==================== ex_muldiv_seq
[src/rtl/ex_muldiv_seq_pkg.sv]
// Shared core package for the EX-stage sequential multiply/divide unit:
// RV64M funct3 encodings, FSM state enum, operation kinds and the request
// struct passed from operand decode to the iterating datapath.
`ifndef RNG_64
`define RNG_64 63:0
`endif

package ex_muldiv_seq_pkg;

   typedef enum logic [2:0] {
      F3_MUL    = 3'b000,
      F3_MULH   = 3'b001,
      F3_MULHSU = 3'b010,
      F3_MULHU  = 3'b011,
      F3_DIV    = 3'b100,
      F3_DIVU   = 3'b101,
      F3_REM    = 3'b110,
      F3_REMU   = 3'b111
   } muldiv_funct3_e;

   typedef enum logic [1:0] {
      S_IDLE = 2'd0,
      S_BUSY = 2'd1,
      S_DONE = 2'd2
   } muldiv_state_e;

   // Which half / which output of the iterated datapath is returned.
   typedef enum logic [1:0] {
      K_MUL_LO  = 2'd0,
      K_MUL_HI  = 2'd1,
      K_DIV_QUO = 2'd2,
      K_DIV_REM = 2'd3
   } muldiv_kind_e;

   // Decoded operation as captured at accept. opa is the multiplicand or
   // divisor magnitude; opb is the operand scanned one bit per iteration
   // (multiplier or dividend magnitude). neg requests negation at finish.
   typedef struct packed {
      muldiv_kind_e   kind;
      logic           word;
      logic           neg;
      logic [`RNG_64] opa;
      logic [`RNG_64] opb;
   } muldiv_req_t;

   localparam logic [5:0]     CNT_LAST_64 = 6'd63;
   localparam logic [5:0]     CNT_LAST_32 = 6'd31;
   localparam logic [`RNG_64] MOST_NEG_64 = 64'h8000_0000_0000_0000;
   localparam logic [`RNG_64] MOST_NEG_W  = 64'hFFFF_FFFF_8000_0000;
   localparam logic [`RNG_64] ALL_ONES_64 = 64'hFFFF_FFFF_FFFF_FFFF;

   // W-variant results are the low word sign-extended to 64 bits.
   function automatic logic [`RNG_64] wrap_result(input logic word, input logic [`RNG_64] val);
      logic [`RNG_64] res;
      if (word) begin
         res = {{32{val[31]}}, val[31:0]};
      end else begin
         res = val;
      end
      return res;
   endfunction

endpackage

[src/rtl/ex_muldiv_step.sv]
// One radix-2 iteration of the multiply/divide datapath (combinational).
// Multiply: MSB-first shift-add, acc = 2*acc + (bit ? opnd : 0).
// Divide: restoring shift-subtract; acc[127:64] holds the partial remainder,
// acc[63:0] collects quotient bits from the LSB end.
module ex_muldiv_step
   import ex_muldiv_seq_pkg::*;
(
   input  logic           is_div,
   input  logic [127:0]   acc,
   input  logic [`RNG_64] opnd,
   input  logic           bit_in,
   output logic [127:0]   acc_next
);

   logic [64:0] rem_shift_s;
   logic [65:0] rem_diff_s;

   // Compute the next accumulator value for a single iteration.
   always_comb begin
      acc_next    = 128'd0;
      rem_shift_s = {acc[127:64], bit_in};
      rem_diff_s  = {1'b0, rem_shift_s} - {2'b00, opnd};
      if (is_div) begin
         // Borrow clear means the shifted remainder covers the divisor.
         if (!rem_diff_s[65]) begin
            acc_next = {rem_diff_s[63:0], acc[62:0], 1'b1};
         end else begin
            acc_next = {rem_shift_s[63:0], acc[62:0], 1'b0};
         end
      end else begin
         if (bit_in) begin
            acc_next = {acc[126:0], 1'b0} + {64'd0, opnd};
         end else begin
            acc_next = {acc[126:0], 1'b0};
         end
      end
   end

endmodule

[src/rtl/ex_muldiv_seq.sv]
// Sequential RV64M multiply/divide unit for the EX stage. Operands are
// reduced to magnitudes at accept, iterated one bit per cycle (64 or 32
// iterations), and the sign is fixed up when the last iteration lands in
// the result register. Divide-by-zero and signed overflow skip iteration.
module ex_muldiv_seq
   import ex_muldiv_seq_pkg::*;
(
   input  logic           clk,
   input  logic           rst_n,
   input  logic           i_valid,
   input  logic [2:0]     i_funct3,
   input  logic           i_word,
   input  logic [`RNG_64] i_rs1,
   input  logic [`RNG_64] i_rs2,
   input  logic [4:0]     i_rd,
   input  logic           i_flush,
   input  logic           i_mem_ready,
   output logic           o_ready,
   output logic           o_valid,
   output logic [`RNG_64] o_result,
   output logic [4:0]     o_rd,
   output logic           o_busy
);

   muldiv_state_e  state_r, state_nxt_s;
   muldiv_req_t    req_s, req_r;
   muldiv_funct3_e f3_s;
   muldiv_kind_e   kind_base_s, kind_s;

   logic           is_div_s, sg1_base_s, sg2_base_s, sg1_s, sg2_s;
   logic           neg1_s, neg2_s, div_zero_s, ovf_s, bypass_s;
   logic [`RNG_64] x1_s, x2_s, m1_s, m2_s, most_neg_s, byp_raw_s, byp_res_s;
   logic [`RNG_64] quo_s, rem_s, raw_s, fin_res_s;
   logic [127:0]   prod_s, acc_r, acc_nxt_s;
   logic [5:0]     cnt_r;
   logic [4:0]     rd_r, rd_out_r;
   logic [`RNG_64] result_r;
   logic           ready_r, valid_r, busy_r;
   logic           accept_s, finish_s;
   logic           step_is_div_s, step_bit_s;

   // Classify the offered funct3 into kind and operand signedness.
   always_comb begin
      f3_s        = muldiv_funct3_e'(i_funct3);
      kind_base_s = K_MUL_LO;
      sg1_base_s  = 1'b0;
      sg2_base_s  = 1'b0;
      is_div_s    = 1'b0;
      case (f3_s)
         F3_MUL:    kind_base_s = K_MUL_LO;
         F3_MULH:   begin kind_base_s = K_MUL_HI; sg1_base_s = 1'b1; sg2_base_s = 1'b1; end
         F3_MULHSU: begin kind_base_s = K_MUL_HI; sg1_base_s = 1'b1; end
         F3_MULHU:  kind_base_s = K_MUL_HI;
         F3_DIV:    begin kind_base_s = K_DIV_QUO; is_div_s = 1'b1; sg1_base_s = 1'b1; sg2_base_s = 1'b1; end
         F3_DIVU:   begin kind_base_s = K_DIV_QUO; is_div_s = 1'b1; end
         F3_REM:    begin kind_base_s = K_DIV_REM; is_div_s = 1'b1; sg1_base_s = 1'b1; sg2_base_s = 1'b1; end
         F3_REMU:   begin kind_base_s = K_DIV_REM; is_div_s = 1'b1; end
         default:   kind_base_s = K_MUL_LO;
      endcase
   end

   // Apply the W override, extend operands, take magnitudes, build the request.
   always_comb begin
      // Every W multiply (including the unused MULH*W encodings) is MULW;
      // its low word does not depend on operand signedness.
      if (i_word && !is_div_s) begin
         kind_s = K_MUL_LO;
         sg1_s  = 1'b0;
         sg2_s  = 1'b0;
      end else begin
         kind_s = kind_base_s;
         sg1_s  = sg1_base_s;
         sg2_s  = sg2_base_s;
      end
      if (i_word) begin
         x1_s = sg1_s ? {{32{i_rs1[31]}}, i_rs1[31:0]} : {32'd0, i_rs1[31:0]};
         x2_s = sg2_s ? {{32{i_rs2[31]}}, i_rs2[31:0]} : {32'd0, i_rs2[31:0]};
      end else begin
         x1_s = i_rs1;
         x2_s = i_rs2;
      end
      neg1_s = sg1_s & x1_s[63];
      neg2_s = sg2_s & x2_s[63];
      m1_s   = neg1_s ? (64'd0 - x1_s) : x1_s;
      m2_s   = neg2_s ? (64'd0 - x2_s) : x2_s;

      req_s      = '0;
      req_s.kind = kind_s;
      req_s.word = i_word;
      if (is_div_s) begin
         req_s.opa = m2_s;
         req_s.opb = m1_s;
         req_s.neg = (kind_s == K_DIV_REM) ? neg1_s : (neg1_s ^ neg2_s);
      end else begin
         req_s.opa = m1_s;
         req_s.opb = m2_s;
         req_s.neg = (kind_s == K_MUL_HI) ? (neg1_s ^ neg2_s) : 1'b0;
      end
   end

   // Detect the cases answered without iterating and form their result.
   always_comb begin
      most_neg_s = i_word ? MOST_NEG_W : MOST_NEG_64;
      div_zero_s = is_div_s && (x2_s == 64'd0);
      ovf_s      = is_div_s && sg1_s && (x1_s == most_neg_s) && (x2_s == ALL_ONES_64);
      bypass_s   = div_zero_s || ovf_s;
      byp_raw_s  = 64'd0;
      if (div_zero_s) begin
         byp_raw_s = (kind_s == K_DIV_REM) ? x1_s : ALL_ONES_64;
      end else if (ovf_s) begin
         byp_raw_s = (kind_s == K_DIV_REM) ? 64'd0 : x1_s;
      end else begin
         byp_raw_s = 64'd0;
      end
      byp_res_s = wrap_result(i_word, byp_raw_s);
   end

   // Next-state logic; flush wins over accept and over MEM handshake.
   always_comb begin
      state_nxt_s = state_r;
      accept_s    = 1'b0;
      finish_s    = 1'b0;
      case (state_r)
         S_IDLE: begin
            if (i_flush) begin
               state_nxt_s = S_IDLE;
            end else if (i_valid) begin
               accept_s    = 1'b1;
               state_nxt_s = bypass_s ? S_DONE : S_BUSY;
            end else begin
               state_nxt_s = S_IDLE;
            end
         end
         S_BUSY: begin
            if (i_flush) begin
               state_nxt_s = S_IDLE;
            end else if (cnt_r == 6'd0) begin
               finish_s    = 1'b1;
               state_nxt_s = S_DONE;
            end else begin
               state_nxt_s = S_BUSY;
            end
         end
         S_DONE: begin
            if (i_flush || i_mem_ready) begin
               state_nxt_s = S_IDLE;
            end else begin
               state_nxt_s = S_DONE;
            end
         end
         default: state_nxt_s = S_IDLE;
      endcase
   end

   assign step_is_div_s = (req_r.kind == K_DIV_QUO) || (req_r.kind == K_DIV_REM);
   assign step_bit_s    = req_r.opb[cnt_r];

   ex_muldiv_step u_step (
      .is_div   (step_is_div_s),
      .acc      (acc_r),
      .opnd     (req_r.opa),
      .bit_in   (step_bit_s),
      .acc_next (acc_nxt_s)
   );

   // Sign fix-up and selection of the final result from the last iteration.
   always_comb begin
      if (req_r.neg) begin
         prod_s = 128'd0 - acc_nxt_s;
         quo_s  = 64'd0 - acc_nxt_s[63:0];
         rem_s  = 64'd0 - acc_nxt_s[127:64];
      end else begin
         prod_s = acc_nxt_s;
         quo_s  = acc_nxt_s[63:0];
         rem_s  = acc_nxt_s[127:64];
      end
      case (req_r.kind)
         K_MUL_LO:  raw_s = prod_s[63:0];
         K_MUL_HI:  raw_s = prod_s[127:64];
         K_DIV_QUO: raw_s = quo_s;
         K_DIV_REM: raw_s = rem_s;
         default:   raw_s = 64'd0;
      endcase
      fin_res_s = wrap_result(req_r.word, raw_s);
   end

   // State register and registered status flags derived from the next state.
   always_ff @(posedge clk or negedge rst_n) begin
      if (!rst_n) begin
         state_r <= S_IDLE;
         ready_r <= 1'b1;
         busy_r  <= 1'b0;
         valid_r <= 1'b0;
      end else begin
         state_r <= state_nxt_s;
         ready_r <= (state_nxt_s == S_IDLE);
         busy_r  <= (state_nxt_s != S_IDLE);
         valid_r <= (state_nxt_s == S_DONE);
      end
   end

   // Operand capture, iteration counter and accumulator.
   always_ff @(posedge clk or negedge rst_n) begin
      if (!rst_n) begin
         req_r <= '0;
         rd_r  <= 5'd0;
         cnt_r <= 6'd0;
         acc_r <= 128'd0;
      end else if (accept_s) begin
         req_r <= req_s;
         rd_r  <= i_rd;
         cnt_r <= i_word ? CNT_LAST_32 : CNT_LAST_64;
         acc_r <= 128'd0;
      end else if ((state_r == S_BUSY) && !i_flush) begin
         acc_r <= acc_nxt_s;
         cnt_r <= (cnt_r == 6'd0) ? 6'd0 : (cnt_r - 6'd1);
      end else if (i_flush) begin
         cnt_r <= 6'd0;
         acc_r <= 128'd0;
      end
   end

   // Result and tag registers: loaded on entry to DONE, held there, zero otherwise.
   always_ff @(posedge clk or negedge rst_n) begin
      if (!rst_n) begin
         result_r <= 64'd0;
         rd_out_r <= 5'd0;
      end else if (accept_s && bypass_s) begin
         result_r <= byp_res_s;
         rd_out_r <= i_rd;
      end else if (finish_s) begin
         result_r <= fin_res_s;
         rd_out_r <= rd_r;
      end else if (state_nxt_s != S_DONE) begin
         result_r <= 64'd0;
         rd_out_r <= 5'd0;
      end
   end

   assign o_ready  = ready_r;
   assign o_valid  = valid_r;
   assign o_busy   = busy_r;
   assign o_result = result_r;
   assign o_rd     = rd_out_r;

endmodule
[config.mk]
export PLATFORM = sky130hd
export DESIGN_NAME = ex_muldiv_seq
export DESIGN_NICKNAME = d
export VERILOG_FILES = /design/src/rtl/ex_muldiv_seq_pkg.sv /design/src/rtl/ex_muldiv_step.sv /design/src/rtl/ex_muldiv_seq.sv
export SDC_FILE = /design/constraint.sdc
export NUM_CORES = 2
export LEC_CHECK = 0
export CORE_MARGIN = 2
export CORE_UTILIZATION = 35
export CTS_CLUSTER_DIAMETER = 80
export DETAILED_ROUTE_END_ITERATION = 8
export GPL_TIMING_DRIVEN = 0
export PLACE_DENSITY_LB_ADDON = 0.2
export SLEW_MARGIN = 30
export SYNTH_ARGS = -nofsm -noshare
export SYNTH_HDL_FRONTEND = slang
export SYNTH_SLANG_ARGS = --single-unit
[constraint.sdc]
create_clock -name clk -period 7.9 [get_ports clk]
set_clock_uncertainty 0.1 [all_clocks]
set_input_delay 1.58 -clock clk [delete_from_list [all_inputs] [get_ports clk]]
set_output_delay 1.58 -clock clk [all_outputs]
set_load 0.02 [all_outputs]
==> impl_summary.log <==
[flow] collecting metrics
[metrics] result of the run: complete, but fails checks
[metrics] failing checks: setup timing
[metrics] buffer and inverter count on the worst path: 10
[metrics] overall fraction of global-route tracks in use: between 40 and 50%
[metrics] post-DR vias/cell: about 6.8
[metrics] Initial Utilization: between 30% and 40%
[metrics] worst setup path endpoint: o_result[52]
[metrics] Max stage delay on crit path: between 0.4 and 0.5 ns
[metrics] overall power: 15.33 mW
[metrics] number of filler cells placed in the layout: ~11k
[metrics] leading cell types in the layout, fill and taps excluded: 732 x nand2_1, 561 x o21ai_0, 481 x a21oi_1
[metrics] dominant kind of cell: multi-input combinational cells
[metrics] maximum level of the CTS H-tree: 2
[metrics] maximum capacitance violations: 0
[metrics] number of antenna repair diodes: 4
[metrics] portion of total power attributed to sequential cells: 16.8%
[metrics] Main power group: combinational cells
[metrics] post-synthesis to final-layout area growth: 22.34%
[metrics] clock period minus worst slack: around 8 ns
[metrics] final worst-path cycle share: 103.8%
[metrics] Fin Hold WS: 0.3814 ns
[metrics] Reg-to-Reg End: o_result[52]
[metrics] flip-flop and latch count after synthesis: 345
[metrics] worst hold path startpoint: req_r[45]
[metrics] clock network fraction of total power: between 10 and 15%
[metrics] category of the worst setup path launch point: flop
[metrics] power density cells: ~330 nW/µm²
[metrics] core footprint: 107200 µm²
[metrics] violation count after the first detailed-routing iteration: between 7k and 8k
[metrics] Port-buffer cells: between 200 and 250
[metrics] part of the total power dissipated in combinational logic: approximately two thirds
[metrics] met1 wire length: between 100000 and 150000 µm
[metrics] area leader, netlist: dfrtp_1
[metrics] final tally of setup violations: 17
[metrics] Sinks on Clock Net: 345
[metrics] Leakage: between 15 and 20 nW
[metrics] fin worst setup slack: -0.2966 ns
[metrics] wire length on met3: 32840 µm
[metrics] cell total in the yosys stat output: around 5.3k
[metrics] total internal power: around 6.5 mW
[metrics] number of setup buffers added after CTS: about 95
synthesized netlist by cell type, types with 21 or more instances:
cell type / instances
a2111oi_0: 22
a211oi_1: 69
a21o_1: 65
a21oi_1: 491
a22o_1: 70
a22oi_1: 23
a31oi_1: 59
and2_1: 31
and3_1: 53
buf_1: 33
buf_2: 34
clkbuf_1: 262
dfrtp_1: 344
ha_1: 135
inv_1: 118
mux2_2: 28
mux2i_1: 78
nand2_1: 738
nand2b_1: 28
nand3_1: 143
nand4_1: 133
nor2_1: 478
nor2b_1: 24
nor3_1: 164
nor4_1: 62
o211ai_1: 91
o21a_1: 47
o21ai_0: 581
o21ai_1: 23
o21bai_1: 23
o31ai_1: 60
or2_2: 21
or3_1: 65
or4_1: 36
xnor2_1: 169
xor2_1: 133
state kept, by name, indices dropped and copies added (netlist names), 2 cells and up:
register,flops
req_r,132
acc_r,128
o_result,64
cnt_r,6
o_rd,5
rd_r,5
state_r,2
cells by family after synthesis:
logic type | Yosys count | share of synthesized area [%]
mux | 119 | 3.517
xor+xnor | 302 | 6.980
fa+ha+maj | 137 | 4.563
buf+inv | 466 | 4.963
simple gates | 2079 | 26.19
compound gates | 1862 | 31.00
flops | 345 | 22.79
Figure 1. Sequential cells colored by netlist name (ex_muldiv_seq).
Bar = 100 µm.
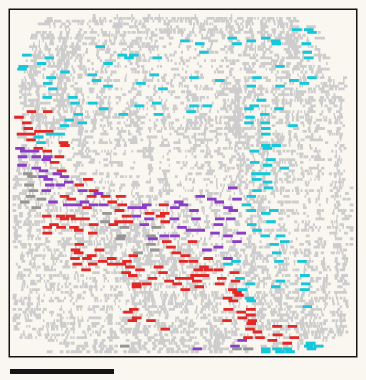
| color | netlist name | flops |
|---|---|---|
| purple | o_result | 64 |
| cyan | acc_r | 128 |
| red | req_r | 132 |
flop share of the area: 18.63%
Core Util, Final: 43.24%
sequential cell area: 8635 µm²
power in sequential cells: 2.58 mW

Figure 2. Cells colored by class (ex_muldiv_seq).
Bar = 100 µm.
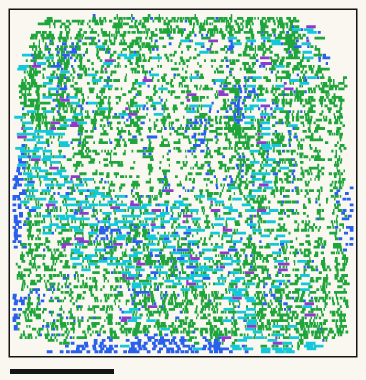
| color | class | cells | share of their area |
|---|---|---|---|
| green | remaining logic cells | 4621 | 66% |
| cyan | registers | 345 | 19% |
| purple | clock drivers and dummy loads | 86 | 3.5% |
| blue | remaining buffers and delay cells | 701 | 12% |


==================== param_cam
<file path="config.mk">
export PLATFORM = sky130hd
export DESIGN_NAME = param_cam
export DESIGN_NICKNAME = d
export VERILOG_FILES = /design/src/rtl/param_cam.sv
export SDC_FILE = /design/constraint.sdc
export NUM_CORES = 2
export LEC_CHECK = 0
export CAP_MARGIN = 0
export CORE_ASPECT_RATIO = 0.9
export CORE_UTILIZATION = 57
export CTS_CLUSTER_DIAMETER = 30
export DETAILED_ROUTE_END_ITERATION = 8
export PLACE_DENSITY_LB_ADDON = 0.25
export SYNTH_ARGS = -nofsm -noshare
export SYNTH_HDL_FRONTEND = slang
export SYNTH_SLANG_ARGS = --single-unit
</file>
<file path="constraint.sdc">
create_clock -name clk -period 7.25 [get_ports clk]
set_input_delay 2.175 -clock clk [delete_from_list [all_inputs] [get_ports clk]]
set_output_delay 2.175 -clock clk [all_outputs]
set_load 0.05 [all_outputs]
</file>
<file path="src/rtl/param_cam.sv">
// -----------------------------------------------------------------------------
// param_cam - parametrised content-addressable memory
//
// DEPTH entries of DATA_WIDTH bits, each with a valid bit. Supports indexed
// read, indexed write, per-entry invalidate and a fully parallel search with
// lowest-index priority, multi-hit and occupancy reporting. Every result is
// registered one cycle after its request. Read and search observe the array as
// it was before the current edge.
//
// Optional feature macro: CAM_MASK_EN
//   defined   -> search_mask_i exists; a 1 bit means "compare this bit"
//   undefined -> exact match on all DATA_WIDTH bits
//
// Ports
//   clk                 sole clock, rising edge
//   reset_i             synchronous active-high reset (clears valid vector and
//                       all outputs; coincident requests are dropped)
//   read_i/read_index_i                 indexed read request
//   write_i/write_index_i/write_data_i  indexed write, sets entry valid
//   invalidate_i/invalidate_index_i     clears entry valid (wins over write)
//   search_i/search_data_i[/search_mask_i] parallel search request
//   read_valid_o/read_value_o           read result (value 0 unless valid)
//   search_done_o                       pulses one cycle after each search_i
//   search_valid_o/search_index_o/search_multi_o  search result
//   count_o/full_o                      occupancy after the current edge
// Indices >= DEPTH are ignored; such reads return zeros.
// -----------------------------------------------------------------------------
module param_cam #(
    parameter int DATA_WIDTH = 32,
    parameter int ADDR_WIDTH = 5,
    parameter int DEPTH      = 1 << ADDR_WIDTH
) (
    input  logic                  clk,
    input  logic                  reset_i,
    input  logic                  read_i,
    input  logic [ADDR_WIDTH-1:0] read_index_i,
    input  logic                  write_i,
    input  logic [ADDR_WIDTH-1:0] write_index_i,
    input  logic [DATA_WIDTH-1:0] write_data_i,
    input  logic                  invalidate_i,
    input  logic [ADDR_WIDTH-1:0] invalidate_index_i,
    input  logic                  search_i,
    input  logic [DATA_WIDTH-1:0] search_data_i,
`ifdef CAM_MASK_EN
    input  logic [DATA_WIDTH-1:0] search_mask_i,
`endif
    output logic                  read_valid_o,
    output logic [DATA_WIDTH-1:0] read_value_o,
    output logic                  search_done_o,
    output logic                  search_valid_o,
    output logic [ADDR_WIDTH-1:0] search_index_o,
    output logic                  search_multi_o,
    output logic [ADDR_WIDTH:0]   count_o,
    output logic                  full_o
);

    logic [DATA_WIDTH-1:0] mem [DEPTH];
    logic [DEPTH-1:0]      valid;

    function automatic logic in_range(input logic [ADDR_WIDTH-1:0] idx);
        return int'(idx) < DEPTH;
    endfunction

    logic [DATA_WIDTH-1:0] mask_p0;
`ifdef CAM_MASK_EN
    assign mask_p0 = search_mask_i;
`else
    assign mask_p0 = '1;
`endif

    // ---- stage p0: combinational lookup against pre-edge array state ----
    logic                  rd_hit_p0;
    logic [DATA_WIDTH-1:0] rd_data_p0;
    logic [DEPTH-1:0]      match_p0;
    logic                  hit_p0;
    logic                  multi_p0;
    logic [ADDR_WIDTH-1:0] hit_idx_p0;
    logic [DEPTH-1:0]      valid_next_p0;
    logic [ADDR_WIDTH:0]   count_next_p0;

    always_comb begin
        rd_hit_p0  = 1'b0;
        rd_data_p0 = '0;
        if (read_i && in_range(read_index_i) && valid[read_index_i]) begin
            rd_hit_p0  = 1'b1;
            rd_data_p0 = mem[read_index_i];
        end
    end

    always_comb begin
        for (int k = 0; k < DEPTH; k++)
            match_p0[k] = valid[k] && (((mem[k] ^ search_data_i) & mask_p0) == '0);
    end

    // Scan upward: the first match found is the winner; any later match
    // means at least two entries hit.
    always_comb begin
        hit_p0     = 1'b0;
        multi_p0   = 1'b0;
        hit_idx_p0 = '0;
        for (int k = 0; k < DEPTH; k++) begin
            if (match_p0[k]) begin
                if (hit_p0) begin
                    multi_p0 = 1'b1;
                end else begin
                    hit_p0     = 1'b1;
                    hit_idx_p0 = ADDR_WIDTH'(k);
                end
            end
        end
    end

    // Invalidate is applied after write so it wins on a same-index collision.
    always_comb begin
        valid_next_p0 = valid;
        if (write_i && in_range(write_index_i))
            valid_next_p0[write_index_i] = 1'b1;
        if (invalidate_i && in_range(invalidate_index_i))
            valid_next_p0[invalidate_index_i] = 1'b0;
        count_next_p0 = '0;
        for (int k = 0; k < DEPTH; k++)
            count_next_p0 = count_next_p0 + (ADDR_WIDTH+1)'(valid_next_p0[k]);
    end

    // ---- stage p1: registered state and results ----
    always_ff @(posedge clk) begin
        if (!reset_i && write_i && in_range(write_index_i))
            mem[write_index_i] <= write_data_i;
    end

    always_ff @(posedge clk) begin
        if (reset_i) begin
            valid          <= '0;
            read_valid_o   <= 1'b0;
            read_value_o   <= '0;
            search_done_o  <= 1'b0;
            search_valid_o <= 1'b0;
            search_index_o <= '0;
            search_multi_o <= 1'b0;
            count_o        <= '0;
            full_o         <= 1'b0;
        end else begin
            valid          <= valid_next_p0;
            read_valid_o   <= rd_hit_p0;
            read_value_o   <= rd_data_p0;
            search_done_o  <= search_i;
            search_valid_o <= search_i && hit_p0;
            search_index_o <= (search_i && hit_p0) ? hit_idx_p0 : '0;
            search_multi_o <= search_i && multi_p0;
            count_o        <= count_next_p0;
            full_o         <= (count_next_p0 == (ADDR_WIDTH+1)'(DEPTH));
        end
    end

endmodule

</file>
==> impl_summary.log <==
[flow] collecting metrics
[metrics] clock buffer and inverter area fraction after layout: a little over a tenth
[metrics] number of detailed-route iterations in the first pass: 8
[metrics] number of OpenROAD warnings: 27
[metrics] post-DR vias/cell: a little over 7
[metrics] GRT overflow: 0
[metrics] overall power: around 18 mW
[metrics] flip-flop count of the largest register, all copies and words added: 1024
[metrics] Detail Route met2 WL: just under 90000 µm
[metrics] cells along the critical path: clkdlybuf4s50_1 -> or3b_2 -> o22ai_2 -> fa_1 -> fa_1 -> inv_1 -> fa_1 -> inv_1 -> fa_1 -> fa_1 -> inv_1 -> fa_1 -> ha_1 -> a21o_1 -> a21oi_2 -> xor2_1 -> and4b_1 -> and3_1
[metrics] Fin Hold WS: between 0.7 and 0.8 ns
[metrics] Main area contributors: edfxtp_1 56%, mux4_2 13%, xnor2_1 10%
[metrics] placed cell count: ~4.8k
[metrics] core footprint: between 90000 and 100000 µm²
[metrics] worst-skew pair later-pin latency: approximately 0.8 ns
[metrics] final tally of setup violations: 0
[metrics] TritonCTS clock tree: built
[metrics] Post-layout nets: between 3k and 4k
[metrics] portion of total power attributed to sequential cells: approximately 40%
[metrics] part of the total power dissipated in combinational logic: slightly below 9%
[metrics] result of the run: completed
[metrics] total internal power: 13.50 mW
[metrics] Core Util, Final: 67.54%
[metrics] post-placement cell area: 58140 µm²
[metrics] Final Hold Fails: 0
[metrics] number of buffers inserted by hold repair at cts: 0
[metrics] antenna violations before repair: ~44
[metrics] wire length on met3: about 42000 µm
[metrics] number of resized instances in the post-cts repair step: 0
[metrics] maximum level of the CTS H-tree: 4
[metrics] count of distinct cell types in the synthesized netlist: 76
[metrics] Die Span Y: approximately 300 µm
[metrics] Reg-to-Reg End: full_o
[metrics] gp weighted congestion: between 1 and 1.5
[metrics] standard cell with the maximum stage delay on the critical path: or3b_2
[metrics] largest net degree at the start of global routing: a little over 70
[metrics] sequential cell area: about 32000 µm²
[metrics] Post-synth seq share: 58.43%
[metrics] Min-Delay Path Class: flop to flop
[metrics] Syn Inst Count: around 3.5k
[metrics] leading cell types in the layout, fill and taps excluded: 1024 x edfxtp_1, 657 x xnor2_1, 347 x xor2_1
[metrics] crit-path max FO: 3
[metrics] worst hold path startpoint: valid[8]
per-layer routing:
| layer | vias to the layer above | GRT usage, % |
|---|---|---|
| met4 | 34 | 21.55 |
| li1 | 13990 | - |
| met1 | 18910 | 61.60 |
| met5 | - | 0 |
| met3 | 706 | 23.60 |
| met2 | 3807 | 60.14 |
power by group through the flow:
stage	clock, mW	sequential, mW	combinational (mW)
3_3_place_gp	0	7.17	1.49
4_1_cts	9.36	7.05	1.50
3_5_place_dp	0	7.17	1.49
6_report	9.42	7.06	1.58
5_1_grt	9.66	7.05	1.58
2_1_floorplan	0	7.18	0.805
logic make-up (layout without fill, tap and decap cells):
group | count (synthesis) | after routing | synth area share, %
AOI/OAI and AO/OA | 107 | 107 | 1.383
xor gates and xnor gates | 1004 | 1004 | 15.88
adders and majority gates | 36 | 36 | 1.119
buffers and inverters | 278 | 727 | 3.001
DFF | 1104 | 1104 | 58.43
muxes | 363 | 363 | 14.02
other | 0 | 11 | 0
and+or+nand+nor | 600 | 600 | 6.163
critical path: cells and delay by family:
family	cells	cell delay (ns)
simple gates	3	0.95
xor+xnor	1	0.22
buf+inv	4	0.67
compound gates	3	0.65
fa+ha+maj	7	3.11
Figure 3. Cell sizes after repair (param_cam).
Bar = 100 µm.
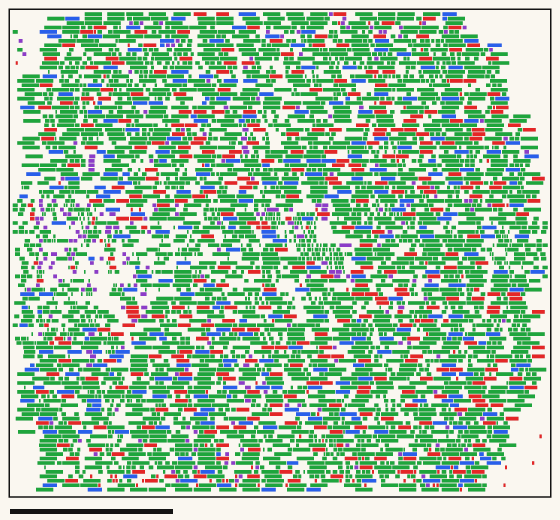
| color | size | cells |
|---|---|---|
| purple | x3 and x4 | 224 |
| blue | x6 and larger | 282 |
| red | x2 | 439 |
| green | x1 and smaller | 2996 |

Figure 4. Gate families picked out (param_cam).
Bar = 100 µm.
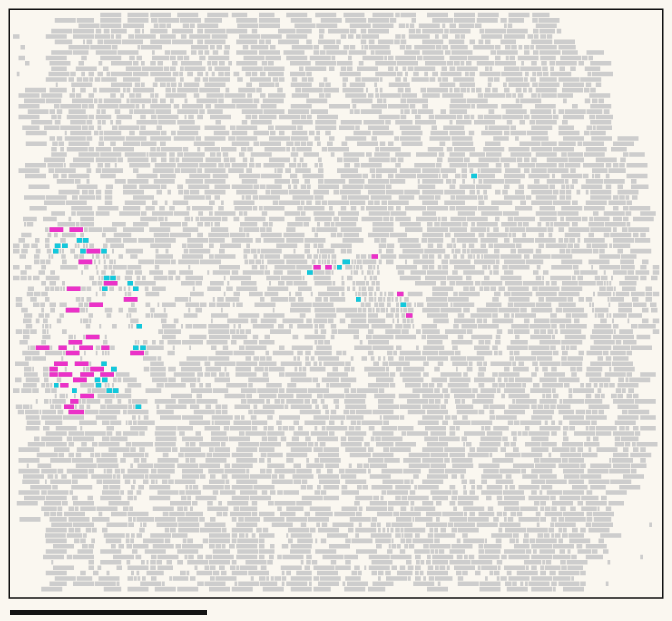
| color | family | cells | most used |
|---|---|---|---|
| cyan | non-inverting ao/oa cells | 31 | o22a_1 |
| magenta | fa/ha/maj cells | 36 | fa_1 |
proportion of cell area occupied by multi-input gates: 33.24%
most common logic cell in the routed design: edfxtp_1
number of standard cells in the final layout excluding fillers: 5217


==================== nibble_control_unit
Figure 5. Cells colored by class (nibble_control_unit).
Bar = 10 µm.
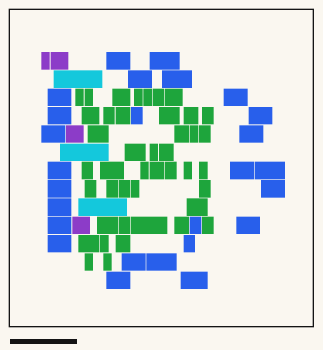
Figure 6. Routing congestion (nibble_control_unit).
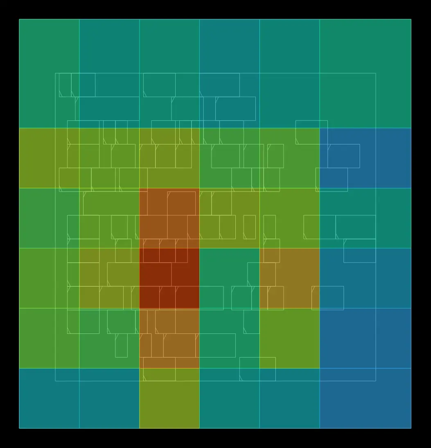
Figure 7. Cell sizes after repair (nibble_control_unit).
Bar = 10 µm.
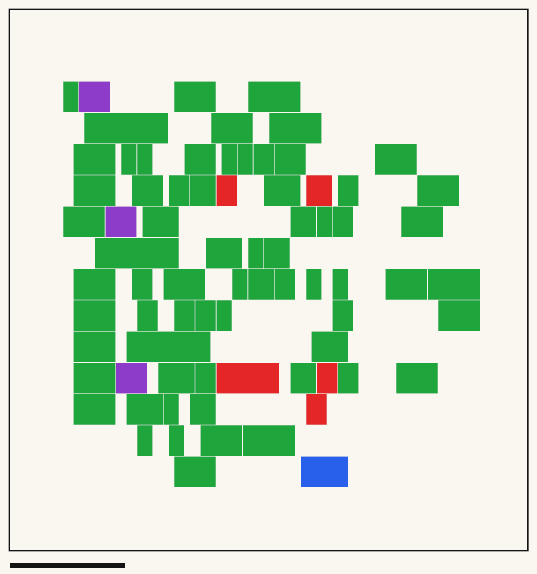
===== config.mk =====
export PLATFORM = sky130hd
export DESIGN_NAME = nibble_control_unit
export DESIGN_NICKNAME = d
export VERILOG_FILES = /design/src/rtl/nibble_pkg.sv /design/src/rtl/nibble_flags.sv /design/src/rtl/nibble_control_unit.sv
export SDC_FILE = /design/constraint.sdc
export NUM_CORES = 1
export LEC_CHECK = 0
export CAP_MARGIN = 25
export CORE_AREA = 4 4 41 43
export DETAILED_ROUTE_END_ITERATION = 10
export DIE_AREA = 0 0 45 47
export GPL_TIMING_DRIVEN = 0
export HOLD_SLACK_MARGIN = 0.02
export PLACE_DENSITY = 0.67
export SKIP_CTS_REPAIR_TIMING = 1
export SYNTH_ARGS = -nofsm -noshare
export SYNTH_HDL_FRONTEND = slang
export SYNTH_SLANG_ARGS = --single-unit

===== constraint.sdc =====
create_clock -name Clk -period 3.8 [get_ports Clk]
set_clock_uncertainty 0.1 [all_clocks]
set_input_delay 0.76 -clock Clk [delete_from_list [all_inputs] [get_ports Clk]]
set_output_delay 0.76 -clock Clk [all_outputs]
set_load 0.05 [all_outputs]

===== src/rtl/nibble_pkg.sv =====
// nibble_pkg -- shared definitions for the nibble CPU control unit.
//   opcode_t  : 4-bit instruction opcodes
//   alu_sel_t : ALU function select encodings
//   state_t   : control FSM state encoding (S_WAIT only with NIBBLE_CTRL_STEP_EN)
//   ctrl_t    : bundle of datapath strobes produced by the decoder
//   is_jump / jump_cond : jump classification helpers
package nibble_pkg;

  typedef enum logic [3:0] {
    OP_JC    = 4'h0, OP_JNC   = 4'h1, OP_CMPI  = 4'h2, OP_CMPM  = 4'h3,
    OP_LIT   = 4'h4, OP_IN    = 4'h5, OP_LD    = 4'h6, OP_ST    = 4'h7,
    OP_JZ    = 4'h8, OP_JNZ   = 4'h9, OP_ADDI  = 4'hA, OP_ADDM  = 4'hB,
    OP_JMP   = 4'hC, OP_OUT   = 4'hD, OP_NANDI = 4'hE, OP_NANDM = 4'hF
  } opcode_t;

  typedef enum logic [2:0] {
    ALU_PASS_A = 3'b000,
    ALU_CMP    = 3'b001,
    ALU_PASS_B = 3'b010,
    ALU_ADD    = 3'b011,
    ALU_NAND   = 3'b100
  } alu_sel_t;

`ifdef NIBBLE_CTRL_STEP_EN
  typedef enum logic [1:0] {S_FETCH = 2'd0, S_EXEC = 2'd1, S_WAIT = 2'd2} state_t;
`else
  typedef enum logic [1:0] {S_FETCH = 2'd0, S_EXEC = 2'd1} state_t;
`endif

  typedef struct packed {
    logic     fetch;
    logic     pc_inc;
    logic     pc_load;
    alu_sel_t alu_sel;
    logic     acc_we;
    logic     flags_we;
    logic     oe_oprnd;
    logic     mem_oe;
    logic     mem_we;
    logic     in_oe;
    logic     out_we;
    logic     oe_alu;
    logic     phase;
  } ctrl_t;

  function automatic logic is_jump(input opcode_t op);
    return (op == OP_JC) || (op == OP_JNC) || (op == OP_JZ) ||
           (op == OP_JNZ) || (op == OP_JMP);
  endfunction

  // Condition is evaluated on the registered flags, not the live ALU outputs.
  function automatic logic jump_cond(input opcode_t op, input logic c, input logic z);
    case (op)
      OP_JC:   return c;
      OP_JNC:  return !c;
      OP_JZ:   return z;
      OP_JNZ:  return !z;
      OP_JMP:  return 1'b1;
      default: return 1'b0;
    endcase
  endfunction

endpackage


===== src/rtl/nibble_flags.sv =====
// nibble_flags -- carry/zero flag registers.
//   Clk, Reset : clock, synchronous active-high reset (clears both flags)
//   we         : load c_in/z_in on the rising edge
//   c_in, z_in : ALU carry/zero of the current cycle
//   c_flag, z_flag : registered flags
module nibble_flags (
  input  logic Clk,
  input  logic Reset,
  input  logic we,
  input  logic c_in,
  input  logic z_in,
  output logic c_flag,
  output logic z_flag
);

  always_ff @(posedge Clk) begin
    if (Reset) begin
      c_flag <= 1'b0;
      z_flag <= 1'b0;
    end else if (we) begin
      c_flag <= c_in;
      z_flag <= z_in;
    end
  end

endmodule


===== src/rtl/nibble_control_unit.sv =====
// nibble_control_unit -- two-phase (fetch/execute) control FSM for the nibble CPU.
//   Clk, Reset        : clock, synchronous active-high reset
//   Instr, Oprnd      : fetch register contents (Oprnd is routed by the datapath only)
//   Alu_C, Alu_Z      : live ALU carry/zero
//   Step              : single-step release (only with NIBBLE_CTRL_STEP_EN)
//   Enable_Fetch, Enable_PCounter, Activacion_PCounter_Load : fetch / PC control
//   Alu_Sel, Acc_We, Flags_We, Oe_Oprnd, Mem_Oe, Mem_We, In_Oe, Out_We, Oe_Alu : datapath strobes
//   Phase             : 0 fetch, 1 execute (and step-wait)
//   C_Flag, Z_Flag    : registered flags
// Build option: NIBBLE_CTRL_STEP_EN adds the Step input and an S_WAIT state after
// every execute cycle.
module nibble_control_unit
  import nibble_pkg::*;
(
  input  logic       Clk,
  input  logic       Reset,
  input  logic [3:0] Instr,
  input  logic [3:0] Oprnd,
  input  logic       Alu_C,
  input  logic       Alu_Z,
`ifdef NIBBLE_CTRL_STEP_EN
  input  logic       Step,
`endif
  output logic       Enable_Fetch,
  output logic       Enable_PCounter,
  output logic       Activacion_PCounter_Load,
  output logic [2:0] Alu_Sel,
  output logic       Acc_We,
  output logic       Flags_We,
  output logic       Oe_Oprnd,
  output logic       Mem_Oe,
  output logic       Mem_We,
  output logic       In_Oe,
  output logic       Out_We,
  output logic       Oe_Alu,
  output logic       Phase,
  output logic       C_Flag,
  output logic       Z_Flag
);

  state_t  state;
  opcode_t op;
  ctrl_t   ctl;

  assign op = opcode_t'(Instr);

  // The operand nibble is consumed by the datapath; it is on this port list
  // only so the fetch register interface stays uniform.
  logic unused_oprnd;
  assign unused_oprnd = ^Oprnd;

  always_ff @(posedge Clk) begin
    if (Reset) begin
      state <= S_FETCH;
    end else begin
      case (state)
        S_FETCH: state <= S_EXEC;
`ifdef NIBBLE_CTRL_STEP_EN
        S_EXEC:  state <= S_WAIT;
        S_WAIT:  if (Step) state <= S_FETCH;
`else
        S_EXEC:  state <= S_FETCH;
`endif
        default: state <= S_FETCH;
      endcase
    end
  end

  // Strobes are combinational so that Reset can kill them in the same cycle
  // it is asserted, aborting an in-flight execute without side effects.
  always_comb begin
    ctl = '0;
    if (!Reset) begin
      case (state)
        S_FETCH: begin
          ctl.fetch  = 1'b1;
          ctl.pc_inc = 1'b1;
        end
        S_EXEC: begin
          ctl.phase = 1'b1;
          if (is_jump(op)) begin
            // Not-taken jumps still step past the address byte.
            if (jump_cond(op, C_Flag, Z_Flag)) ctl.pc_load = 1'b1;
            else                               ctl.pc_inc  = 1'b1;
          end else begin
            case (op)
              OP_CMPI:  begin ctl.alu_sel = ALU_CMP;    ctl.oe_oprnd = 1'b1; ctl.flags_we = 1'b1; end
              OP_CMPM:  begin ctl.alu_sel = ALU_CMP;    ctl.mem_oe   = 1'b1; ctl.flags_we = 1'b1; end
              OP_LIT:   begin ctl.alu_sel = ALU_PASS_B; ctl.oe_oprnd = 1'b1; ctl.acc_we   = 1'b1; end
              OP_IN:    begin ctl.alu_sel = ALU_PASS_B; ctl.in_oe    = 1'b1; ctl.acc_we   = 1'b1; end
              OP_LD:    begin ctl.alu_sel = ALU_PASS_B; ctl.mem_oe   = 1'b1; ctl.acc_we   = 1'b1; end
              OP_ST:    begin ctl.alu_sel = ALU_PASS_A; ctl.oe_alu   = 1'b1; ctl.mem_we   = 1'b1; end
              OP_ADDI:  begin ctl.alu_sel = ALU_ADD;    ctl.oe_oprnd = 1'b1; ctl.acc_we = 1'b1; ctl.flags_we = 1'b1; end
              OP_ADDM:  begin ctl.alu_sel = ALU_ADD;    ctl.mem_oe   = 1'b1; ctl.acc_we = 1'b1; ctl.flags_we = 1'b1; end
              OP_OUT:   begin ctl.alu_sel = ALU_PASS_A; ctl.oe_alu   = 1'b1; ctl.out_we   = 1'b1; end
              OP_NANDI: begin ctl.alu_sel = ALU_NAND;   ctl.oe_oprnd = 1'b1; ctl.acc_we = 1'b1; ctl.flags_we = 1'b1; end
              OP_NANDM: begin ctl.alu_sel = ALU_NAND;   ctl.mem_oe   = 1'b1; ctl.acc_we = 1'b1; ctl.flags_we = 1'b1; end
              default:  ;
            endcase
          end
        end
`ifdef NIBBLE_CTRL_STEP_EN
        S_WAIT: ctl.phase = 1'b1;
`endif
        default: ;
      endcase
    end
  end

  nibble_flags u_flags (
    .Clk    (Clk),
    .Reset  (Reset),
    .we     (ctl.flags_we),
    .c_in   (Alu_C),
    .z_in   (Alu_Z),
    .c_flag (C_Flag),
    .z_flag (Z_Flag)
  );

  assign Enable_Fetch             = ctl.fetch;
  assign Enable_PCounter          = ctl.pc_inc;
  assign Activacion_PCounter_Load = ctl.pc_load;
  assign Alu_Sel                  = ctl.alu_sel;
  assign Acc_We                   = ctl.acc_we;
  assign Flags_We                 = ctl.flags_we;
  assign Oe_Oprnd                 = ctl.oe_oprnd;
  assign Mem_Oe                   = ctl.mem_oe;
  assign Mem_We                   = ctl.mem_we;
  assign In_Oe                    = ctl.in_oe;
  assign Out_We                   = ctl.out_we;
  assign Oe_Alu                   = ctl.oe_alu;
  assign Phase                    = ctl.phase;

endmodule


==> impl_summary.log <==
[flow] collecting metrics
[metrics] Max stage delay on crit path: just over 0.8 ns
[metrics] Min-Delay Path Class: flop to flop
[metrics] chip area estimate from yosys synthesis: approximately 340 µm²
[metrics] cell total in the yosys stat output: 50
[metrics] count of distinct cell types in the synthesized netlist: 24
[metrics] die area: between 2000 and 2500 µm²
[metrics] standard cell with the maximum stage delay on the critical path: clkdlybuf4s50_1
[metrics] minimum setup slack among reg-to-reg paths: about 2.7 ns
[metrics] clock network fraction of total power: a little under two fifths
[metrics] sequential cell area: between 60 and 70 µm²
[metrics] terminating pin of the worst hold path: state[0]
[metrics] proportion of cell area occupied by multi-input gates: about two fifths
[metrics] number of slew-limit violations in the final report: 0
[metrics] clock buffer and inverter area fraction after layout: 4.277%
[metrics] TritonCTS clock tree: built
[metrics] area leader, netlist: dfxtp_1
[metrics] proportion of final cell area spent on non-clock buffers: about two fifths
[metrics] number of flip-flops and latches: 3
[metrics] post-DR vias/cell: ~4.9
[metrics] Least-Margin Pin Slew: 0.5002 ns
[metrics] Non-clock inverters: 1
[metrics] number of buffers created by CTS: 3
[metrics] ANT nets after route: 0
[metrics] Die Span Y: about 47 µm
[metrics] Final Hold Fails: 0
[metrics] warnings from Yosys: 0
[metrics] result of the run: completed
[metrics] cells along the critical path: clkdlybuf4s50_1 -> nor2b_1 -> buf_2 -> nand2_1 -> a21oi_1 -> clkdlybuf4s50_1
[metrics] hold path cells: 1
[metrics] f_max: approximately 270 MHz
[metrics] Main power group: combinational cells
[metrics] setup repair after global routing missed its margin: no
[metrics] Initial Utilization: between 20% and 30%
[metrics] number of OpenROAD warnings: 30
[metrics] startpoint of the most critical register-to-register path: state[0]
[metrics] wire length on met3: between 60 and 70 µm
[metrics] power density cells: between 200 and 250 nW/µm²
[metrics] flop share of the area: under 10%
[metrics] number of antenna repair diodes: 0
[metrics] overall power: about 150 µW
[metrics] core footprint: ~1300 µm²
[metrics] count of unresolved DRC violations after routing: 0
[metrics] portion of total power attributed to sequential cells: a little under a quarter
[metrics] master cell of the clock root buffer: clkbuf_4
[metrics] site row count: 13
## Picture notes: Figure 5
| color | class | cells | share of their area |
|---|---|---|---|
| cyan | registers | 3 | 10% |
| purple | clock drivers and dummy loads | 4 | 4.4% |
| green | remaining logic cells | 43 | 42% |
| blue | remaining buffers and delay cells | 26 | 43% |

## Picture notes: Figure 6
grt met2 use: 16.10%
Global Route met1 Usage: 15.19%
grt met3 use: 2.682%
wire length per cell: 11.52 µm

## Picture notes: Figure 7
| color | size | cells |
|---|---|---|
| green | x1 and smaller | 67 |
| blue | x6 and larger | 1 |
| red | x2 | 5 |
| purple | x3 and x4 | 3 |
area of all placed cells without fillers: 614.3 µm²
Buffers excl. clock: 26
fin worst setup slack: 0.1600 ns
post-synthesis to final-layout area growth: 81.18%

[logic make-up (layout without fill, tap and decap cells)]
family                 after synthesis  after routing  synth area share, %
AND/OR/NAND/NOR                     28             28                42.07
AND-OR/OR-AND                        8              8                15.50
flip-flops                           3              3                17.71
buffers and inverters                5             31                8.853
multiplexers                         1              1                2.952
XOR/XNOR                             5              5                12.91
[state kept, by name, summed over array words and instances (netlist names)]
signal	flops
state	1
u_flags.c_flag	1
u_flags.z_flag	1
[layout by cell type, fill, tap and decap left out, types with 2 or more instances in the layout]
cell type / synthesis / routed
clkdlybuf4s50_1: 0 / 18
nor2_1: 7 / 7
nor3_1: 5 / 5
nand2_1: 5 / 5
xnor2_1: 4 / 4
a21oi_1: 4 / 4
dlymetal6s2s_1: 0 / 4
clkbuf_4: 0 / 3
dfxtp_1: 3 / 3
buf_2: 2 / 2
nand2b_1: 2 / 2
nand4_1: 2 / 2
o21ai_0: 2 / 2
[worst max-delay path, delay by kind of cell]
kind / cells / cell delay (ns)
buf+inv: 3 / 1.62
simple gates: 2 / 0.24
compound gates: 1 / 0.15
[layer usage]
metal,up-vias,GRT usage [%]
li1,226,-
met1,206,15.19
met2,16,16.10
met3,0,2.682
met4,0,5.848
met5,-,0

==================== cmd_frame_parser
--- src/rtl/cmd_frame_parser.sv ---
// UART command-frame parser: assembles big-endian words, validates opcode/length/address/terminator
// framing and streams payload words to a register-file write port with ACK/NAK handshaking.
module cmd_frame_parser #(
  parameter int unsigned WORD_BYTES  = 2,
  parameter int unsigned MAX_LEN     = 16,
  parameter int unsigned ADDR_W      = 8,
  parameter int unsigned TIMEOUT_CYC = 4096,
  parameter logic [7:0]  ACK_BYTE    = 8'h06,
  parameter logic [7:0]  NAK_BYTE    = 8'h15
) (
  input  logic                      iClock,
  input  logic                      iReset_n,
  input  logic [7:0]                iRxByte,
  input  logic                      iRxReady,
  input  logic                      iRxError,
  input  logic                      iTxSent,
  output logic [7:0]                oTxByte,
  output logic                      oTxStart,
  output logic                      oWrEn,
  output logic [ADDR_W-1:0]         oWrAddr,
  output logic [8*WORD_BYTES-1:0]   oWrData,
  output logic [7:0]                oOpcode,
  output logic                      oBusy,
  output logic                      oFrameDone,
  output logic                      oFrameOk
);

  localparam int unsigned W    = 8 * WORD_BYTES;
  localparam int unsigned BcW  = (WORD_BYTES > 1) ? $clog2(WORD_BYTES) : 1;
  localparam int unsigned TmoW = $clog2(TIMEOUT_CYC) + 1;

  typedef enum logic [3:0] {
    StIdle, StSendAck, StWaitAck, StLen, StCmd2, StAddr, StData, StEnd, StSendStat, StWaitStat
  } state_e;

  state_e            state_q, state_d;
  logic [BcW-1:0]    byte_cnt_q, byte_cnt_d;
  logic [W-1:0]      word_q, word_d;
  logic [W-1:0]      hold_q, hold_d;
  logic              hold_vld_q, hold_vld_d;
  logic [7:0]        opc_q, opc_d;
  logic [W-1:0]      len_q, len_d;
  logic [W-1:0]      idx_q, idx_d;
  logic [ADDR_W-1:0] addr_q, addr_d;
  logic [TmoW-1:0]   tmo_q, tmo_d;
  logic              stat_ok_q, stat_ok_d;
  logic [7:0]        tx_byte_q, tx_byte_d;
  logic              tx_start_q, tx_start_d;
  logic              wr_en_q, wr_en_d;
  logic [ADDR_W-1:0] wr_addr_q, wr_addr_d;
  logic [W-1:0]      wr_data_q, wr_data_d;
  logic              busy_q, busy_d;
  logic              done_q, done_d;
  logic              ok_q, ok_d;

  logic [W+7:0] shifted;
  logic [W-1:0] asm_word, cur_word;
  logic         rx_ok, word_done, cur_vld, timed, abortable, tmo_hit, opc_ok, err;

  always_comb begin
    shifted   = {word_q, iRxByte};
    asm_word  = shifted[W-1:0];
    rx_ok     = iRxReady && !iRxError;
    word_done = rx_ok && (byte_cnt_q == BcW'(WORD_BYTES - 1));
    // A held word (captured while the ACK was in flight) is processed before any new one.
    cur_vld   = hold_vld_q || word_done;
    cur_word  = hold_vld_q ? hold_q : asm_word;
    timed     = state_q inside {StLen, StCmd2, StAddr, StData, StEnd};
    abortable = timed || (state_q == StSendAck) || (state_q == StWaitAck);
    tmo_hit   = timed && (tmo_q == TmoW'(TIMEOUT_CYC - 1));
    opc_ok    = (asm_word == {WORD_BYTES{asm_word[7:0]}}) &&
                (asm_word[7:0] != 8'h00) && (asm_word[7:0] != 8'hFF);
  end

  always_comb begin
    state_d    = state_q;
    byte_cnt_d = byte_cnt_q;
    word_d     = word_q;
    hold_d     = hold_q;
    hold_vld_d = hold_vld_q;
    opc_d      = opc_q;
    len_d      = len_q;
    idx_d      = idx_q;
    addr_d     = addr_q;
    stat_ok_d  = stat_ok_q;
    tx_byte_d  = tx_byte_q;
    tx_start_d = 1'b0;
    wr_en_d    = 1'b0;
    wr_addr_d  = wr_addr_q;
    wr_data_d  = wr_data_q;
    done_d     = 1'b0;
    ok_d       = 1'b0;
    err        = 1'b0;

    if (rx_ok) begin
      word_d     = asm_word;
      byte_cnt_d = word_done ? '0 : byte_cnt_q + BcW'(1);
    end
    // Consuming the held word; a word completing in the same cycle takes its place.
    if (timed && hold_vld_q) begin
      hold_vld_d = word_done;
      hold_d     = asm_word;
    end

    case (state_q)
      StIdle: begin
        if (iRxError) begin
          byte_cnt_d = '0;
        end else if (word_done && opc_ok) begin
          opc_d      = asm_word[7:0];
          state_d    = StSendAck;
          tx_start_d = 1'b1;
          tx_byte_d  = ACK_BYTE;
        end
      end
      StSendAck, StWaitAck: begin
        if (word_done) begin
          if (hold_vld_q) begin
            err = 1'b1;
          end else begin
            hold_d     = asm_word;
            hold_vld_d = 1'b1;
          end
        end
        if (state_q == StSendAck) state_d = StWaitAck;
        else if (iTxSent)         state_d = StLen;
      end
      StLen: begin
        if (cur_vld) begin
          if (cur_word == '0 || cur_word > W'(MAX_LEN)) begin
            err = 1'b1;
          end else begin
            len_d   = cur_word;
            state_d = StCmd2;
          end
        end
      end
      StCmd2: begin
        if (cur_vld) begin
          if (cur_word != {WORD_BYTES{opc_q}}) err = 1'b1;
          else                                 state_d = StAddr;
        end
      end
      StAddr: begin
        if (cur_vld) begin
          addr_d  = ADDR_W'(cur_word);
          idx_d   = '0;
          state_d = StData;
        end
      end
      StData: begin
        if (cur_vld) begin
          wr_en_d   = 1'b1;
          wr_addr_d = addr_q;
          wr_data_d = cur_word;
          addr_d    = addr_q + ADDR_W'(1);
          idx_d     = idx_q + W'(1);
          if (idx_q == len_q - W'(1)) state_d = StEnd;
        end
      end
      StEnd: begin
        if (cur_vld) begin
          if (cur_word != '1) begin
            err = 1'b1;
          end else begin
            state_d    = StSendStat;
            tx_start_d = 1'b1;
            tx_byte_d  = ACK_BYTE;
            stat_ok_d  = 1'b1;
          end
        end
      end
      StSendStat: state_d = StWaitStat;
      StWaitStat: begin
        if (iTxSent) begin
          state_d = StIdle;
          done_d  = 1'b1;
          ok_d    = stat_ok_q;
        end
      end
      default: state_d = StIdle;
    endcase

    if (abortable && (iRxError || err || tmo_hit)) begin
      state_d    = StSendStat;
      tx_start_d = 1'b1;
      tx_byte_d  = NAK_BYTE;
      stat_ok_d  = 1'b0;
    end

    if (state_d inside {StIdle, StSendStat, StWaitStat}) hold_vld_d = 1'b0;
    if (state_d == StIdle && state_q != StIdle) byte_cnt_d = '0;

    if (iRxReady || (state_d != state_q) || !timed) tmo_d = '0;
    else                                            tmo_d = tmo_q + TmoW'(1);

    busy_d = (state_d != StIdle);
  end

  always_ff @(posedge iClock) begin
    if (!iReset_n) begin
      state_q    <= StIdle;
      byte_cnt_q <= '0;
      word_q     <= '0;
      hold_q     <= '0;
      hold_vld_q <= 1'b0;
      opc_q      <= '0;
      len_q      <= '0;
      idx_q      <= '0;
      addr_q     <= '0;
      tmo_q      <= '0;
      stat_ok_q  <= 1'b0;
      tx_byte_q  <= 8'h00;
      tx_start_q <= 1'b0;
      wr_en_q    <= 1'b0;
      wr_addr_q  <= '0;
      wr_data_q  <= '0;
      busy_q     <= 1'b0;
      done_q     <= 1'b0;
      ok_q       <= 1'b0;
    end else begin
      state_q    <= state_d;
      byte_cnt_q <= byte_cnt_d;
      word_q     <= word_d;
      hold_q     <= hold_d;
      hold_vld_q <= hold_vld_d;
      opc_q      <= opc_d;
      len_q      <= len_d;
      idx_q      <= idx_d;
      addr_q     <= addr_d;
      tmo_q      <= tmo_d;
      stat_ok_q  <= stat_ok_d;
      tx_byte_q  <= tx_byte_d;
      tx_start_q <= tx_start_d;
      wr_en_q    <= wr_en_d;
      wr_addr_q  <= wr_addr_d;
      wr_data_q  <= wr_data_d;
      busy_q     <= busy_d;
      done_q     <= done_d;
      ok_q       <= ok_d;
    end
  end

  assign oTxByte    = tx_byte_q;
  assign oTxStart   = tx_start_q;
  assign oWrEn      = wr_en_q;
  assign oWrAddr    = wr_addr_q;
  assign oWrData    = wr_data_q;
  assign oOpcode    = opc_q;
  assign oBusy      = busy_q;
  assign oFrameDone = done_q;
  assign oFrameOk   = ok_q;

endmodule

--- config.mk ---
export PLATFORM = sky130hd
export DESIGN_NAME = cmd_frame_parser
export DESIGN_NICKNAME = d
export VERILOG_FILES = /design/src/rtl/cmd_frame_parser.sv
export SDC_FILE = /design/constraint.sdc
export NUM_CORES = 1
export LEC_CHECK = 0
export CORE_ASPECT_RATIO = 1.25
export CORE_UTILIZATION = 55
export DETAILED_ROUTE_END_ITERATION = 12
export PLACE_DENSITY = 0.82
export SYNTH_ARGS = -nofsm -noshare
export SYNTH_HDL_FRONTEND = slang
export SYNTH_SLANG_ARGS = --single-unit
export TNS_END_PERCENT = 1
--- constraint.sdc ---
create_clock -name iClock -period 4.25 [get_ports iClock]
set_input_delay 0.425 -clock iClock [delete_from_list [all_inputs] [get_ports iClock]]
set_output_delay 0.425 -clock iClock [all_outputs]
set_load 0.005 [all_outputs]
Figure 8. Gate families picked out (cmd_frame_parser).
Bar = 20 µm.
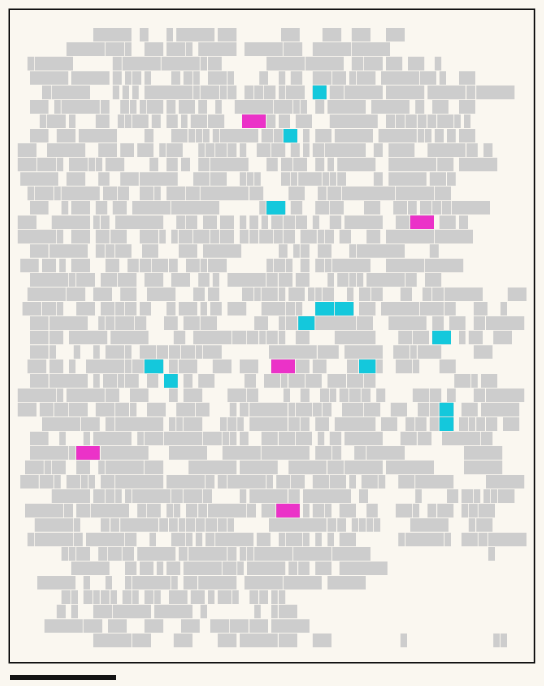
| color | family | cells | most used |
|---|---|---|---|
| magenta | fa/ha/maj cells | 5 | ha_1 |
| cyan | non-inverting ao/oa cells | 12 | o21a_1 |
most common logic cell in the routed design: dfxtp_1
proportion of cell area occupied by multi-input gates: 48.19%
number of standard cells in the final layout excluding fillers: 954

Figure 9. Cell sizes after repair (cmd_frame_parser).
Bar = 20 µm.
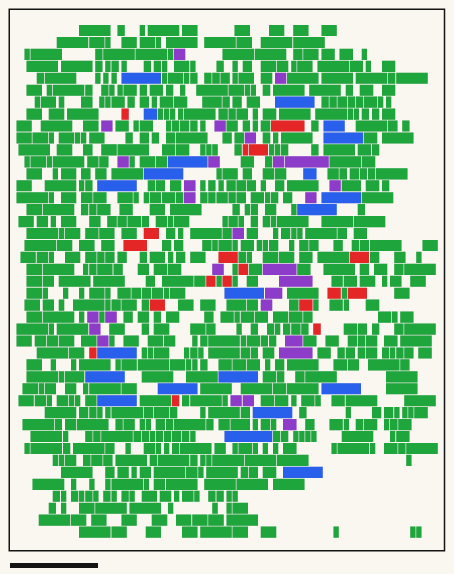
| color | size | cells |
|---|---|---|
| blue | x6 and larger | 21 |
| green | x1 and smaller | 752 |
| red | x2 | 18 |
| purple | x3 and x4 | 28 |

Figure 10. Routing congestion (cmd_frame_parser).
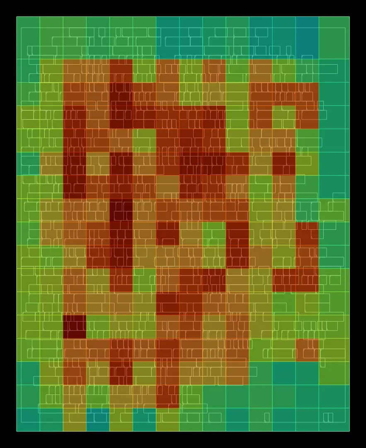
grt met3 use: 5.427%
Core Util, Final: 67.16%
peak-usage layer in the global routing report: met2

==> impl_summary.log <==
[flow] collecting metrics
[metrics] result of the run: completed
[metrics] worst setup path endpoint: tmo_q[2]
[metrics] warnings from Yosys: 0
[metrics] clock period minus worst slack: 3.720 ns
[metrics] terminating pin of the worst hold path: oWrAddr[1]
[metrics] Die Span Y: ~120 µm
[metrics] final tally of setup violations: 0
[metrics] flip-flop and latch count after synthesis: 124
[metrics] clock network fraction of total power: approximately half
[metrics] flop share of the area: 32.89%
[metrics] Post-layout nets: just over 800
[metrics] area leader, netlist: dfxtp_1
[metrics] chip area estimate from yosys synthesis: around 6400 µm²
[metrics] share of total power consumed by net switching: around a quarter
[metrics] worst hold path startpoint: oWrAddr[1]
[metrics] dominant delay contributor by cell family on the critical path: flip-flops
[metrics] portion of total power attributed to sequential cells: approximately 45%
[metrics] Non-clock inverters: 15
[metrics] power drawn by the combinational cells: just over 100 µW
[metrics] crit-path max FO: ~59
[metrics] power density cells: about 350 nW/µm²
[metrics] post-route clock skew: 0.009080 ns
[metrics] data required time at the worst endpoint: 4.56 ns
[metrics] average cell area after synthesis: around 8.3 µm²
[metrics] kind of critical path: flop to flop
[metrics] clock buffer and inverter area fraction after layout: 7.422%
[metrics] dominant kind of cell: multi-input combinational cells
[metrics] overall fraction of global-route tracks in use: between 20% and 30%
[metrics] clock-pin slew of the registers on the worst-case setup and hold paths: approximately 0.060 ns
[metrics] gp weighted congestion: around 0.94
[metrics] Worst setup EP type: flop
[metrics] top-level I/O count: around 58
[metrics] wire length reported by the detailed router: between 15000 and 20000 µm
[metrics] via count of the first global-routing pass: ~5.6k
[metrics] total internal power: a little over 2 mW
[metrics] minimum setup slack among reg-to-reg paths: 0.53 ns
-- Yosys cell counts, types with 4 or more instances --
library cell  number
inv_1             14
xnor2_1           23
or4_1              6
nor3b_1            7
dfxtp_1          124
nand2_1           70
nor2_1           102
o21ai_0           20
a21oi_1           39
buf_2              6
and4_1             5
buf_4              7
clkbuf_1          38
ha_1               5
and3_1            31
nor4_1             7
o22ai_1            7
xor2_1            29
mux2i_1           41
a211oi_1          25
nor3_1            34
nand2b_1           4
and2_1             5
nand3_1           26
a31oi_1            7
nand3b_1           4
nand4_1           11
a22oi_1            5
a2111oi_0          5
-- kinds of logic after synthesis --
group	Yosys count	synth area share (%)
XOR/XNOR	53	7.498
AND-OR/OR-AND	139	14.37
AND/OR/NAND/NOR	338	27.02
other	1	0.05822
adder cells (fa/ha/maj)	5	0.9713
multiplexers	41	6.371
flip-flops	124	38.54
buffers and inverters	73	5.167
-- routing by layer --
metal	wire [µm]	global-route usage, %	up-vias
met3	712	5.427	56
met5	0	0	-
li1	-	-	2820
met2	8358	49.96	195
met4	728	16.70	0
met1	6634	30.86	2782

==================== cpu6502_interrupt_ctrl_flat
--- src/rtl/cpu6502_interrupt_ctrl_pkg.sv ---
// Shared encodings for the 6502 interrupt controller: service kinds, vectors, FSM states.
package cpu6502_pkg;

   typedef enum logic [1:0] {
      KIND_NONE  = 2'd0,
      KIND_IRQ   = 2'd1,
      KIND_NMI   = 2'd2,
      KIND_RESET = 2'd3
   } service_kind_e;

   localparam logic [15:0] VEC_NONE  = 16'h0000;
   localparam logic [15:0] VEC_IRQ   = 16'hFFFE;
   localparam logic [15:0] VEC_NMI   = 16'hFFFA;
   localparam logic [15:0] VEC_RESET = 16'hFFFC;

   typedef enum logic [1:0] {
      ST_IDLE    = 2'd0,
      ST_REQUEST = 2'd1,
      ST_HOLD    = 2'd2
   } ctrl_state_e;

   function automatic logic [15:0] vector_of(input service_kind_e kind);
      logic [15:0] vec;
      case (kind)
         KIND_IRQ:   vec = VEC_IRQ;
         KIND_NMI:   vec = VEC_NMI;
         KIND_RESET: vec = VEC_RESET;
         default:    vec = VEC_NONE;
      endcase
      return vec;
   endfunction

   // RESET outranks NMI, which outranks IRQ.
   function automatic service_kind_e select_kind(input logic rst_pend, input logic nmi_pend,
                                                 input logic irq_act);
      service_kind_e kind;
      if (rst_pend) begin
         kind = KIND_RESET;
      end else if (nmi_pend) begin
         kind = KIND_NMI;
      end else if (irq_act) begin
         kind = KIND_IRQ;
      end else begin
         kind = KIND_NONE;
      end
      return kind;
   endfunction

endpackage

--- src/rtl/cpu6502_interrupt_ctrl_if.sv ---
// Handshake between the CPU sequencer (master) and the interrupt controller (slave).
interface cpu6502_interrupt_ctrl_if;
   logic        interruptDisableFlag;
   logic        instructionBoundary;
   logic        vectorFetchDone;
   logic        serviceRequest;
   logic [1:0]  serviceKind;
   logic [15:0] vectorAddress;

   modport master (
      output interruptDisableFlag, instructionBoundary, vectorFetchDone,
      input  serviceRequest, serviceKind, vectorAddress
   );

   modport slave (
      input  interruptDisableFlag, instructionBoundary, vectorFetchDone,
      output serviceRequest, serviceKind, vectorAddress
   );
endinterface

--- src/rtl/cpu6502_interrupt_ctrl_sync.sv ---
// Plain flop-chain synchronizer for one asynchronous pin; all stages reset to 1.
module cpu6502_sync #(
   parameter int STAGES = 2
) (
   input  logic clock,
   input  logic reset,
   input  logic async_in,
   output logic sync_out
);
   logic [STAGES-1:0] stage_q;
   logic [STAGES-1:0] stage_d;

   // Shift the pin in at the bottom of the chain.
   always_comb begin
      stage_d = {stage_q[STAGES-2:0], async_in};
   end

   // Stage registers.
   always_ff @(posedge clock) begin
      if (reset) begin
         stage_q <= {STAGES{1'b1}};
      end else begin
         stage_q <= stage_d;
      end
   end

   assign sync_out = stage_q[STAGES-1];
endmodule

--- src/rtl/cpu6502_interrupt_ctrl.sv ---
// 6502 interrupt controller: pin sync, NMI edge latch, RESET/NMI/IRQ service FSM.
// Optional CPU6502_NMI_HIJACK_EN lets a pending NMI take over an unacknowledged IRQ request.
module cpu6502_interrupt_ctrl
   import cpu6502_pkg::*;
#(
   parameter int SYNC_STAGES = 2
) (
   input  logic                      clock,
   input  logic                      reset,
   input  logic                      enable,
   input  logic                      interrupt_N,
   input  logic                      nonMaskableInterrupt_N,
   input  logic                      reset_N,
   cpu6502_interrupt_ctrl_if.slave   bus,
   output logic                      coreHold
);
   logic irq_n_s, nmi_n_s, rst_n_s;
   logic irq_active, nmi_edge, nmi_clear;
   service_kind_e pick_kind;

   ctrl_state_e   state_q, state_d;
   service_kind_e kind_q, kind_d;
   logic [15:0]   vector_q, vector_d;
   logic          service_request_q, service_request_d;
   logic          core_hold_q, core_hold_d;
   logic          nmi_pending_q, nmi_pending_d;
   logic          reset_pending_q, reset_pending_d;
   logic          nmi_prev_q, nmi_prev_d;

   cpu6502_sync #(.STAGES(SYNC_STAGES)) u_sync_irq (.clock(clock), .reset(reset), .async_in(interrupt_N),            .sync_out(irq_n_s));
   cpu6502_sync #(.STAGES(SYNC_STAGES)) u_sync_nmi (.clock(clock), .reset(reset), .async_in(nonMaskableInterrupt_N), .sync_out(nmi_n_s));
   cpu6502_sync #(.STAGES(SYNC_STAGES)) u_sync_rst (.clock(clock), .reset(reset), .async_in(reset_N),                .sync_out(rst_n_s));

   // Next-state and registered-output logic.
   always_comb begin
      state_d           = state_q;
      kind_d            = kind_q;
      vector_d          = vector_q;
      service_request_d = service_request_q;
      core_hold_d       = core_hold_q;
      reset_pending_d   = reset_pending_q;
      nmi_clear         = 1'b0;
      nmi_prev_d        = nmi_n_s;
      irq_active        = ~irq_n_s & ~bus.interruptDisableFlag;
      nmi_edge          = nmi_prev_q & ~nmi_n_s;
      pick_kind         = select_kind(reset_pending_q, nmi_pending_q, irq_active);

      if (!rst_n_s) begin
         // Held reset pin wins over enable and every other input.
         state_d           = ST_HOLD;
         kind_d            = KIND_NONE;
         vector_d          = VEC_NONE;
         service_request_d = 1'b0;
         core_hold_d       = 1'b1;
         reset_pending_d   = 1'b1;
      end else if (enable) begin
         core_hold_d = 1'b0;
         case (state_q)
            ST_IDLE: begin
               if (bus.instructionBoundary && (pick_kind != KIND_NONE)) begin
                  state_d           = ST_REQUEST;
                  kind_d            = pick_kind;
                  vector_d          = vector_of(pick_kind);
                  service_request_d = 1'b1;
               end else begin
                  state_d = ST_IDLE;
               end
            end
            ST_REQUEST: begin
               if (bus.vectorFetchDone) begin
                  state_d           = ST_IDLE;
                  kind_d            = KIND_NONE;
                  vector_d          = VEC_NONE;
                  service_request_d = 1'b0;
                  nmi_clear         = (kind_q == KIND_NMI);
                  reset_pending_d   = (kind_q == KIND_RESET) ? 1'b0 : reset_pending_q;
               end
`ifdef CPU6502_NMI_HIJACK_EN
               else if ((kind_q == KIND_IRQ) && nmi_pending_q) begin
                  kind_d   = KIND_NMI;
                  vector_d = VEC_NMI;
               end
`endif
               else begin
                  kind_d = kind_q;
               end
            end
            ST_HOLD: begin
               state_d           = ST_REQUEST;
               kind_d            = KIND_RESET;
               vector_d          = VEC_RESET;
               service_request_d = 1'b1;
            end
            default: begin
               state_d           = ST_IDLE;
               kind_d            = KIND_NONE;
               vector_d          = VEC_NONE;
               service_request_d = 1'b0;
            end
         endcase
      end else begin
         state_d = state_q;
      end

      // A fresh edge beats a same-cycle acknowledge.
      if (nmi_edge) begin
         nmi_pending_d = 1'b1;
      end else if (nmi_clear) begin
         nmi_pending_d = 1'b0;
      end else begin
         nmi_pending_d = nmi_pending_q;
      end
   end

   // State and output registers.
   always_ff @(posedge clock) begin
      if (reset) begin
         state_q           <= ST_IDLE;
         kind_q            <= KIND_NONE;
         vector_q          <= VEC_NONE;
         service_request_q <= 1'b0;
         core_hold_q       <= 1'b0;
         nmi_pending_q     <= 1'b0;
         reset_pending_q   <= 1'b1;
         nmi_prev_q        <= 1'b1;
      end else begin
         state_q           <= state_d;
         kind_q            <= kind_d;
         vector_q          <= vector_d;
         service_request_q <= service_request_d;
         core_hold_q       <= core_hold_d;
         nmi_pending_q     <= nmi_pending_d;
         reset_pending_q   <= reset_pending_d;
         nmi_prev_q        <= nmi_prev_d;
      end
   end

   assign bus.serviceRequest = service_request_q;
   assign bus.serviceKind    = kind_q;
   assign bus.vectorAddress  = vector_q;
   assign coreHold           = core_hold_q;
endmodule

--- src/flat_wrapper.sv ---
// flat-port wrapper written by rule: the top's interface ports become plain ports
module cpu6502_interrupt_ctrl_flat import cpu6502_pkg::*;
#(
   parameter int SYNC_STAGES = 2
)
  (clock, reset, enable, interrupt_N, nonMaskableInterrupt_N, reset_N, coreHold, bus_interruptDisableFlag, bus_instructionBoundary, bus_vectorFetchDone, bus_serviceRequest, bus_serviceKind, bus_vectorAddress);
  cpu6502_interrupt_ctrl_if bus_i ();
  input  logic clock;
  input  logic reset;
  input  logic enable;
  input  logic interrupt_N;
  input  logic nonMaskableInterrupt_N;
  input  logic reset_N;
  output logic coreHold;
  input wire logic [$bits(bus_i.interruptDisableFlag)-1:0] bus_interruptDisableFlag;
  input wire logic [$bits(bus_i.instructionBoundary)-1:0] bus_instructionBoundary;
  input wire logic [$bits(bus_i.vectorFetchDone)-1:0] bus_vectorFetchDone;
  output wire logic [$bits(bus_i.serviceRequest)-1:0] bus_serviceRequest;
  output wire logic [$bits(bus_i.serviceKind)-1:0] bus_serviceKind;
  output wire logic [$bits(bus_i.vectorAddress)-1:0] bus_vectorAddress;
  assign bus_i.interruptDisableFlag = bus_interruptDisableFlag;
  assign bus_i.instructionBoundary = bus_instructionBoundary;
  assign bus_i.vectorFetchDone = bus_vectorFetchDone;
  assign bus_serviceRequest = bus_i.serviceRequest;
  assign bus_serviceKind = bus_i.serviceKind;
  assign bus_vectorAddress = bus_i.vectorAddress;
  cpu6502_interrupt_ctrl #(.SYNC_STAGES(SYNC_STAGES)) u_core (.clock(clock), .reset(reset), .enable(enable), .interrupt_N(interrupt_N), .nonMaskableInterrupt_N(nonMaskableInterrupt_N), .reset_N(reset_N), .bus(bus_i), .coreHold(coreHold));
endmodule
--- config.mk ---
export PLATFORM = sky130hd
export DESIGN_NAME = cpu6502_interrupt_ctrl_flat
export DESIGN_NICKNAME = d
export VERILOG_FILES = /design/src/rtl/cpu6502_interrupt_ctrl_pkg.sv /design/src/rtl/cpu6502_interrupt_ctrl_if.sv /design/src/rtl/cpu6502_interrupt_ctrl_sync.sv /design/src/rtl/cpu6502_interrupt_ctrl.sv /design/src/flat_wrapper.sv
export SDC_FILE = /design/constraint.sdc
export NUM_CORES = 1
export LEC_CHECK = 0
export ABC_AREA = 1
export CORE_MARGIN = 5
export CORE_UTILIZATION = 40
export CTS_CLUSTER_DIAMETER = 50
export CTS_CLUSTER_SIZE = 10
export DETAILED_ROUTE_END_ITERATION = 12
export PLACE_DENSITY = 0.73
export SETUP_SLACK_MARGIN = 0.5
export SLEW_MARGIN = 40
export SYNTH_ARGS = -nofsm -noshare
export SYNTH_HDL_FRONTEND = slang
export SYNTH_HIERARCHICAL = 1
export SYNTH_SLANG_ARGS = --single-unit
--- constraint.sdc ---
create_clock -name clock -period 1.7 [get_ports clock]
set_input_delay 0.17 -clock clock [delete_from_list [all_inputs] [get_ports clock]]
set_output_delay 0.17 -clock clock [all_outputs]
set_load 0.05 [all_outputs]
Figure 11. Cells colored by class (cpu6502_interrupt_ctrl_flat).
Bar = 20 µm.
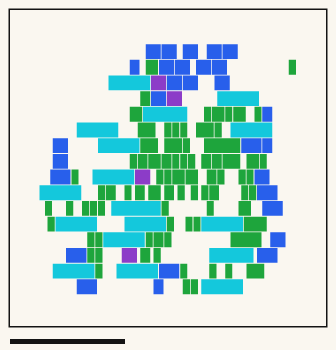
| color | class | cells | share of their area |
|---|---|---|---|
| green | remaining logic cells | 82 | 40% |
| purple | clock drivers and dummy loads | 4 | 3.0% |
| blue | remaining buffers and delay cells | 29 | 22% |
| cyan | registers | 17 | 34% |
flop share of the area: 33.05%
Core Util, Final: 53.99%
site row count: 16

Figure 12. Cell sizes after repair (cpu6502_interrupt_ctrl_flat).
Bar = 20 µm.
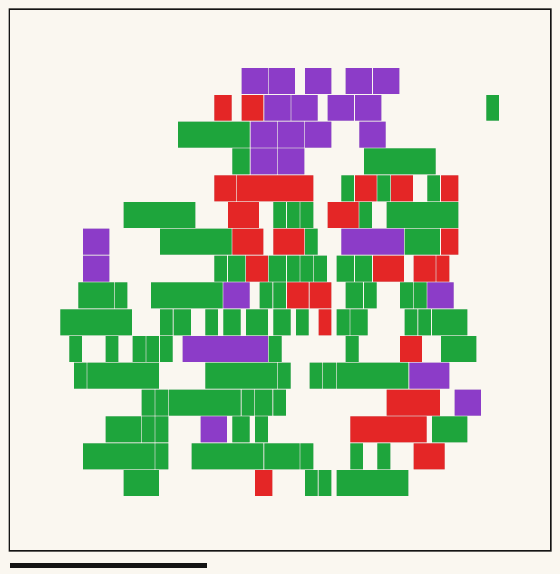
| color | size | cells |
|---|---|---|
| green | x1 and smaller | 84 |
| purple | x3 and x4 | 24 |
| red | x2 | 24 |

==> impl_summary.log <==
[flow] collecting metrics
[metrics] number of detailed-route iterations in the first pass: 4
[metrics] area share of the largest cell type after synthesis: a little over two fifths
[metrics] share of total power consumed by net switching: a little under two fifths
[metrics] startpoint of the most critical setup path: u_core/nmi_pending_q
[metrics] number of buffers created by CTS: 3
[metrics] dominant cell by count in the synthesized netlist: nand2_1
[metrics] Reg2Reg Depth: 8
[metrics] worst-skew pair later-pin latency: ~0.30 ns
[metrics] flip-flop count of the largest register, all copies and words added: 3
[metrics] signal arrival time at the worst endpoint: approximately 1.5 ns
[metrics] core footprint: 1942 µm²
[metrics] TritonCTS clock tree: built
[metrics] number of resized instances in the post-cts repair step: 16
[metrics] switching power total: approximately 370 µW
[metrics] largest net degree at the start of global routing: 15
[metrics] die area: 3004 µm²
[metrics] violation count after the first detailed-routing iteration: 11
[metrics] clock-pin slew of the registers on the worst-case setup and hold paths: 0.10 ns
[metrics] Post-synth seq share: a little over two fifths
[metrics] area leader, netlist: dfxtp_1
[metrics] Main area contributors: dfxtp_1 42%, buf_4 13%, nand2_1 12%
[metrics] power in sequential cells: 444 µW
[metrics] clock network fraction of total power: between 20% and 30%
[metrics] wire length per cell: between 10 and 15 µm
[metrics] result of the run: completed
[metrics] Max stage delay on crit path: between 0.3 and 0.4 ns
[metrics] hold path cells: 3
[metrics] width of the die: between 50 and 60 µm
[metrics] Initial Utilization: between 40 and 50%
[metrics] antenna violations before repair: 0
[metrics] number of OpenROAD warnings: 28
[metrics] area fraction in xor and xnor cells: 0%
[through the flow]
stage / cell area, µm² / hold WS [ns] / util (%) / power [mW] / std cells
floorplan: 814.5 / 0.2391 / - / 0.6885 / 113
global placement: 975.9 / 0.3933 / 50.26 / 0.7446 / 153
detailed placement: 975.9 / 0.4010 / 50.26 / 0.7464 / 153
CTS: 1028 / 0.3741 / 52.96 / 0.9765 / 158
global route: 1049 / 0.3992 / 53.99 / 1.028 / 159
finish: 1049 / 0.3850 / 53.99 / 0.9685 / 159
[cell type report]
class | count | area [µm²]
flip-flops and latches | 17 | 346.6
multi-input cells | 58 | 320.3
repair buffers | 29 | 227.7
fillers | 200 | 893.4
clock inverters | 1 | 7.507
clock buffers | 3 | 22.52
well taps | 27 | 33.78
inverters | 24 | 90.09
[routing by layer]
metal  global-route usage (%)  wire length [µm]  vias up  share of wire, %
li1                         -                 -      364                 -
met1                    14.24               692      286                43
met2                    14.57               775       14                49
met3                    4.632                91        5               5.7
met4                    7.469                32        0               2.0
met5                        0                 0        -                 0

==================== sync_fifo_flags_flat
Figure 13. Cells colored by class (sync_fifo_flags_flat).
Bar = 20 µm.
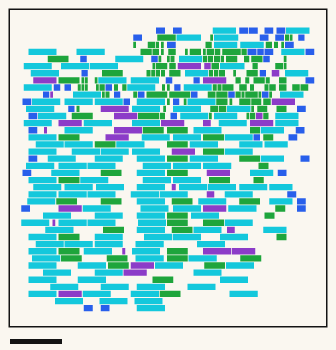
Figure 14. Cell sizes after repair (sync_fifo_flags_flat).
Bar = 20 µm.
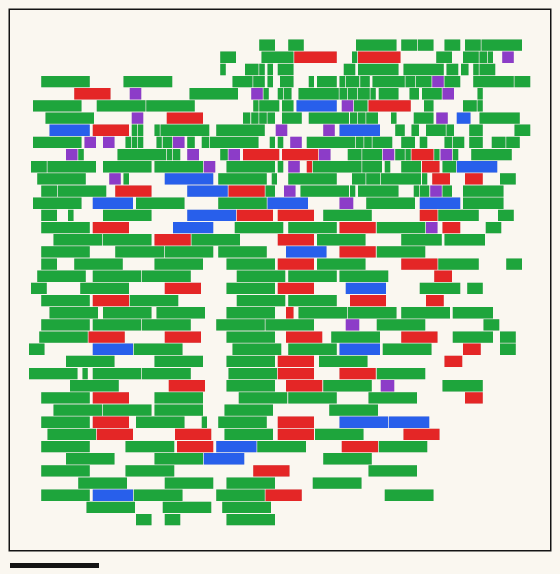
[config.mk]
export PLATFORM = sky130hd
export DESIGN_NAME = sync_fifo_flags_flat
export DESIGN_NICKNAME = d
export VERILOG_FILES = /design/src/rtl/fifo_defs.sv /design/src/rtl/sync_fifo_flags_pkg.sv /design/src/rtl/sync_fifo_flags_if.sv /design/src/rtl/sync_fifo_flags_ram.sv /design/src/rtl/sync_fifo_flags.sv /design/src/flat_wrapper.sv
export SDC_FILE = /design/constraint.sdc
export NUM_CORES = 1
export LEC_CHECK = 0
export CAP_MARGIN = 0
export CORE_MARGIN = 4
export CORE_UTILIZATION = 49
export DETAILED_ROUTE_END_ITERATION = 8
export PLACE_DENSITY = 0.73
export SYNTH_ARGS = -nofsm -noshare
export SYNTH_HDL_FRONTEND = slang
export SYNTH_SLANG_ARGS = --single-unit
[constraint.sdc]
create_clock -name clk -period 3.5 [get_ports clk]
set_input_delay 0.7 -clock clk [delete_from_list [all_inputs] [get_ports clk]]
set_output_delay 0.7 -clock clk [all_outputs]
set_load 0.01 [all_outputs]
[src/rtl/fifo_defs.sv]
`default_nettype none
// ============================================================================
//  Module      : fifo_defs (package)
//  Description : Definitions shared by the FIFO family: read-mode constants
//                and the almost-full / almost-empty threshold range check.
//  Revision    : 1.0  initial release
// ============================================================================
package fifo_defs;

    // Values accepted by the SHOW_AHEAD parameter of every FIFO variant
    localparam int FIFO_MODE_NORMAL    = 0;
    localparam int FIFO_MODE_SHOWAHEAD = 1;

    // True when both thresholds lie inside the range the flag logic supports
    function automatic bit thresh_ok(int depth, int af_thresh, int ae_thresh);
        return (af_thresh >= 1) && (af_thresh <= depth) &&
               (ae_thresh >= 0) && (ae_thresh <= depth - 1);
    endfunction

endpackage
`default_nettype wire

[src/rtl/sync_fifo_flags_pkg.sv]
`default_nettype none
// ============================================================================
//  Module      : sync_fifo_flags_pkg (package)
//  Description : Types and helpers for the single-clock flagged FIFO.
//  Revision    : 1.0  initial release
// ============================================================================
package sync_fifo_flags_pkg;

    // Read-port style of the storage array
    typedef enum logic {
        RAM_READ_REG   = 1'b0,
        RAM_READ_ASYNC = 1'b1
    } ram_read_e;

    // Occupancy-derived status flags, registered together
    typedef struct packed {
        logic wrfull;
        logic rdempty;
        logic almost_full;
        logic almost_empty;
    } fifo_flags_t;

    // Status flags for a given word count
    function automatic fifo_flags_t flags_from_count(int count, int depth,
                                                     int af_thresh, int ae_thresh);
        fifo_flags_t f;
        f.wrfull       = (count >= depth);
        f.rdempty      = (count == 0);
        f.almost_full  = (count >= af_thresh);
        f.almost_empty = (count <= ae_thresh);
        return f;
    endfunction

endpackage
`default_nettype wire

[src/rtl/sync_fifo_flags_if.sv]
`default_nettype none
// ============================================================================
//  Module      : sync_fifo_flags_if
//  Description : Write/read/status bundle of the single-clock flagged FIFO.
//                master = FIFO user, slave = FIFO.
//  Revision    : 1.0  initial release
// ============================================================================
interface sync_fifo_flags_if #(
    parameter int DATA_WIDTH    = 8,
    parameter int ADDRESS_WIDTH = 4
);
    logic                     sclr;
    logic [DATA_WIDTH-1:0]    data;
    logic                     wrreq;
    logic                     wrfull;
    logic [DATA_WIDTH-1:0]    q;
    logic                     rdreq;
    logic                     rdempty;
    logic [ADDRESS_WIDTH:0]   usedw;
    logic                     almost_full;
    logic                     almost_empty;
    logic                     overflow;
    logic                     underflow;

    modport master (
        output sclr, data, wrreq, rdreq,
        input  wrfull, q, rdempty, usedw, almost_full, almost_empty,
               overflow, underflow
    );

    modport slave (
        input  sclr, data, wrreq, rdreq,
        output wrfull, q, rdempty, usedw, almost_full, almost_empty,
               overflow, underflow
    );
endinterface
`default_nettype wire

[src/rtl/sync_fifo_flags_ram.sv]
`default_nettype none
// ============================================================================
//  Module      : sync_fifo_ram
//  Description : Simple dual-port storage: one write port, one read port.
//                Read is either registered (enable-gated) or asynchronous.
//  Revision    : 1.0  initial release
// ============================================================================
module sync_fifo_ram
    import sync_fifo_flags_pkg::*;
#(
    parameter int        DATA_WIDTH    = 8,
    parameter int        ADDRESS_WIDTH = 4,
    parameter ram_read_e READ_MODE     = RAM_READ_REG
) (
    input  wire logic                     clk,
    input  wire logic                     rst_n,
    input  wire logic                     we,
    input  wire logic [ADDRESS_WIDTH-1:0] waddr,
    input  wire logic [DATA_WIDTH-1:0]    wdata,
    input  wire logic                     re,
    input  wire logic [ADDRESS_WIDTH-1:0] raddr,
    output logic      [DATA_WIDTH-1:0]    rdata
);
    localparam int c_words = 1 << ADDRESS_WIDTH;

    logic [DATA_WIDTH-1:0] r_mem [0:c_words-1];

    // Storage write; contents deliberately not reset
    always_ff @(posedge clk) begin
        if (we) begin
            r_mem[waddr] <= wdata;
        end
    end

    generate
        if (READ_MODE == RAM_READ_REG) begin : g_reg_read
            logic [DATA_WIDTH-1:0] r_rdata;

            // Output register loads only on an enabled read, else holds
            always_ff @(posedge clk or negedge rst_n) begin
                if (!rst_n) begin
                    r_rdata <= '0;
                end else if (re) begin
                    r_rdata <= r_mem[raddr];
                end
            end

            assign rdata = r_rdata;
        end else begin : g_async_read
            // Read enable and reset have no role when the array is read directly
            logic w_unused_ctrl;
            assign w_unused_ctrl = &{1'b0, re, rst_n};
            assign rdata         = r_mem[raddr];
        end
    endgenerate

endmodule
`default_nettype wire

[src/rtl/sync_fifo_flags.sv]
`default_nettype none
// ============================================================================
//  Module      : sync_fifo_flags
//  Description : Single-clock FIFO with fill count, almost-full/almost-empty
//                thresholds, sticky overflow/underflow and synchronous clear.
//                Normal (registered q) or show-ahead read mode.
//  Revision    : 1.0  initial release
// ============================================================================
module sync_fifo_flags
    import sync_fifo_flags_pkg::*;
#(
    parameter int DATA_WIDTH    = 8,
    parameter int ADDRESS_WIDTH = 4,
    parameter int FIFO_DEPTH    = 1 << ADDRESS_WIDTH,
    parameter int SHOW_AHEAD    = 0,
    parameter int AF_THRESH     = FIFO_DEPTH - 2,
    parameter int AE_THRESH     = 2
) (
    input  wire logic         clk,
    input  wire logic         rst_n,
    sync_fifo_flags_if.slave  bus
);
    localparam ram_read_e c_read_mode =
        (SHOW_AHEAD == fifo_defs::FIFO_MODE_SHOWAHEAD) ? RAM_READ_ASYNC : RAM_READ_REG;
    localparam fifo_flags_t c_flags_rst = '{wrfull: 1'b0, rdempty: 1'b1,
                                            almost_full: 1'b0, almost_empty: 1'b1};

    // Elaboration-time parameter legality
    generate
        if (ADDRESS_WIDTH < 2) begin : g_bad_address_width
            $error("sync_fifo_flags: ADDRESS_WIDTH must be >= 2");
        end
        if (FIFO_DEPTH != (1 << ADDRESS_WIDTH)) begin : g_bad_depth
            $error("sync_fifo_flags: FIFO_DEPTH is derived from ADDRESS_WIDTH");
        end
        if ((SHOW_AHEAD != fifo_defs::FIFO_MODE_NORMAL) &&
            (SHOW_AHEAD != fifo_defs::FIFO_MODE_SHOWAHEAD)) begin : g_bad_mode
            $error("sync_fifo_flags: SHOW_AHEAD must be 0 or 1");
        end
        if (!fifo_defs::thresh_ok(FIFO_DEPTH, AF_THRESH, AE_THRESH)) begin : g_bad_thresh
            $error("sync_fifo_flags: AF_THRESH/AE_THRESH out of range");
        end
    endgenerate

    // Pointers carry one wrap bit above the address so full and empty differ
    logic [ADDRESS_WIDTH:0]  r_wr_ptr;
    logic [ADDRESS_WIDTH:0]  r_rd_ptr;
    logic [ADDRESS_WIDTH:0]  w_wr_ptr_nxt;
    logic [ADDRESS_WIDTH:0]  w_rd_ptr_nxt;
    logic [ADDRESS_WIDTH:0]  w_count_nxt;
    fifo_flags_t             r_flags;
    fifo_flags_t             w_flags_nxt;
    logic                    r_overflow;
    logic                    r_underflow;
    logic                    w_wr_acc;
    logic                    w_rd_acc;
    logic [DATA_WIDTH-1:0]   w_rdata;

    // Acceptance judged only on registered flags; clear overrides both requests
    assign w_wr_acc = bus.wrreq & ~r_flags.wrfull  & ~bus.sclr;
    assign w_rd_acc = bus.rdreq & ~r_flags.rdempty & ~bus.sclr;

    assign w_wr_ptr_nxt = bus.sclr ? '0 : r_wr_ptr + {{ADDRESS_WIDTH{1'b0}}, w_wr_acc};
    assign w_rd_ptr_nxt = bus.sclr ? '0 : r_rd_ptr + {{ADDRESS_WIDTH{1'b0}}, w_rd_acc};

    // Modular pointer difference is the word count, 0..FIFO_DEPTH
    assign w_count_nxt = w_wr_ptr_nxt - w_rd_ptr_nxt;
    assign w_flags_nxt = flags_from_count(int'(w_count_nxt), FIFO_DEPTH,
                                          AF_THRESH, AE_THRESH);

    // Pointer and flag state; flags track the count on the same edge
    always_ff @(posedge clk or negedge rst_n) begin
        if (!rst_n) begin
            r_wr_ptr <= '0;
            r_rd_ptr <= '0;
            r_flags  <= c_flags_rst;
        end else begin
            r_wr_ptr <= w_wr_ptr_nxt;
            r_rd_ptr <= w_rd_ptr_nxt;
            r_flags  <= w_flags_nxt;
        end
    end

    // Sticky error flags, cleared only by reset or sclr
    always_ff @(posedge clk or negedge rst_n) begin
        if (!rst_n) begin
            r_overflow  <= 1'b0;
            r_underflow <= 1'b0;
        end else if (bus.sclr) begin
            r_overflow  <= 1'b0;
            r_underflow <= 1'b0;
        end else begin
            if (bus.wrreq && r_flags.wrfull) begin
                r_overflow <= 1'b1;
            end
            if (bus.rdreq && r_flags.rdempty) begin
                r_underflow <= 1'b1;
            end
        end
    end

    sync_fifo_ram #(
        .DATA_WIDTH    (DATA_WIDTH),
        .ADDRESS_WIDTH (ADDRESS_WIDTH),
        .READ_MODE     (c_read_mode)
    ) u_ram (
        .clk   (clk),
        .rst_n (rst_n),
        .we    (w_wr_acc),
        .waddr (r_wr_ptr[ADDRESS_WIDTH-1:0]),
        .wdata (bus.data),
        .re    (w_rd_acc),
        .raddr (r_rd_ptr[ADDRESS_WIDTH-1:0]),
        .rdata (w_rdata)
    );

    generate
        if (SHOW_AHEAD == fifo_defs::FIFO_MODE_SHOWAHEAD) begin : g_show_ahead
            // Head word falls through; forced to zero while empty so reset q is 0
            assign bus.q = r_flags.rdempty ? '0 : w_rdata;
        end else begin : g_normal
            assign bus.q = w_rdata;
        end
    endgenerate

    assign bus.usedw        = r_wr_ptr - r_rd_ptr;
    assign bus.wrfull       = r_flags.wrfull;
    assign bus.rdempty      = r_flags.rdempty;
    assign bus.almost_full  = r_flags.almost_full;
    assign bus.almost_empty = r_flags.almost_empty;
    assign bus.overflow     = r_overflow;
    assign bus.underflow    = r_underflow;

endmodule
`default_nettype wire

[src/flat_wrapper.sv]
// flat-port wrapper written by rule: the top's interface ports become plain ports
module sync_fifo_flags_flat import sync_fifo_flags_pkg::*;
#(
    parameter int DATA_WIDTH    = 8,
    parameter int ADDRESS_WIDTH = 4,
    parameter int FIFO_DEPTH    = 1 << ADDRESS_WIDTH,
    parameter int SHOW_AHEAD    = 0,
    parameter int AF_THRESH     = FIFO_DEPTH - 2,
    parameter int AE_THRESH     = 2
)
  (clk, rst_n, bus_sclr, bus_data, bus_wrreq, bus_rdreq, bus_wrfull, bus_q, bus_rdempty, bus_usedw, bus_almost_full, bus_almost_empty, bus_overflow, bus_underflow);
  sync_fifo_flags_if #(.DATA_WIDTH(DATA_WIDTH), .ADDRESS_WIDTH(ADDRESS_WIDTH)) bus_i ();
  input  wire logic clk;
  input  wire logic rst_n;
  input wire logic [$bits(bus_i.sclr)-1:0] bus_sclr;
  input wire logic [$bits(bus_i.data)-1:0] bus_data;
  input wire logic [$bits(bus_i.wrreq)-1:0] bus_wrreq;
  input wire logic [$bits(bus_i.rdreq)-1:0] bus_rdreq;
  output wire logic [$bits(bus_i.wrfull)-1:0] bus_wrfull;
  output wire logic [$bits(bus_i.q)-1:0] bus_q;
  output wire logic [$bits(bus_i.rdempty)-1:0] bus_rdempty;
  output wire logic [$bits(bus_i.usedw)-1:0] bus_usedw;
  output wire logic [$bits(bus_i.almost_full)-1:0] bus_almost_full;
  output wire logic [$bits(bus_i.almost_empty)-1:0] bus_almost_empty;
  output wire logic [$bits(bus_i.overflow)-1:0] bus_overflow;
  output wire logic [$bits(bus_i.underflow)-1:0] bus_underflow;
  assign bus_i.sclr = bus_sclr;
  assign bus_i.data = bus_data;
  assign bus_i.wrreq = bus_wrreq;
  assign bus_i.rdreq = bus_rdreq;
  assign bus_wrfull = bus_i.wrfull;
  assign bus_q = bus_i.q;
  assign bus_rdempty = bus_i.rdempty;
  assign bus_usedw = bus_i.usedw;
  assign bus_almost_full = bus_i.almost_full;
  assign bus_almost_empty = bus_i.almost_empty;
  assign bus_overflow = bus_i.overflow;
  assign bus_underflow = bus_i.underflow;
  sync_fifo_flags #(.DATA_WIDTH(DATA_WIDTH), .ADDRESS_WIDTH(ADDRESS_WIDTH), .FIFO_DEPTH(FIFO_DEPTH), .SHOW_AHEAD(SHOW_AHEAD), .AF_THRESH(AF_THRESH), .AE_THRESH(AE_THRESH)) u_core (.clk(clk), .rst_n(rst_n), .bus(bus_i));
endmodule
==> impl_summary.log <==
[flow] collecting metrics
[metrics] most common flop cell mapped by yosys: edfxtp_1
[metrics] number of slew-limit violations in the final report: 0
[metrics] cells along the critical path: inv_2 -> ha_1 -> a21o_1 -> a21oi_1 -> xnor2_1 -> clkdlybuf4s50_1
[metrics] total internal power: around 3.5 mW
[metrics] flip-flop and latch count after synthesis: about 150
[metrics] share of total power consumed by net switching: between 20% and 30%
[metrics] number of buffers inserted by hold repair at cts: 0
[metrics] Initial Utilization: 50.99%
[metrics] combined area of all synthesized cells: 6227 µm²
[metrics] power drawn by the combinational cells: 608 µW
[metrics] number of standard cells in the final layout excluding fillers: 560
[metrics] data required time at the worst endpoint: ~2.8 ns
[metrics] Global Route met1 Usage: between 20% and 30%
[metrics] Least-Margin Pin Slew: a little over 0.7 ns
[metrics] signal arrival time at the worst endpoint: ~2.6 ns
[metrics] result of the run: completed
[metrics] Basic Gates by Area: ~3.8%
[metrics] post-DR vias/cell: about 5.4
[metrics] post-route setup TNS: 0 ns
[metrics] maximum level of the CTS H-tree: 4
[metrics] f_max: a little over 300 MHz
[metrics] peak-usage layer in the global routing report: met2
[metrics] Main area contributors: edfxtp_1 62%, mux4_2 14%, dfrtp_1 8.8%
[metrics] overall fraction of global-route tracks in use: ~17%
About Figure 13:
| color | class | cells | share of their area |
|---|---|---|---|
| green | remaining logic cells | 154 | 24% |
| cyan | registers | 152 | 62% |
| blue | remaining buffers and delay cells | 55 | 6.8% |
| purple | clock drivers and dummy loads | 31 | 8.1% |
core footprint: 12210 µm²
Core Util, Final: 60.88%
area of all placed cells without fillers: 7435 µm²

About Figure 14:
| color | size | cells |
|---|---|---|
| red | x2 | 56 |
| purple | x3 and x4 | 29 |
| blue | x6 and larger | 21 |
| green | x1 and smaller | 286 |

cell usage in the layout (no fill, tap or decap), types with 2 or more instances in the layout:
cell and instances:
a21o_1 3, a21oi_1 6, buf_4 24, bufinv_16 3, clkbuf_1 3, clkbuf_16 17, clkdlybuf4s50_1 31, clkinv_4 3
clkinvlp_4 2, dfrtp_1 21, dfstp_2 2, edfxtp_1 128, fa_1 2, ha_1 12, inv_1 13, mux2_2 10
mux4_2 40, nand2_1 4, nand2b_1 6, nand3_1 9, nor2_1 19, nor2b_1 4, nor3_1 4, nor3b_1 2
xnor2_1 8, xor2_1 6
critical path, delay by kind of cell, from the launching register on:
kind	cells	cell delay [ns]
buf+inv	2	0.81
flops	1	0.46
compound gates	2	0.45
fa+ha+maj	1	0.33
xor+xnor	1	0.15
metal layers:
layer	part of all wire, %	routed length [µm]
met5	0	0
met1	43	4814
met2	51	5720
met3	5.3	593
met4	1.2	135
final cells by class:
class                      instances  area, µm²
inverter                          14      52.55
timing repair buffer              55      490.5
fill                             886       4777
tap                              168      210.2
clock inverter                    11      148.9
sequential                       152       4448
clock buffer                      20      436.7
multi-input combinational        140       1648

==================== mul_sequencer
$ cat config.mk
export PLATFORM = sky130hd
export DESIGN_NAME = mul_sequencer
export DESIGN_NICKNAME = d
export VERILOG_FILES = /design/src/rtl/mul_seq_pkg.sv /design/src/rtl/mul_sequencer.sv
export SDC_FILE = /design/constraint.sdc
export NUM_CORES = 1
export LEC_CHECK = 0
export CAP_MARGIN = 10
export CORE_ASPECT_RATIO = 0.6
export CORE_UTILIZATION = 45
export CTS_BUF_LIST = sky130_fd_sc_hd__clkbuf_4 sky130_fd_sc_hd__clkbuf_8 sky130_fd_sc_hd__clkbuf_16
export DETAILED_ROUTE_END_ITERATION = 6
export PLACE_DENSITY = 0.84
export SLEW_MARGIN = 20
export SYNTH_ARGS = -nofsm -noshare
export SYNTH_HDL_FRONTEND = slang
export SYNTH_SLANG_ARGS = --single-unit
$ cat constraint.sdc
create_clock -name clk -period 2.8 [get_ports clk]
set_clock_uncertainty 0.1 [all_clocks]
set_input_delay 0.56 -clock clk [delete_from_list [all_inputs] [get_ports clk]]
set_output_delay 0.56 -clock clk [all_outputs]
set_load 0.01 [all_outputs]
$ cat src/rtl/mul_seq_pkg.sv
// Shared types for the shift-and-add multiplier sequencer.
package mul_seq_pkg;

  typedef enum logic [1:0] {
    IDLE  = 2'd0,
    CHECK = 2'd1,
    WAIT  = 2'd2,
    DONE  = 2'd3
  } mul_state_t;

endpackage

$ cat src/rtl/mul_sequencer.sv
// Multi-cycle unsigned shift-and-add multiplier that borrows an external registered ALU
// for its additions; one iteration per multiplier bit, plus a wait cycle per set bit.
module mul_sequencer
  import mul_seq_pkg::*;
#(
  parameter int unsigned DATA_BITS = 8
) (
  input  logic                   clk,
  input  logic                   reset,
  input  logic                   start,
  input  logic [DATA_BITS-1:0]   multiplicand,
  input  logic [DATA_BITS-1:0]   multiplier,
  output logic                   busy,
  output logic                   done,
  output logic [2*DATA_BITS-1:0] product,
  output logic                   product_zero,
  output logic [DATA_BITS-1:0]   alu_a,
  output logic [DATA_BITS-1:0]   alu_b,
  output logic                   alu_cin,
  input  logic [DATA_BITS-1:0]   alu_result,
  input  logic                   alu_cout
);

  localparam int unsigned ProdBits = 2 * DATA_BITS;
  localparam int unsigned CntBits  = $clog2(DATA_BITS + 1);
  localparam logic [CntBits-1:0] CntLast = CntBits'(DATA_BITS);

  mul_state_t            state_q, state_d;
  logic [DATA_BITS-1:0]  mcand_q, mcand_d;
  logic [DATA_BITS-1:0]  hi_q, hi_d;
  logic [DATA_BITS-1:0]  lo_q, lo_d;
  logic [CntBits-1:0]    cnt_q, cnt_d;
  logic [ProdBits-1:0]   product_q, product_d;
  logic                  product_zero_q, product_zero_d;
  logic [CntBits-1:0]    cnt_inc;
  logic                  finish;

  assign cnt_inc = cnt_q + CntBits'(1);

  always_ff @(posedge clk) begin
    if (reset) begin
      state_q        <= IDLE;
      mcand_q        <= '0;
      hi_q           <= '0;
      lo_q           <= '0;
      cnt_q          <= '0;
      product_q      <= '0;
      product_zero_q <= 1'b1;
    end else begin
      state_q        <= state_d;
      mcand_q        <= mcand_d;
      hi_q           <= hi_d;
      lo_q           <= lo_d;
      cnt_q          <= cnt_d;
      product_q      <= product_d;
      product_zero_q <= product_zero_d;
    end
  end

  always_comb begin
    state_d        = state_q;
    mcand_d        = mcand_q;
    hi_d           = hi_q;
    lo_d           = lo_q;
    cnt_d          = cnt_q;
    product_d      = product_q;
    product_zero_d = product_zero_q;
    finish         = 1'b0;

    unique case (state_q)
      IDLE, DONE: begin
        state_d = IDLE;
        if (start) begin
          mcand_d = multiplicand;
          hi_d    = '0;
          lo_d    = multiplier;
          cnt_d   = '0;
          state_d = CHECK;
        end
      end
      CHECK: begin
        // A set bit leaves hi/mcand untouched so the ALU result is valid in WAIT.
        if (lo_q[0]) begin
          state_d = WAIT;
        end else begin
          hi_d    = {1'b0, hi_q[DATA_BITS-1:1]};
          lo_d    = {hi_q[0], lo_q[DATA_BITS-1:1]};
          cnt_d   = cnt_inc;
          finish  = (cnt_inc == CntLast);
          state_d = finish ? DONE : CHECK;
        end
      end
      WAIT: begin
        hi_d    = {alu_cout, alu_result[DATA_BITS-1:1]};
        lo_d    = {alu_result[0], lo_q[DATA_BITS-1:1]};
        cnt_d   = cnt_inc;
        finish  = (cnt_inc == CntLast);
        state_d = finish ? DONE : CHECK;
      end
      default: state_d = IDLE;
    endcase

    if (finish) begin
      product_d      = {hi_d, lo_d};
      product_zero_d = ({hi_d, lo_d} == '0);
    end
  end

  assign busy         = (state_q == CHECK) || (state_q == WAIT);
  assign done         = (state_q == DONE);
  assign product      = product_q;
  assign product_zero = product_zero_q;
  assign alu_a        = hi_q;
  assign alu_b        = mcand_q;
  assign alu_cin      = 1'b0;

endmodule
Figure 15. Cell sizes after repair (mul_sequencer).
Bar = 20 µm.
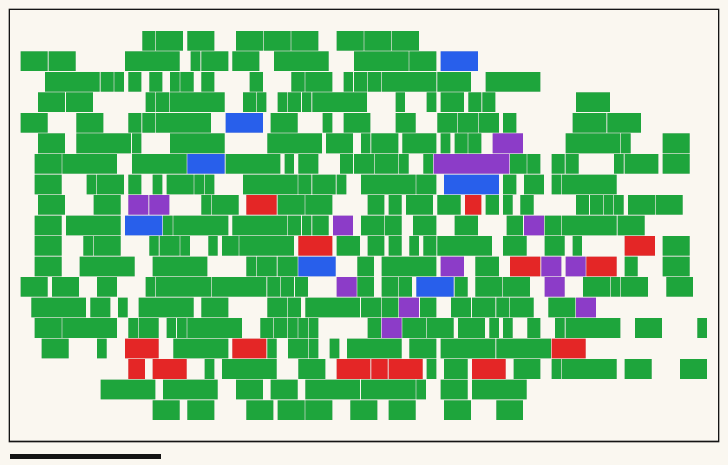
| color | size | cells |
|---|---|---|
| purple | x3 and x4 | 14 |
| red | x2 | 15 |
| blue | x6 and larger | 7 |
| green | x1 and smaller | 280 |
fin worst setup slack: 0.2832 ns
area of all placed cells without fillers: 3045 µm²
Buffers excl. clock: 73
post-synthesis to final-layout area growth: 33.66%

Figure 16. Sequential cells colored by netlist name (mul_sequencer).
Bar = 20 µm.
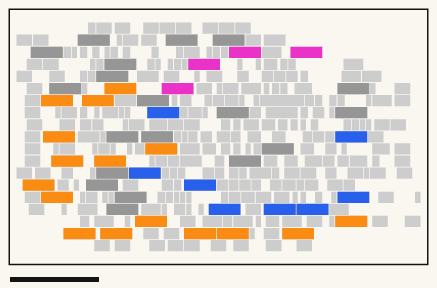
| color | netlist name | flops |
|---|---|---|
| blue | lo_q | 8 |
| magenta | cnt_q | 4 |
| orange | product | 16 |
not colored: 19

worst reg2reg max path: cells and delay by family, from the launching register on:
kind | cells | cell delay, ns
fa+ha+maj | 1 | 0.40
compound gates | 2 | 0.55
flops | 1 | 0.39
buf+inv | 2 | 0.37
simple gates | 4 | 0.62
per-layer routing:
metal	track usage, %	up-vias	share of wire [%]
met5	0	-	0
met4	6.593	0	0.97
met3	7.067	8	11
met2	33.58	126	41
met1	36.46	1003	47
li1	-	1022	-
metrics by stage:
stage	area, µm²	std cells
after floorplan	2278	255
after global placement	2947	371
after detailed placement	2947	371
after CTS	3045	379
after global routing	3045	379
final	3045	379
cells in the final DEF, fill, tap and decap left out, types with 6 or more instances in the layout:
cell,synthesis,final
dfxtp_1,47,47
a21oi_1,28,28
ha_1,6,6
clkdlybuf4s50_1,0,62
nor2_1,33,33
nand2_1,16,16
a211oi_2,8,8
inv_1,9,9
buf_4,2,10
clkbuf_8,0,6
nand3_1,10,10
mux2i_1,10,10
power by group:
part	switching, mW	leakage (nW)	internal (mW)
logic	0.0928	0.670	0.0922
clock network	0.241	0.0474	0.202
registers	0.0160	0.382	0.684
==> impl_summary.log <==
[flow] collecting metrics
[metrics] flip-flop count of the largest register, all copies and words added: 16
[metrics] area share of the largest cell type after synthesis: between 40% and 50%
[metrics] vias: approximately 2.2k
[metrics] Core Util, Final: approximately 65%
[metrics] Worst setup EP type: output port
[metrics] Max stage delay on crit path: ~0.55 ns
[metrics] proportion of cell area occupied by multi-input gates: slightly below 40%
[metrics] dominant delay contributor by cell family on the critical path: buffers and inverters
[metrics] post-DR vias/cell: roughly 5.7
[metrics] average cell area after synthesis: about 8.9 µm²
[metrics] master cell of the clock root buffer: clkbuf_8
[metrics] tally of clock buffers in the finished layout: 6
[metrics] Least-Margin Pin Slew: 0.5414 ns
[metrics] width of the die: 93.86 µm
[metrics] f_max: 397.3 MHz
[metrics] Well Taps: ~63
[metrics] category of the worst setup path launch point: flop
[metrics] setup repair after global routing missed its margin: no
[metrics] wire length reported by the detailed router: 6112 µm
[metrics] dominant kind of cell: multi-input combinational cells
[metrics] standard cell with the maximum stage delay on the critical path: clkdlybuf4s50_1
[metrics] number of detailed-route iterations in the first pass: 5
[metrics] site row count: 19
[metrics] share of synthesized area spent on multiplexers: 6.370%
[metrics] dominant cell by count in the synthesized netlist: dfxtp_1
[metrics] wire length per cell: between 15 and 20 µm
[metrics] signal arrival time at the worst endpoint: between 1.5 and 2 ns
[metrics] worst hold path startpoint: alu_b[5]
[metrics] result of the run: completed
[metrics] Post-layout nets: between 300 and 400
[metrics] number of filler cells placed in the layout: around 390
[metrics] startpoint of the most critical register-to-register path: state_q[0]
[metrics] GRT overflow: 0
[metrics] Min-Delay Path Class: flop to flop
[metrics] Initial Utilization: approximately 48%
[metrics] worst-skew pair later-pin latency: 0.31 ns

==================== imem_loader
Figure 17. Sequential cells colored by netlist name (imem_loader).
Bar = 20 µm.
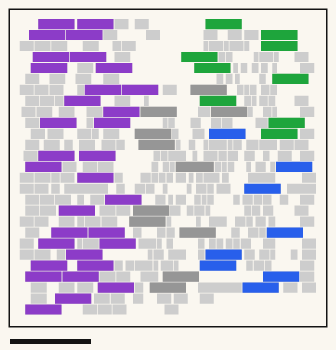
Figure 18. Routing congestion (imem_loader).
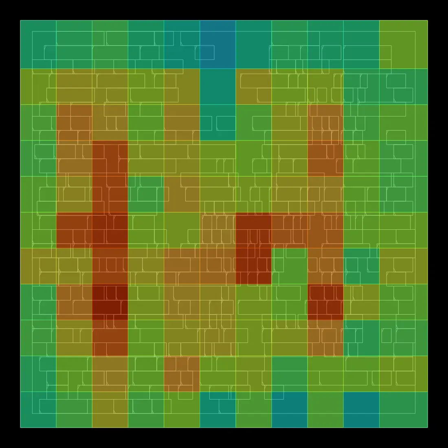
Figure 19. Cell sizes after repair (imem_loader).
Bar = 20 µm.
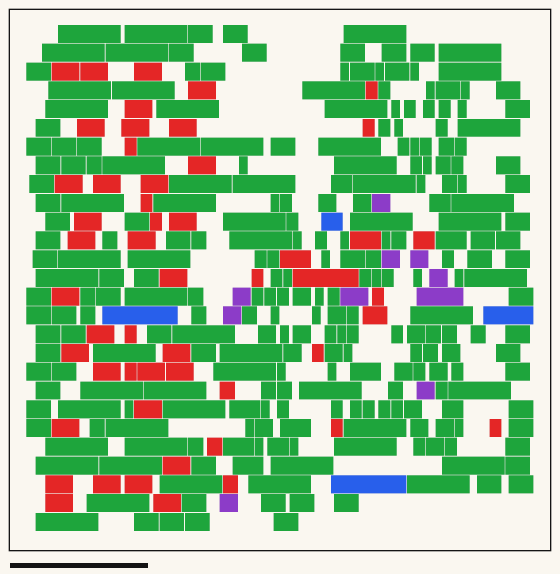
--- config.mk ---
export PLATFORM = sky130hd
export DESIGN_NAME = imem_loader
export DESIGN_NICKNAME = d
export VERILOG_FILES = /design/src/rtl/imem_loader.sv
export SDC_FILE = /design/constraint.sdc
export NUM_CORES = 1
export LEC_CHECK = 0
export CAP_MARGIN = 30
export CORE_MARGIN = 2
export CORE_UTILIZATION = 50
export CTS_BUF_LIST = sky130_fd_sc_hd__clkbuf_2
export DETAILED_ROUTE_END_ITERATION = 12
export MAX_ROUTING_LAYER = met4
export PLACE_DENSITY = 0.77
export SLEW_MARGIN = 20
export SYNTH_ARGS = -nofsm -noshare
export SYNTH_HDL_FRONTEND = slang
export SYNTH_SLANG_ARGS = --single-unit
--- constraint.sdc ---
create_clock -name clk -period 2.5 [get_ports clk]
set_input_delay 0.625 -clock clk [delete_from_list [all_inputs] [get_ports clk]]
set_output_delay 0.625 -clock clk [all_outputs]
set_load 0.01 [all_outputs]
--- src/rtl/imem_loader.sv ---
// imem_loader: streams a little-endian byte image into instruction memory,
// one 32-bit word per write, holding the CPU until the EXIT word arrives.
// Optional feature macro: CHECKSUM_EN (adds one trailing checksum byte after EXIT).
module imem_loader #(
  parameter int DEPTH  = 256,
  parameter int ADDR_W = 8
) (
  input  logic              clk,
  input  logic              rst_n,
  input  logic              start,
  input  logic              rx_valid,
  input  logic [7:0]        rx_data,
  output logic              rx_ready,
  output logic              imem_we,
  output logic [ADDR_W-1:0] imem_addr,
  output logic [31:0]       imem_wdata,
  output logic              cpu_hold,
  output logic              busy,
  output logic              done,
  output logic [ADDR_W:0]   word_count,
  output logic              err
);

`ifdef CHECKSUM_EN
  typedef enum logic [2:0] {
    ST_IDLE  = 3'd0,
    ST_LOAD  = 3'd1,
    ST_WRITE = 3'd2,
    ST_CKSUM = 3'd3,
    ST_DONE  = 3'd4
  } state_t;
`else
  typedef enum logic [2:0] {
    ST_IDLE  = 3'd0,
    ST_LOAD  = 3'd1,
    ST_WRITE = 3'd2,
    ST_DONE  = 3'd4
  } state_t;
`endif

  localparam logic [31:0]       EXIT_WORD = 32'hFFFF_FFFF;
  localparam logic [ADDR_W-1:0] LAST_ADDR = ADDR_W'(DEPTH - 1);
  localparam logic [ADDR_W-1:0] ADDR_ONE  = ADDR_W'(1);
  localparam logic [ADDR_W:0]   COUNT_ONE = (ADDR_W + 1)'(1);

`ifdef CHECKSUM_EN
  // Modulo-256 byte accumulation used by the image checksum.
  function automatic logic [7:0] sum8(input logic [7:0] a, input logic [7:0] b);
    return a + b;
  endfunction
`endif

  state_t      state_r;
  logic [1:0]  byte_idx_r;
`ifdef CHECKSUM_EN
  logic [7:0]  sum_r;
`endif

  logic        byte_fire_s;
  logic        is_exit_s;
  logic        is_last_s;
  logic [31:0] wdata_next_s;

  assign byte_fire_s = rx_valid & rx_ready;
  assign is_exit_s   = (imem_wdata == EXIT_WORD);
  assign is_last_s   = (imem_addr == LAST_ADDR);

  // Merge the incoming byte into its little-endian lane of the word being built.
  always_comb begin
    wdata_next_s = imem_wdata;
    case (byte_idx_r)
      2'd0:    wdata_next_s[7:0]   = rx_data;
      2'd1:    wdata_next_s[15:8]  = rx_data;
      2'd2:    wdata_next_s[23:16] = rx_data;
      2'd3:    wdata_next_s[31:24] = rx_data;
      default: wdata_next_s        = imem_wdata;
    endcase
  end

  // Loader FSM; every output is registered and updated on state transitions.
  always_ff @(posedge clk or negedge rst_n) begin
    if (!rst_n) begin
      state_r    <= ST_IDLE;
      byte_idx_r <= 2'd0;
`ifdef CHECKSUM_EN
      sum_r      <= 8'd0;
`endif
      rx_ready   <= 1'b0;
      imem_we    <= 1'b0;
      imem_addr  <= '0;
      imem_wdata <= 32'd0;
      cpu_hold   <= 1'b1;
      busy       <= 1'b0;
      done       <= 1'b0;
      word_count <= '0;
      err        <= 1'b0;
    end else begin
      case (state_r)
        ST_IDLE, ST_DONE: begin
          if (start) begin
            state_r    <= ST_LOAD;
            byte_idx_r <= 2'd0;
`ifdef CHECKSUM_EN
            sum_r      <= 8'd0;
`endif
            imem_addr  <= '0;
            word_count <= '0;
            err        <= 1'b0;
            done       <= 1'b0;
            busy       <= 1'b1;
            cpu_hold   <= 1'b1;
            rx_ready   <= 1'b1;
          end
        end
        ST_LOAD: begin
          if (byte_fire_s) begin
            imem_wdata <= wdata_next_s;
            byte_idx_r <= byte_idx_r + 2'd1;
`ifdef CHECKSUM_EN
            sum_r      <= sum8(sum_r, rx_data);
`endif
            if (byte_idx_r == 2'd3) begin
              // Word complete: stop accepting and strobe the write next cycle.
              rx_ready <= 1'b0;
              imem_we  <= 1'b1;
              state_r  <= ST_WRITE;
            end
          end
        end
        ST_WRITE: begin
          imem_we    <= 1'b0;
          word_count <= word_count + COUNT_ONE;
          // The address saturates at the top of memory instead of wrapping.
          if (!is_last_s) begin
            imem_addr <= imem_addr + ADDR_ONE;
          end
          if (is_exit_s) begin
`ifdef CHECKSUM_EN
            state_r  <= ST_CKSUM;
            rx_ready <= 1'b1;
`else
            state_r  <= ST_DONE;
            done     <= 1'b1;
            busy     <= 1'b0;
            cpu_hold <= 1'b0;
`endif
          end else if (is_last_s) begin
            // Memory full without EXIT: overflow, release the CPU anyway.
            state_r  <= ST_DONE;
            err      <= 1'b1;
            done     <= 1'b1;
            busy     <= 1'b0;
            cpu_hold <= 1'b0;
          end else begin
            state_r  <= ST_LOAD;
            rx_ready <= 1'b1;
          end
        end
`ifdef CHECKSUM_EN
        ST_CKSUM: begin
          if (byte_fire_s) begin
            err      <= (sum8(sum_r, rx_data) != 8'd0);
            rx_ready <= 1'b0;
            state_r  <= ST_DONE;
            done     <= 1'b1;
            busy     <= 1'b0;
            cpu_hold <= 1'b0;
          end
        end
`endif
        default: begin
          state_r  <= ST_IDLE;
          rx_ready <= 1'b0;
          imem_we  <= 1'b0;
          busy     <= 1'b0;
          done     <= 1'b0;
          cpu_hold <= 1'b1;
        end
      endcase
    end
  end

endmodule

==> impl_summary.log <==
[flow] collecting metrics
[metrics] number of resized instances in the post-cts repair step: 0
[metrics] Leakage: between 1.5 and 2 nW
[metrics] Reg-to-Reg End: imem_addr[3]
[metrics] hold path cells: 1
[metrics] number of buffers inserted by hold repair at cts: 1
[metrics] signal arrival time at the worst endpoint: ~1.6 ns
[metrics] worst-skew pair later-pin latency: between 0.4 and 0.5 ns
[metrics] f_max: 451.9 MHz
[metrics] register bank with the most flops: imem_wdata
[metrics] chip area estimate from yosys synthesis: roughly 2800 µm²
[metrics] part of the total power dissipated in combinational logic: approximately two fifths
[metrics] AND-OR/OR-AND Cells, Area Fraction: around a tenth
[metrics] grt met2 use: between 30% and 40%
[metrics] Detail Route met2 WL: approximately 3000 µm
[metrics] largest voltage drop on the vdd net: between 0.9 and 1 mV
[metrics] cell total in the yosys stat output: around 240
[metrics] Setup WS pre-CTS: about 0.25 ns
[metrics] wire length reported by the detailed router: just over 6000 µm
[metrics] Post-synth seq share: roughly 54%
[metrics] buffer and inverter count on the worst path: 1
[metrics] Reg2Reg Depth: 4
[metrics] antenna violations before repair: 0
[metrics] final worst-path cycle share: around nine tenths
[metrics] result of the run: completed
[metrics] Main power group: registers
[metrics] count of flip-flops with a built-in enable after synthesis: 0
[metrics] share of cells above drive strength 1: 20.50%
[metrics] post-DR vias/cell: 5.563
[metrics] violation count after the first detailed-routing iteration: approximately 140
[metrics] Clock Power: ~700 µW
[metrics] worst rel slew slack: 66.02%
[metrics] adder and majority cell fraction of the synthesized area: 2.721%
[metrics] met1 wire length: around 2700 µm
[metrics] maximum capacitance violations: 0
[metrics] placed cell count: between 300 and 400
Notes on Figure 17 above:
| color | netlist name | flops |
|---|---|---|
| blue | imem_addr | 8 |
| purple | imem_wdata | 32 |
| green | word_count | 9 |
not colored: 11
sequential cell area: 1503 µm²
Core Util, Final: 68.13%
power in sequential cells: 1.58 mW
flop share of the area: 40.81%

Notes on Figure 18 above:
peak-usage layer in the global routing report: met2
overall fraction of global-route tracks in use: 22.59%
wire length per cell: 15.61 µm

Notes on Figure 19 above:
| color | size | cells |
|---|---|---|
| green | x1 and smaller | 256 |
| purple | x3 and x4 | 10 |
| blue | x6 and larger | 4 |
| red | x2 | 52 |

[cell usage in the layout, fill, tap and decap left out, types with 3 or more instances in the layout]
| master | netlist | routed |
|---|---|---|
| nand2_1 | 16 | 16 |
| a21o_1 | 3 | 3 |
| or4_1 | 4 | 4 |
| clkdlybuf4s50_1 | 0 | 65 |
| dfrtp_1 | 59 | 59 |
| nand4_1 | 12 | 12 |
| buf_4 | 0 | 7 |
| and3_1 | 5 | 5 |
| nor2_1 | 13 | 13 |
| a21oi_1 | 13 | 13 |
| clkbuf_2 | 0 | 9 |
| mux2_2 | 32 | 32 |
| nand3_1 | 8 | 8 |
| mux2i_1 | 4 | 4 |
| o31ai_1 | 6 | 6 |
| ha_1 | 6 | 6 |
| a211oi_1 | 3 | 3 |
| o21ai_0 | 15 | 15 |
| nand2_2 | 3 | 3 |
| inv_1 | 6 | 6 |
| nor3_1 | 4 | 4 |
[layout make-up]
type / count / area (µm²)
Sequential cell: 60 / 1503
Fill cell: 425 / 1723
Tap cell: 72 / 90.09
Clock buffer: 9 / 45.04
Inverter: 6 / 22.52
Clock inverter: 7 / 90.09
Multi-Input combinational cell: 165 / 1194
Timing Repair Buffer: 75 / 738.2

==================== float_to_fixed_seq
Figure 20. Routing congestion (float_to_fixed_seq).
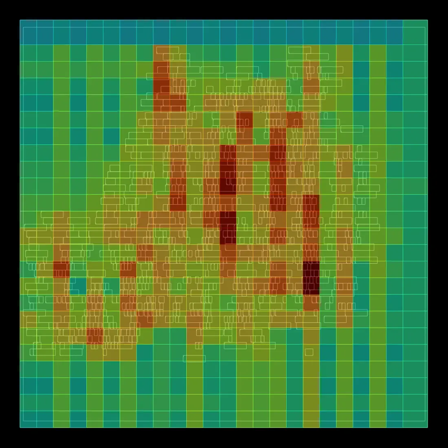
Figure 21. Sequential cells colored by netlist name (float_to_fixed_seq).
Bar = 50 µm.
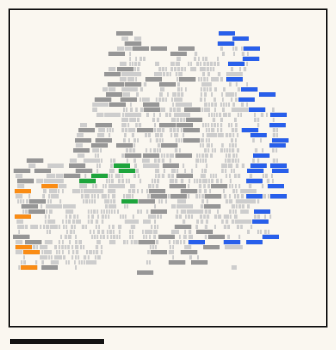
Figure 22. Cell sizes after repair (float_to_fixed_seq).
Bar = 50 µm.
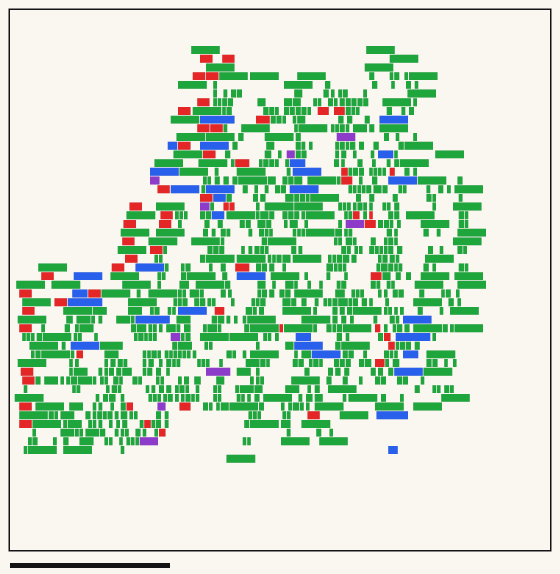
`src/rtl/float_to_fixed_seq.sv`:
```
// Sequential float-to-fixed converter: classifies the captured operand, then shifts the
// significand one bit per cycle toward a runtime-selected radix point.

module SpecialCases #(
    parameter int EXPONENTBITS = 8,
    parameter int MANTISSABITS = 23
) (
    input  logic [EXPONENTBITS+MANTISSABITS-1:0] i_magnitude,
    output logic                                 o_exception,
    output logic                                 o_zero,
    output logic                                 o_normal
);
    logic [EXPONENTBITS-1:0] w_exp;
    logic [MANTISSABITS-1:0] w_mant;

    assign w_exp       = i_magnitude[EXPONENTBITS+MANTISSABITS-1:MANTISSABITS];
    assign w_mant      = i_magnitude[MANTISSABITS-1:0];
    assign o_exception = &w_exp;
    assign o_zero      = (w_exp == '0) && (w_mant == '0);
    assign o_normal    = (w_exp != '0) && !(&w_exp);
endmodule

module float_to_fixed_seq #(
    parameter int FLOATSIZE      = 32,
    parameter int FIXEDSIZE      = 32,
    parameter int RADIXPOINTSIZE = 6,
    parameter int EXPONENTBITS   = 8,
    parameter int MANTISSABITS   = 23
) (
    input  logic                      Clk,
    input  logic                      Rst,
    input  logic                      Start,
    input  logic [FLOATSIZE-1:0]      InFloat,
    input  logic [RADIXPOINTSIZE-1:0] InRadixPoint,
    output logic [FIXEDSIZE-1:0]      OutFixed,
    output logic                      OutDone,
    output logic                      OutBusy,
    output logic                      OutException,
    output logic                      OutZero,
    output logic                      OutOverflow
);
    localparam int SW        = EXPONENTBITS + RADIXPOINTSIZE + 2;
    localparam int BIAS      = 2**(EXPONENTBITS-1) - 1;
    localparam int SHIFT_MAX = FIXEDSIZE - 2 - MANTISSABITS;
    localparam int NMAX      = (SHIFT_MAX > MANTISSABITS) ? SHIFT_MAX : MANTISSABITS;
    localparam int NW        = $clog2(NMAX + 1);

    localparam logic signed [SW-1:0]   S_HI    = SW'(SHIFT_MAX);
    localparam logic signed [SW-1:0]   S_LO    = SW'(-MANTISSABITS);
    localparam logic [FIXEDSIZE-1:0]   SAT_POS = {1'b0, {(FIXEDSIZE-1){1'b1}}};
    localparam logic [FIXEDSIZE-1:0]   SAT_NEG = {1'b1, {(FIXEDSIZE-1){1'b0}}};

    typedef enum logic [1:0] {IDLE, CHECK, SHIFT, FINISH} state_t;
    typedef enum logic [1:0] {PATH_NORMAL, PATH_EXCEPTION, PATH_ZERO, PATH_OVERFLOW} path_t;

    state_t                    r_state, w_next;
    path_t                     r_path, w_path;
    logic                      w_underflow;
    logic [FLOATSIZE-1:0]      r_float;
    logic [RADIXPOINTSIZE-1:0] r_radix;
    logic [FIXEDSIZE-1:0]      r_mag, r_fixed;
    logic [NW-1:0]             r_count;
    logic                      r_left, r_done, r_busy;
    logic                      r_exception, r_zero, r_overflow;

    logic                      w_exception, w_zero, w_normal;
    logic [EXPONENTBITS-1:0]   w_exp;
    logic [FIXEDSIZE-1:0]      w_sig;
    logic signed [SW-1:0]      w_shift, w_shift_abs;

    SpecialCases #(
        .EXPONENTBITS (EXPONENTBITS),
        .MANTISSABITS (MANTISSABITS)
    ) u_special (
        .i_magnitude (r_float[EXPONENTBITS+MANTISSABITS-1:0]),
        .o_exception (w_exception),
        .o_zero      (w_zero),
        .o_normal    (w_normal)
    );

    assign w_exp       = r_float[FLOATSIZE-2 -: EXPONENTBITS];
    assign w_sig       = {{(FIXEDSIZE-MANTISSABITS-1){1'b0}}, 1'b1, r_float[MANTISSABITS-1:0]};
    assign w_shift     = $signed({{(SW-EXPONENTBITS){1'b0}}, w_exp})
                       + $signed({{(SW-RADIXPOINTSIZE){1'b0}}, r_radix})
                       - SW'(BIAS + MANTISSABITS);
    assign w_shift_abs = w_shift[SW-1] ? -w_shift : w_shift;

    always_ff @(posedge Clk or posedge Rst) begin
        if (Rst) r_state <= IDLE;
        else     r_state <= w_next;
    end

    // NOTE: every output of this block gets a default first so no path can infer a latch.
    always_comb begin
        w_next      = r_state;
        w_path      = PATH_NORMAL;
        w_underflow = 1'b0;
        case (r_state)
            IDLE:   if (Start) w_next = CHECK;
            CHECK: begin
                w_next = FINISH;
                if (w_exception)                w_path = PATH_EXCEPTION;
                else if (w_zero || !w_normal)   w_path = PATH_ZERO;
                else if (w_shift > S_HI)        w_path = PATH_OVERFLOW;
                else if (w_shift < S_LO)        w_underflow = 1'b1;
                else if (w_shift_abs != '0)     w_next = SHIFT;
            end
            SHIFT:  if (r_count == NW'(1)) w_next = FINISH;
            FINISH: w_next = IDLE;
            default: w_next = IDLE;
        endcase
    end

    // NOTE: all state here uses non-blocking assignments so every register samples pre-edge values.
    always_ff @(posedge Clk or posedge Rst) begin
        if (Rst) begin
            r_path      <= PATH_NORMAL;
            r_float     <= '0;
            r_radix     <= '0;
            r_mag       <= '0;
            r_fixed     <= '0;
            r_count     <= '0;
            r_left      <= 1'b0;
            r_done      <= 1'b0;
            r_busy      <= 1'b0;
            r_exception <= 1'b0;
            r_zero      <= 1'b0;
            r_overflow  <= 1'b0;
        end else begin
            r_done <= (r_state == FINISH);
            case (r_state)
                IDLE: begin
                    if (Start) begin
                        r_float     <= InFloat;
                        r_radix     <= InRadixPoint;
                        r_busy      <= 1'b1;
                        r_exception <= 1'b0;
                        r_zero      <= 1'b0;
                        r_overflow  <= 1'b0;
                    end else begin
                        r_busy <= 1'b0;
                    end
                end
                CHECK: begin
                    r_path  <= w_path;
                    r_mag   <= w_underflow ? '0 : w_sig;
                    r_count <= w_shift_abs[NW-1:0];
                    r_left  <= !w_shift[SW-1];
                end
                SHIFT: begin
                    // Right shifts drop fraction bits, truncating the magnitude toward zero.
                    r_mag   <= r_left ? (r_mag << 1) : (r_mag >> 1);
                    r_count <= r_count - NW'(1);
                end
                FINISH: begin
                    r_exception <= (r_path == PATH_EXCEPTION);
                    r_zero      <= (r_path == PATH_ZERO);
                    r_overflow  <= (r_path == PATH_OVERFLOW);
                    case (r_path)
                        PATH_OVERFLOW:             r_fixed <= r_float[FLOATSIZE-1] ? SAT_NEG : SAT_POS;
                        PATH_EXCEPTION, PATH_ZERO: r_fixed <= '0;
                        default:                   r_fixed <= r_float[FLOATSIZE-1] ? -r_mag : r_mag;
                    endcase
                end
                default: ;
            endcase
        end
    end

    assign OutFixed     = r_fixed;
    assign OutDone      = r_done;
    assign OutBusy      = r_busy;
    assign OutException = r_exception;
    assign OutZero      = r_zero;
    assign OutOverflow  = r_overflow;
endmodule

```
`config.mk`:
```
export PLATFORM = sky130hd
export DESIGN_NAME = float_to_fixed_seq
export DESIGN_NICKNAME = d
export VERILOG_FILES = /design/src/rtl/float_to_fixed_seq.sv
export SDC_FILE = /design/constraint.sdc
export NUM_CORES = 1
export LEC_CHECK = 0
export ABC_AREA = 1
export CORE_UTILIZATION = 25
export CTS_CLUSTER_SIZE = 12
export DETAILED_ROUTE_END_ITERATION = 8
export DONT_BUFFER_PORTS = 1
export GPL_TIMING_DRIVEN = 0
export SKIP_CTS_REPAIR_TIMING = 1
export SYNTH_ARGS = -nofsm -noshare
export SYNTH_HDL_FRONTEND = slang
export SYNTH_HIERARCHICAL = 1
export SYNTH_SLANG_ARGS = --single-unit
```
`constraint.sdc`:
```
create_clock -name Clk -period 5 [get_ports Clk]
set_input_delay 1 -clock Clk [delete_from_list [all_inputs] [get_ports Clk]]
set_output_delay 1 -clock Clk [all_outputs]
set_load 0.02 [all_outputs]
```
==> impl_summary.log <==
[flow] collecting metrics
[metrics] result of the run: completed
[metrics] share of cells above drive strength 1: 10.32%
[metrics] final worst-path cycle share: between 50% and 60%
[metrics] Post-synth seq share: between 40% and 50%
[metrics] width of the die: 168.9 µm
[metrics] Main area contributors: dfrtp_1 42%, nand2_1 7.4%, a21oi_1 6.8%
[metrics] Min-Delay Path Class: input pin to async pin
[metrics] Fin Hold WS: ~0.41 ns
[metrics] wire length reported by the detailed router: 19060 µm
[metrics] most common flop cell mapped by yosys: dfrtp_1
[metrics] violation count after the first detailed-routing iteration: between 300 and 400
[metrics] wire length per cell: between 10 and 15 µm
[metrics] master cell of the clock root buffer: clkbuf_16
[metrics] Detailed Place HPWL: about 15000 µm
[metrics] adder and majority cell fraction of the synthesized area: under 10%
[metrics] first-pass GRT wire length: 31550 µm
Notes on Figure 20 above:
peak-usage layer in the global routing report: met2
overall fraction of global-route tracks in use: 14.09%
Core Util, Final: 29.92%

Notes on Figure 21 above:
| color | netlist name | flops |
|---|---|---|
| orange | r_radix | 6 |
| blue | OutFixed | 32 |
| green | r_count | 5 |

Notes on Figure 22 above:
| color | size | cells |
|---|---|---|
| green | x1 and smaller | 834 |
| purple | x3 and x4 | 9 |
| red | x2 | 56 |
| blue | x6 and larger | 31 |
Buffers excl. clock: 45
fin worst setup slack: 2.048 ns
post-synthesis to final-layout area growth: 16.72%
area of all placed cells without fillers: 8132 µm²

==> layout make-up <==
class / count / area [µm²] / share of cell area [%]
repair buffers: 1 / 27.53 / 0.3385
plain buffers: 44 / 187.7 / 2.308
clock buffers: 22 / 494.2 / 6.078
flip-flops and latches: 117 / 2928 / 36.01
inverters: 94 / 357.8 / 4.401
clock inverters: 10 / 167.7 / 2.062
well taps: 372 / 465.4 / 5.724
multi-input cells: 642 / 3498 / 43.02
diodes: 2 / 5.005 / 0.06155
==> critical path, stage by stage (launching register included) <==
cell	delay, ns
dfrtp_1	0.36
inv_1	0.08
ha_1	0.28
inv_1	0.04
ha_1	0.23
fa_1	0.45
xnor2_1	0.36
inv_1	0.15
nand2_1	0.08
nand2_1	0.05
nand2_1	0.07
nor2_1	0.05
nand3_2	0.10
nand4_4	0.14
buf_6	0.19
nand3_1	0.09
a22oi_1	0.09


## Gallery

Routing congestion.
Plate I
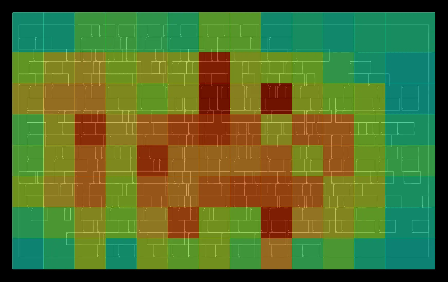
Plate II
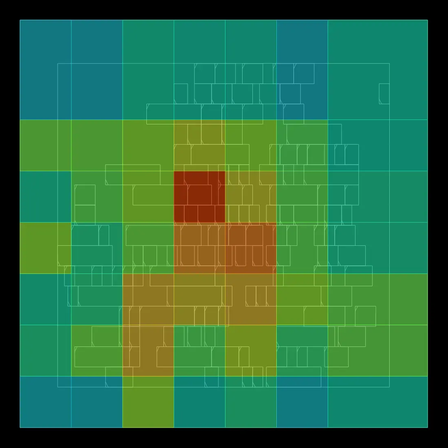
Plate III
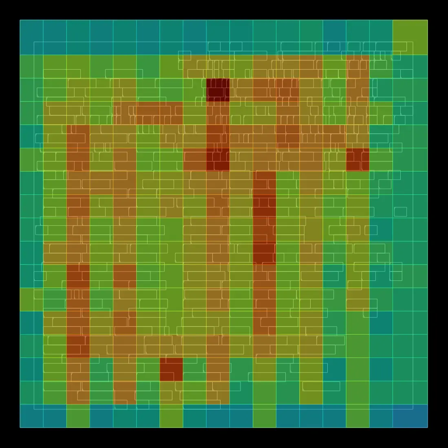
Plate IV
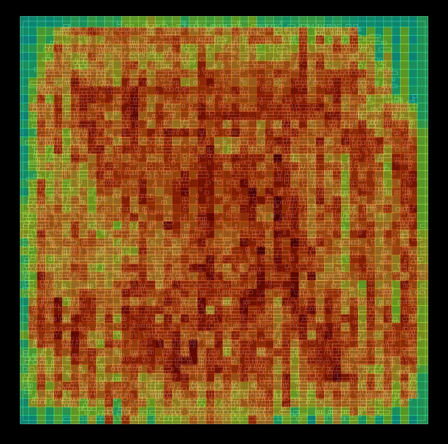
Plate V
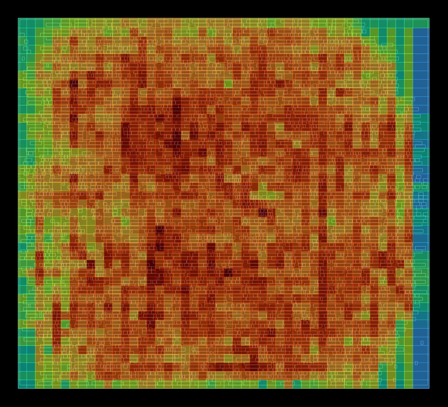
ex_muldiv_seq -> Plate IV
mul_sequencer -> Plate I
sync_fifo_flags_flat -> Plate III
param_cam -> Plate V
cpu6502_interrupt_ctrl_flat -> Plate II


==> gallery <==
Sequential cells colored by netlist name.
panel A
Bar = 20 µm.
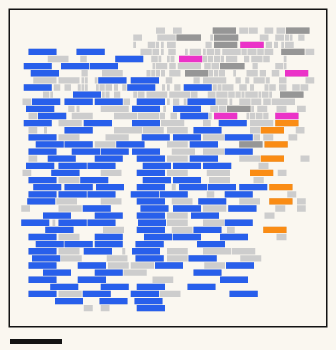
panel B
Bar = 20 µm.
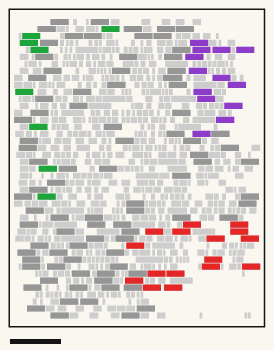
panel C
Bar = 20 µm.
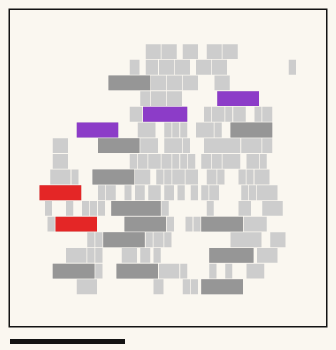
panel D
Bar = 100 µm.
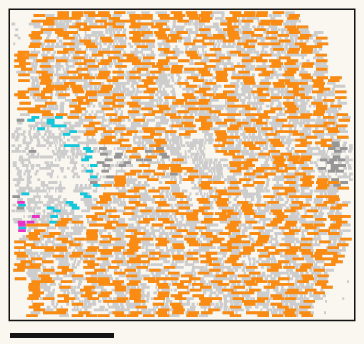
Panel A comes from sync_fifo_flags_flat.
Panel B comes from cmd_frame_parser.
Panel C comes from cpu6502_interrupt_ctrl_flat.
Panel D comes from param_cam.
The one with the fewest sequential cells is panel C.

Key to panel A:
| color | netlist name | flops |
|---|---|---|
| orange | u_core.u_ram.rdata | 8 |
| magenta | u_core.r_wr_ptr | 5 |
| blue | u_core.u_ram.r_mem | 128 |
not colored: 11

No activity file was given, so power comes from the tool's default toggle rates.
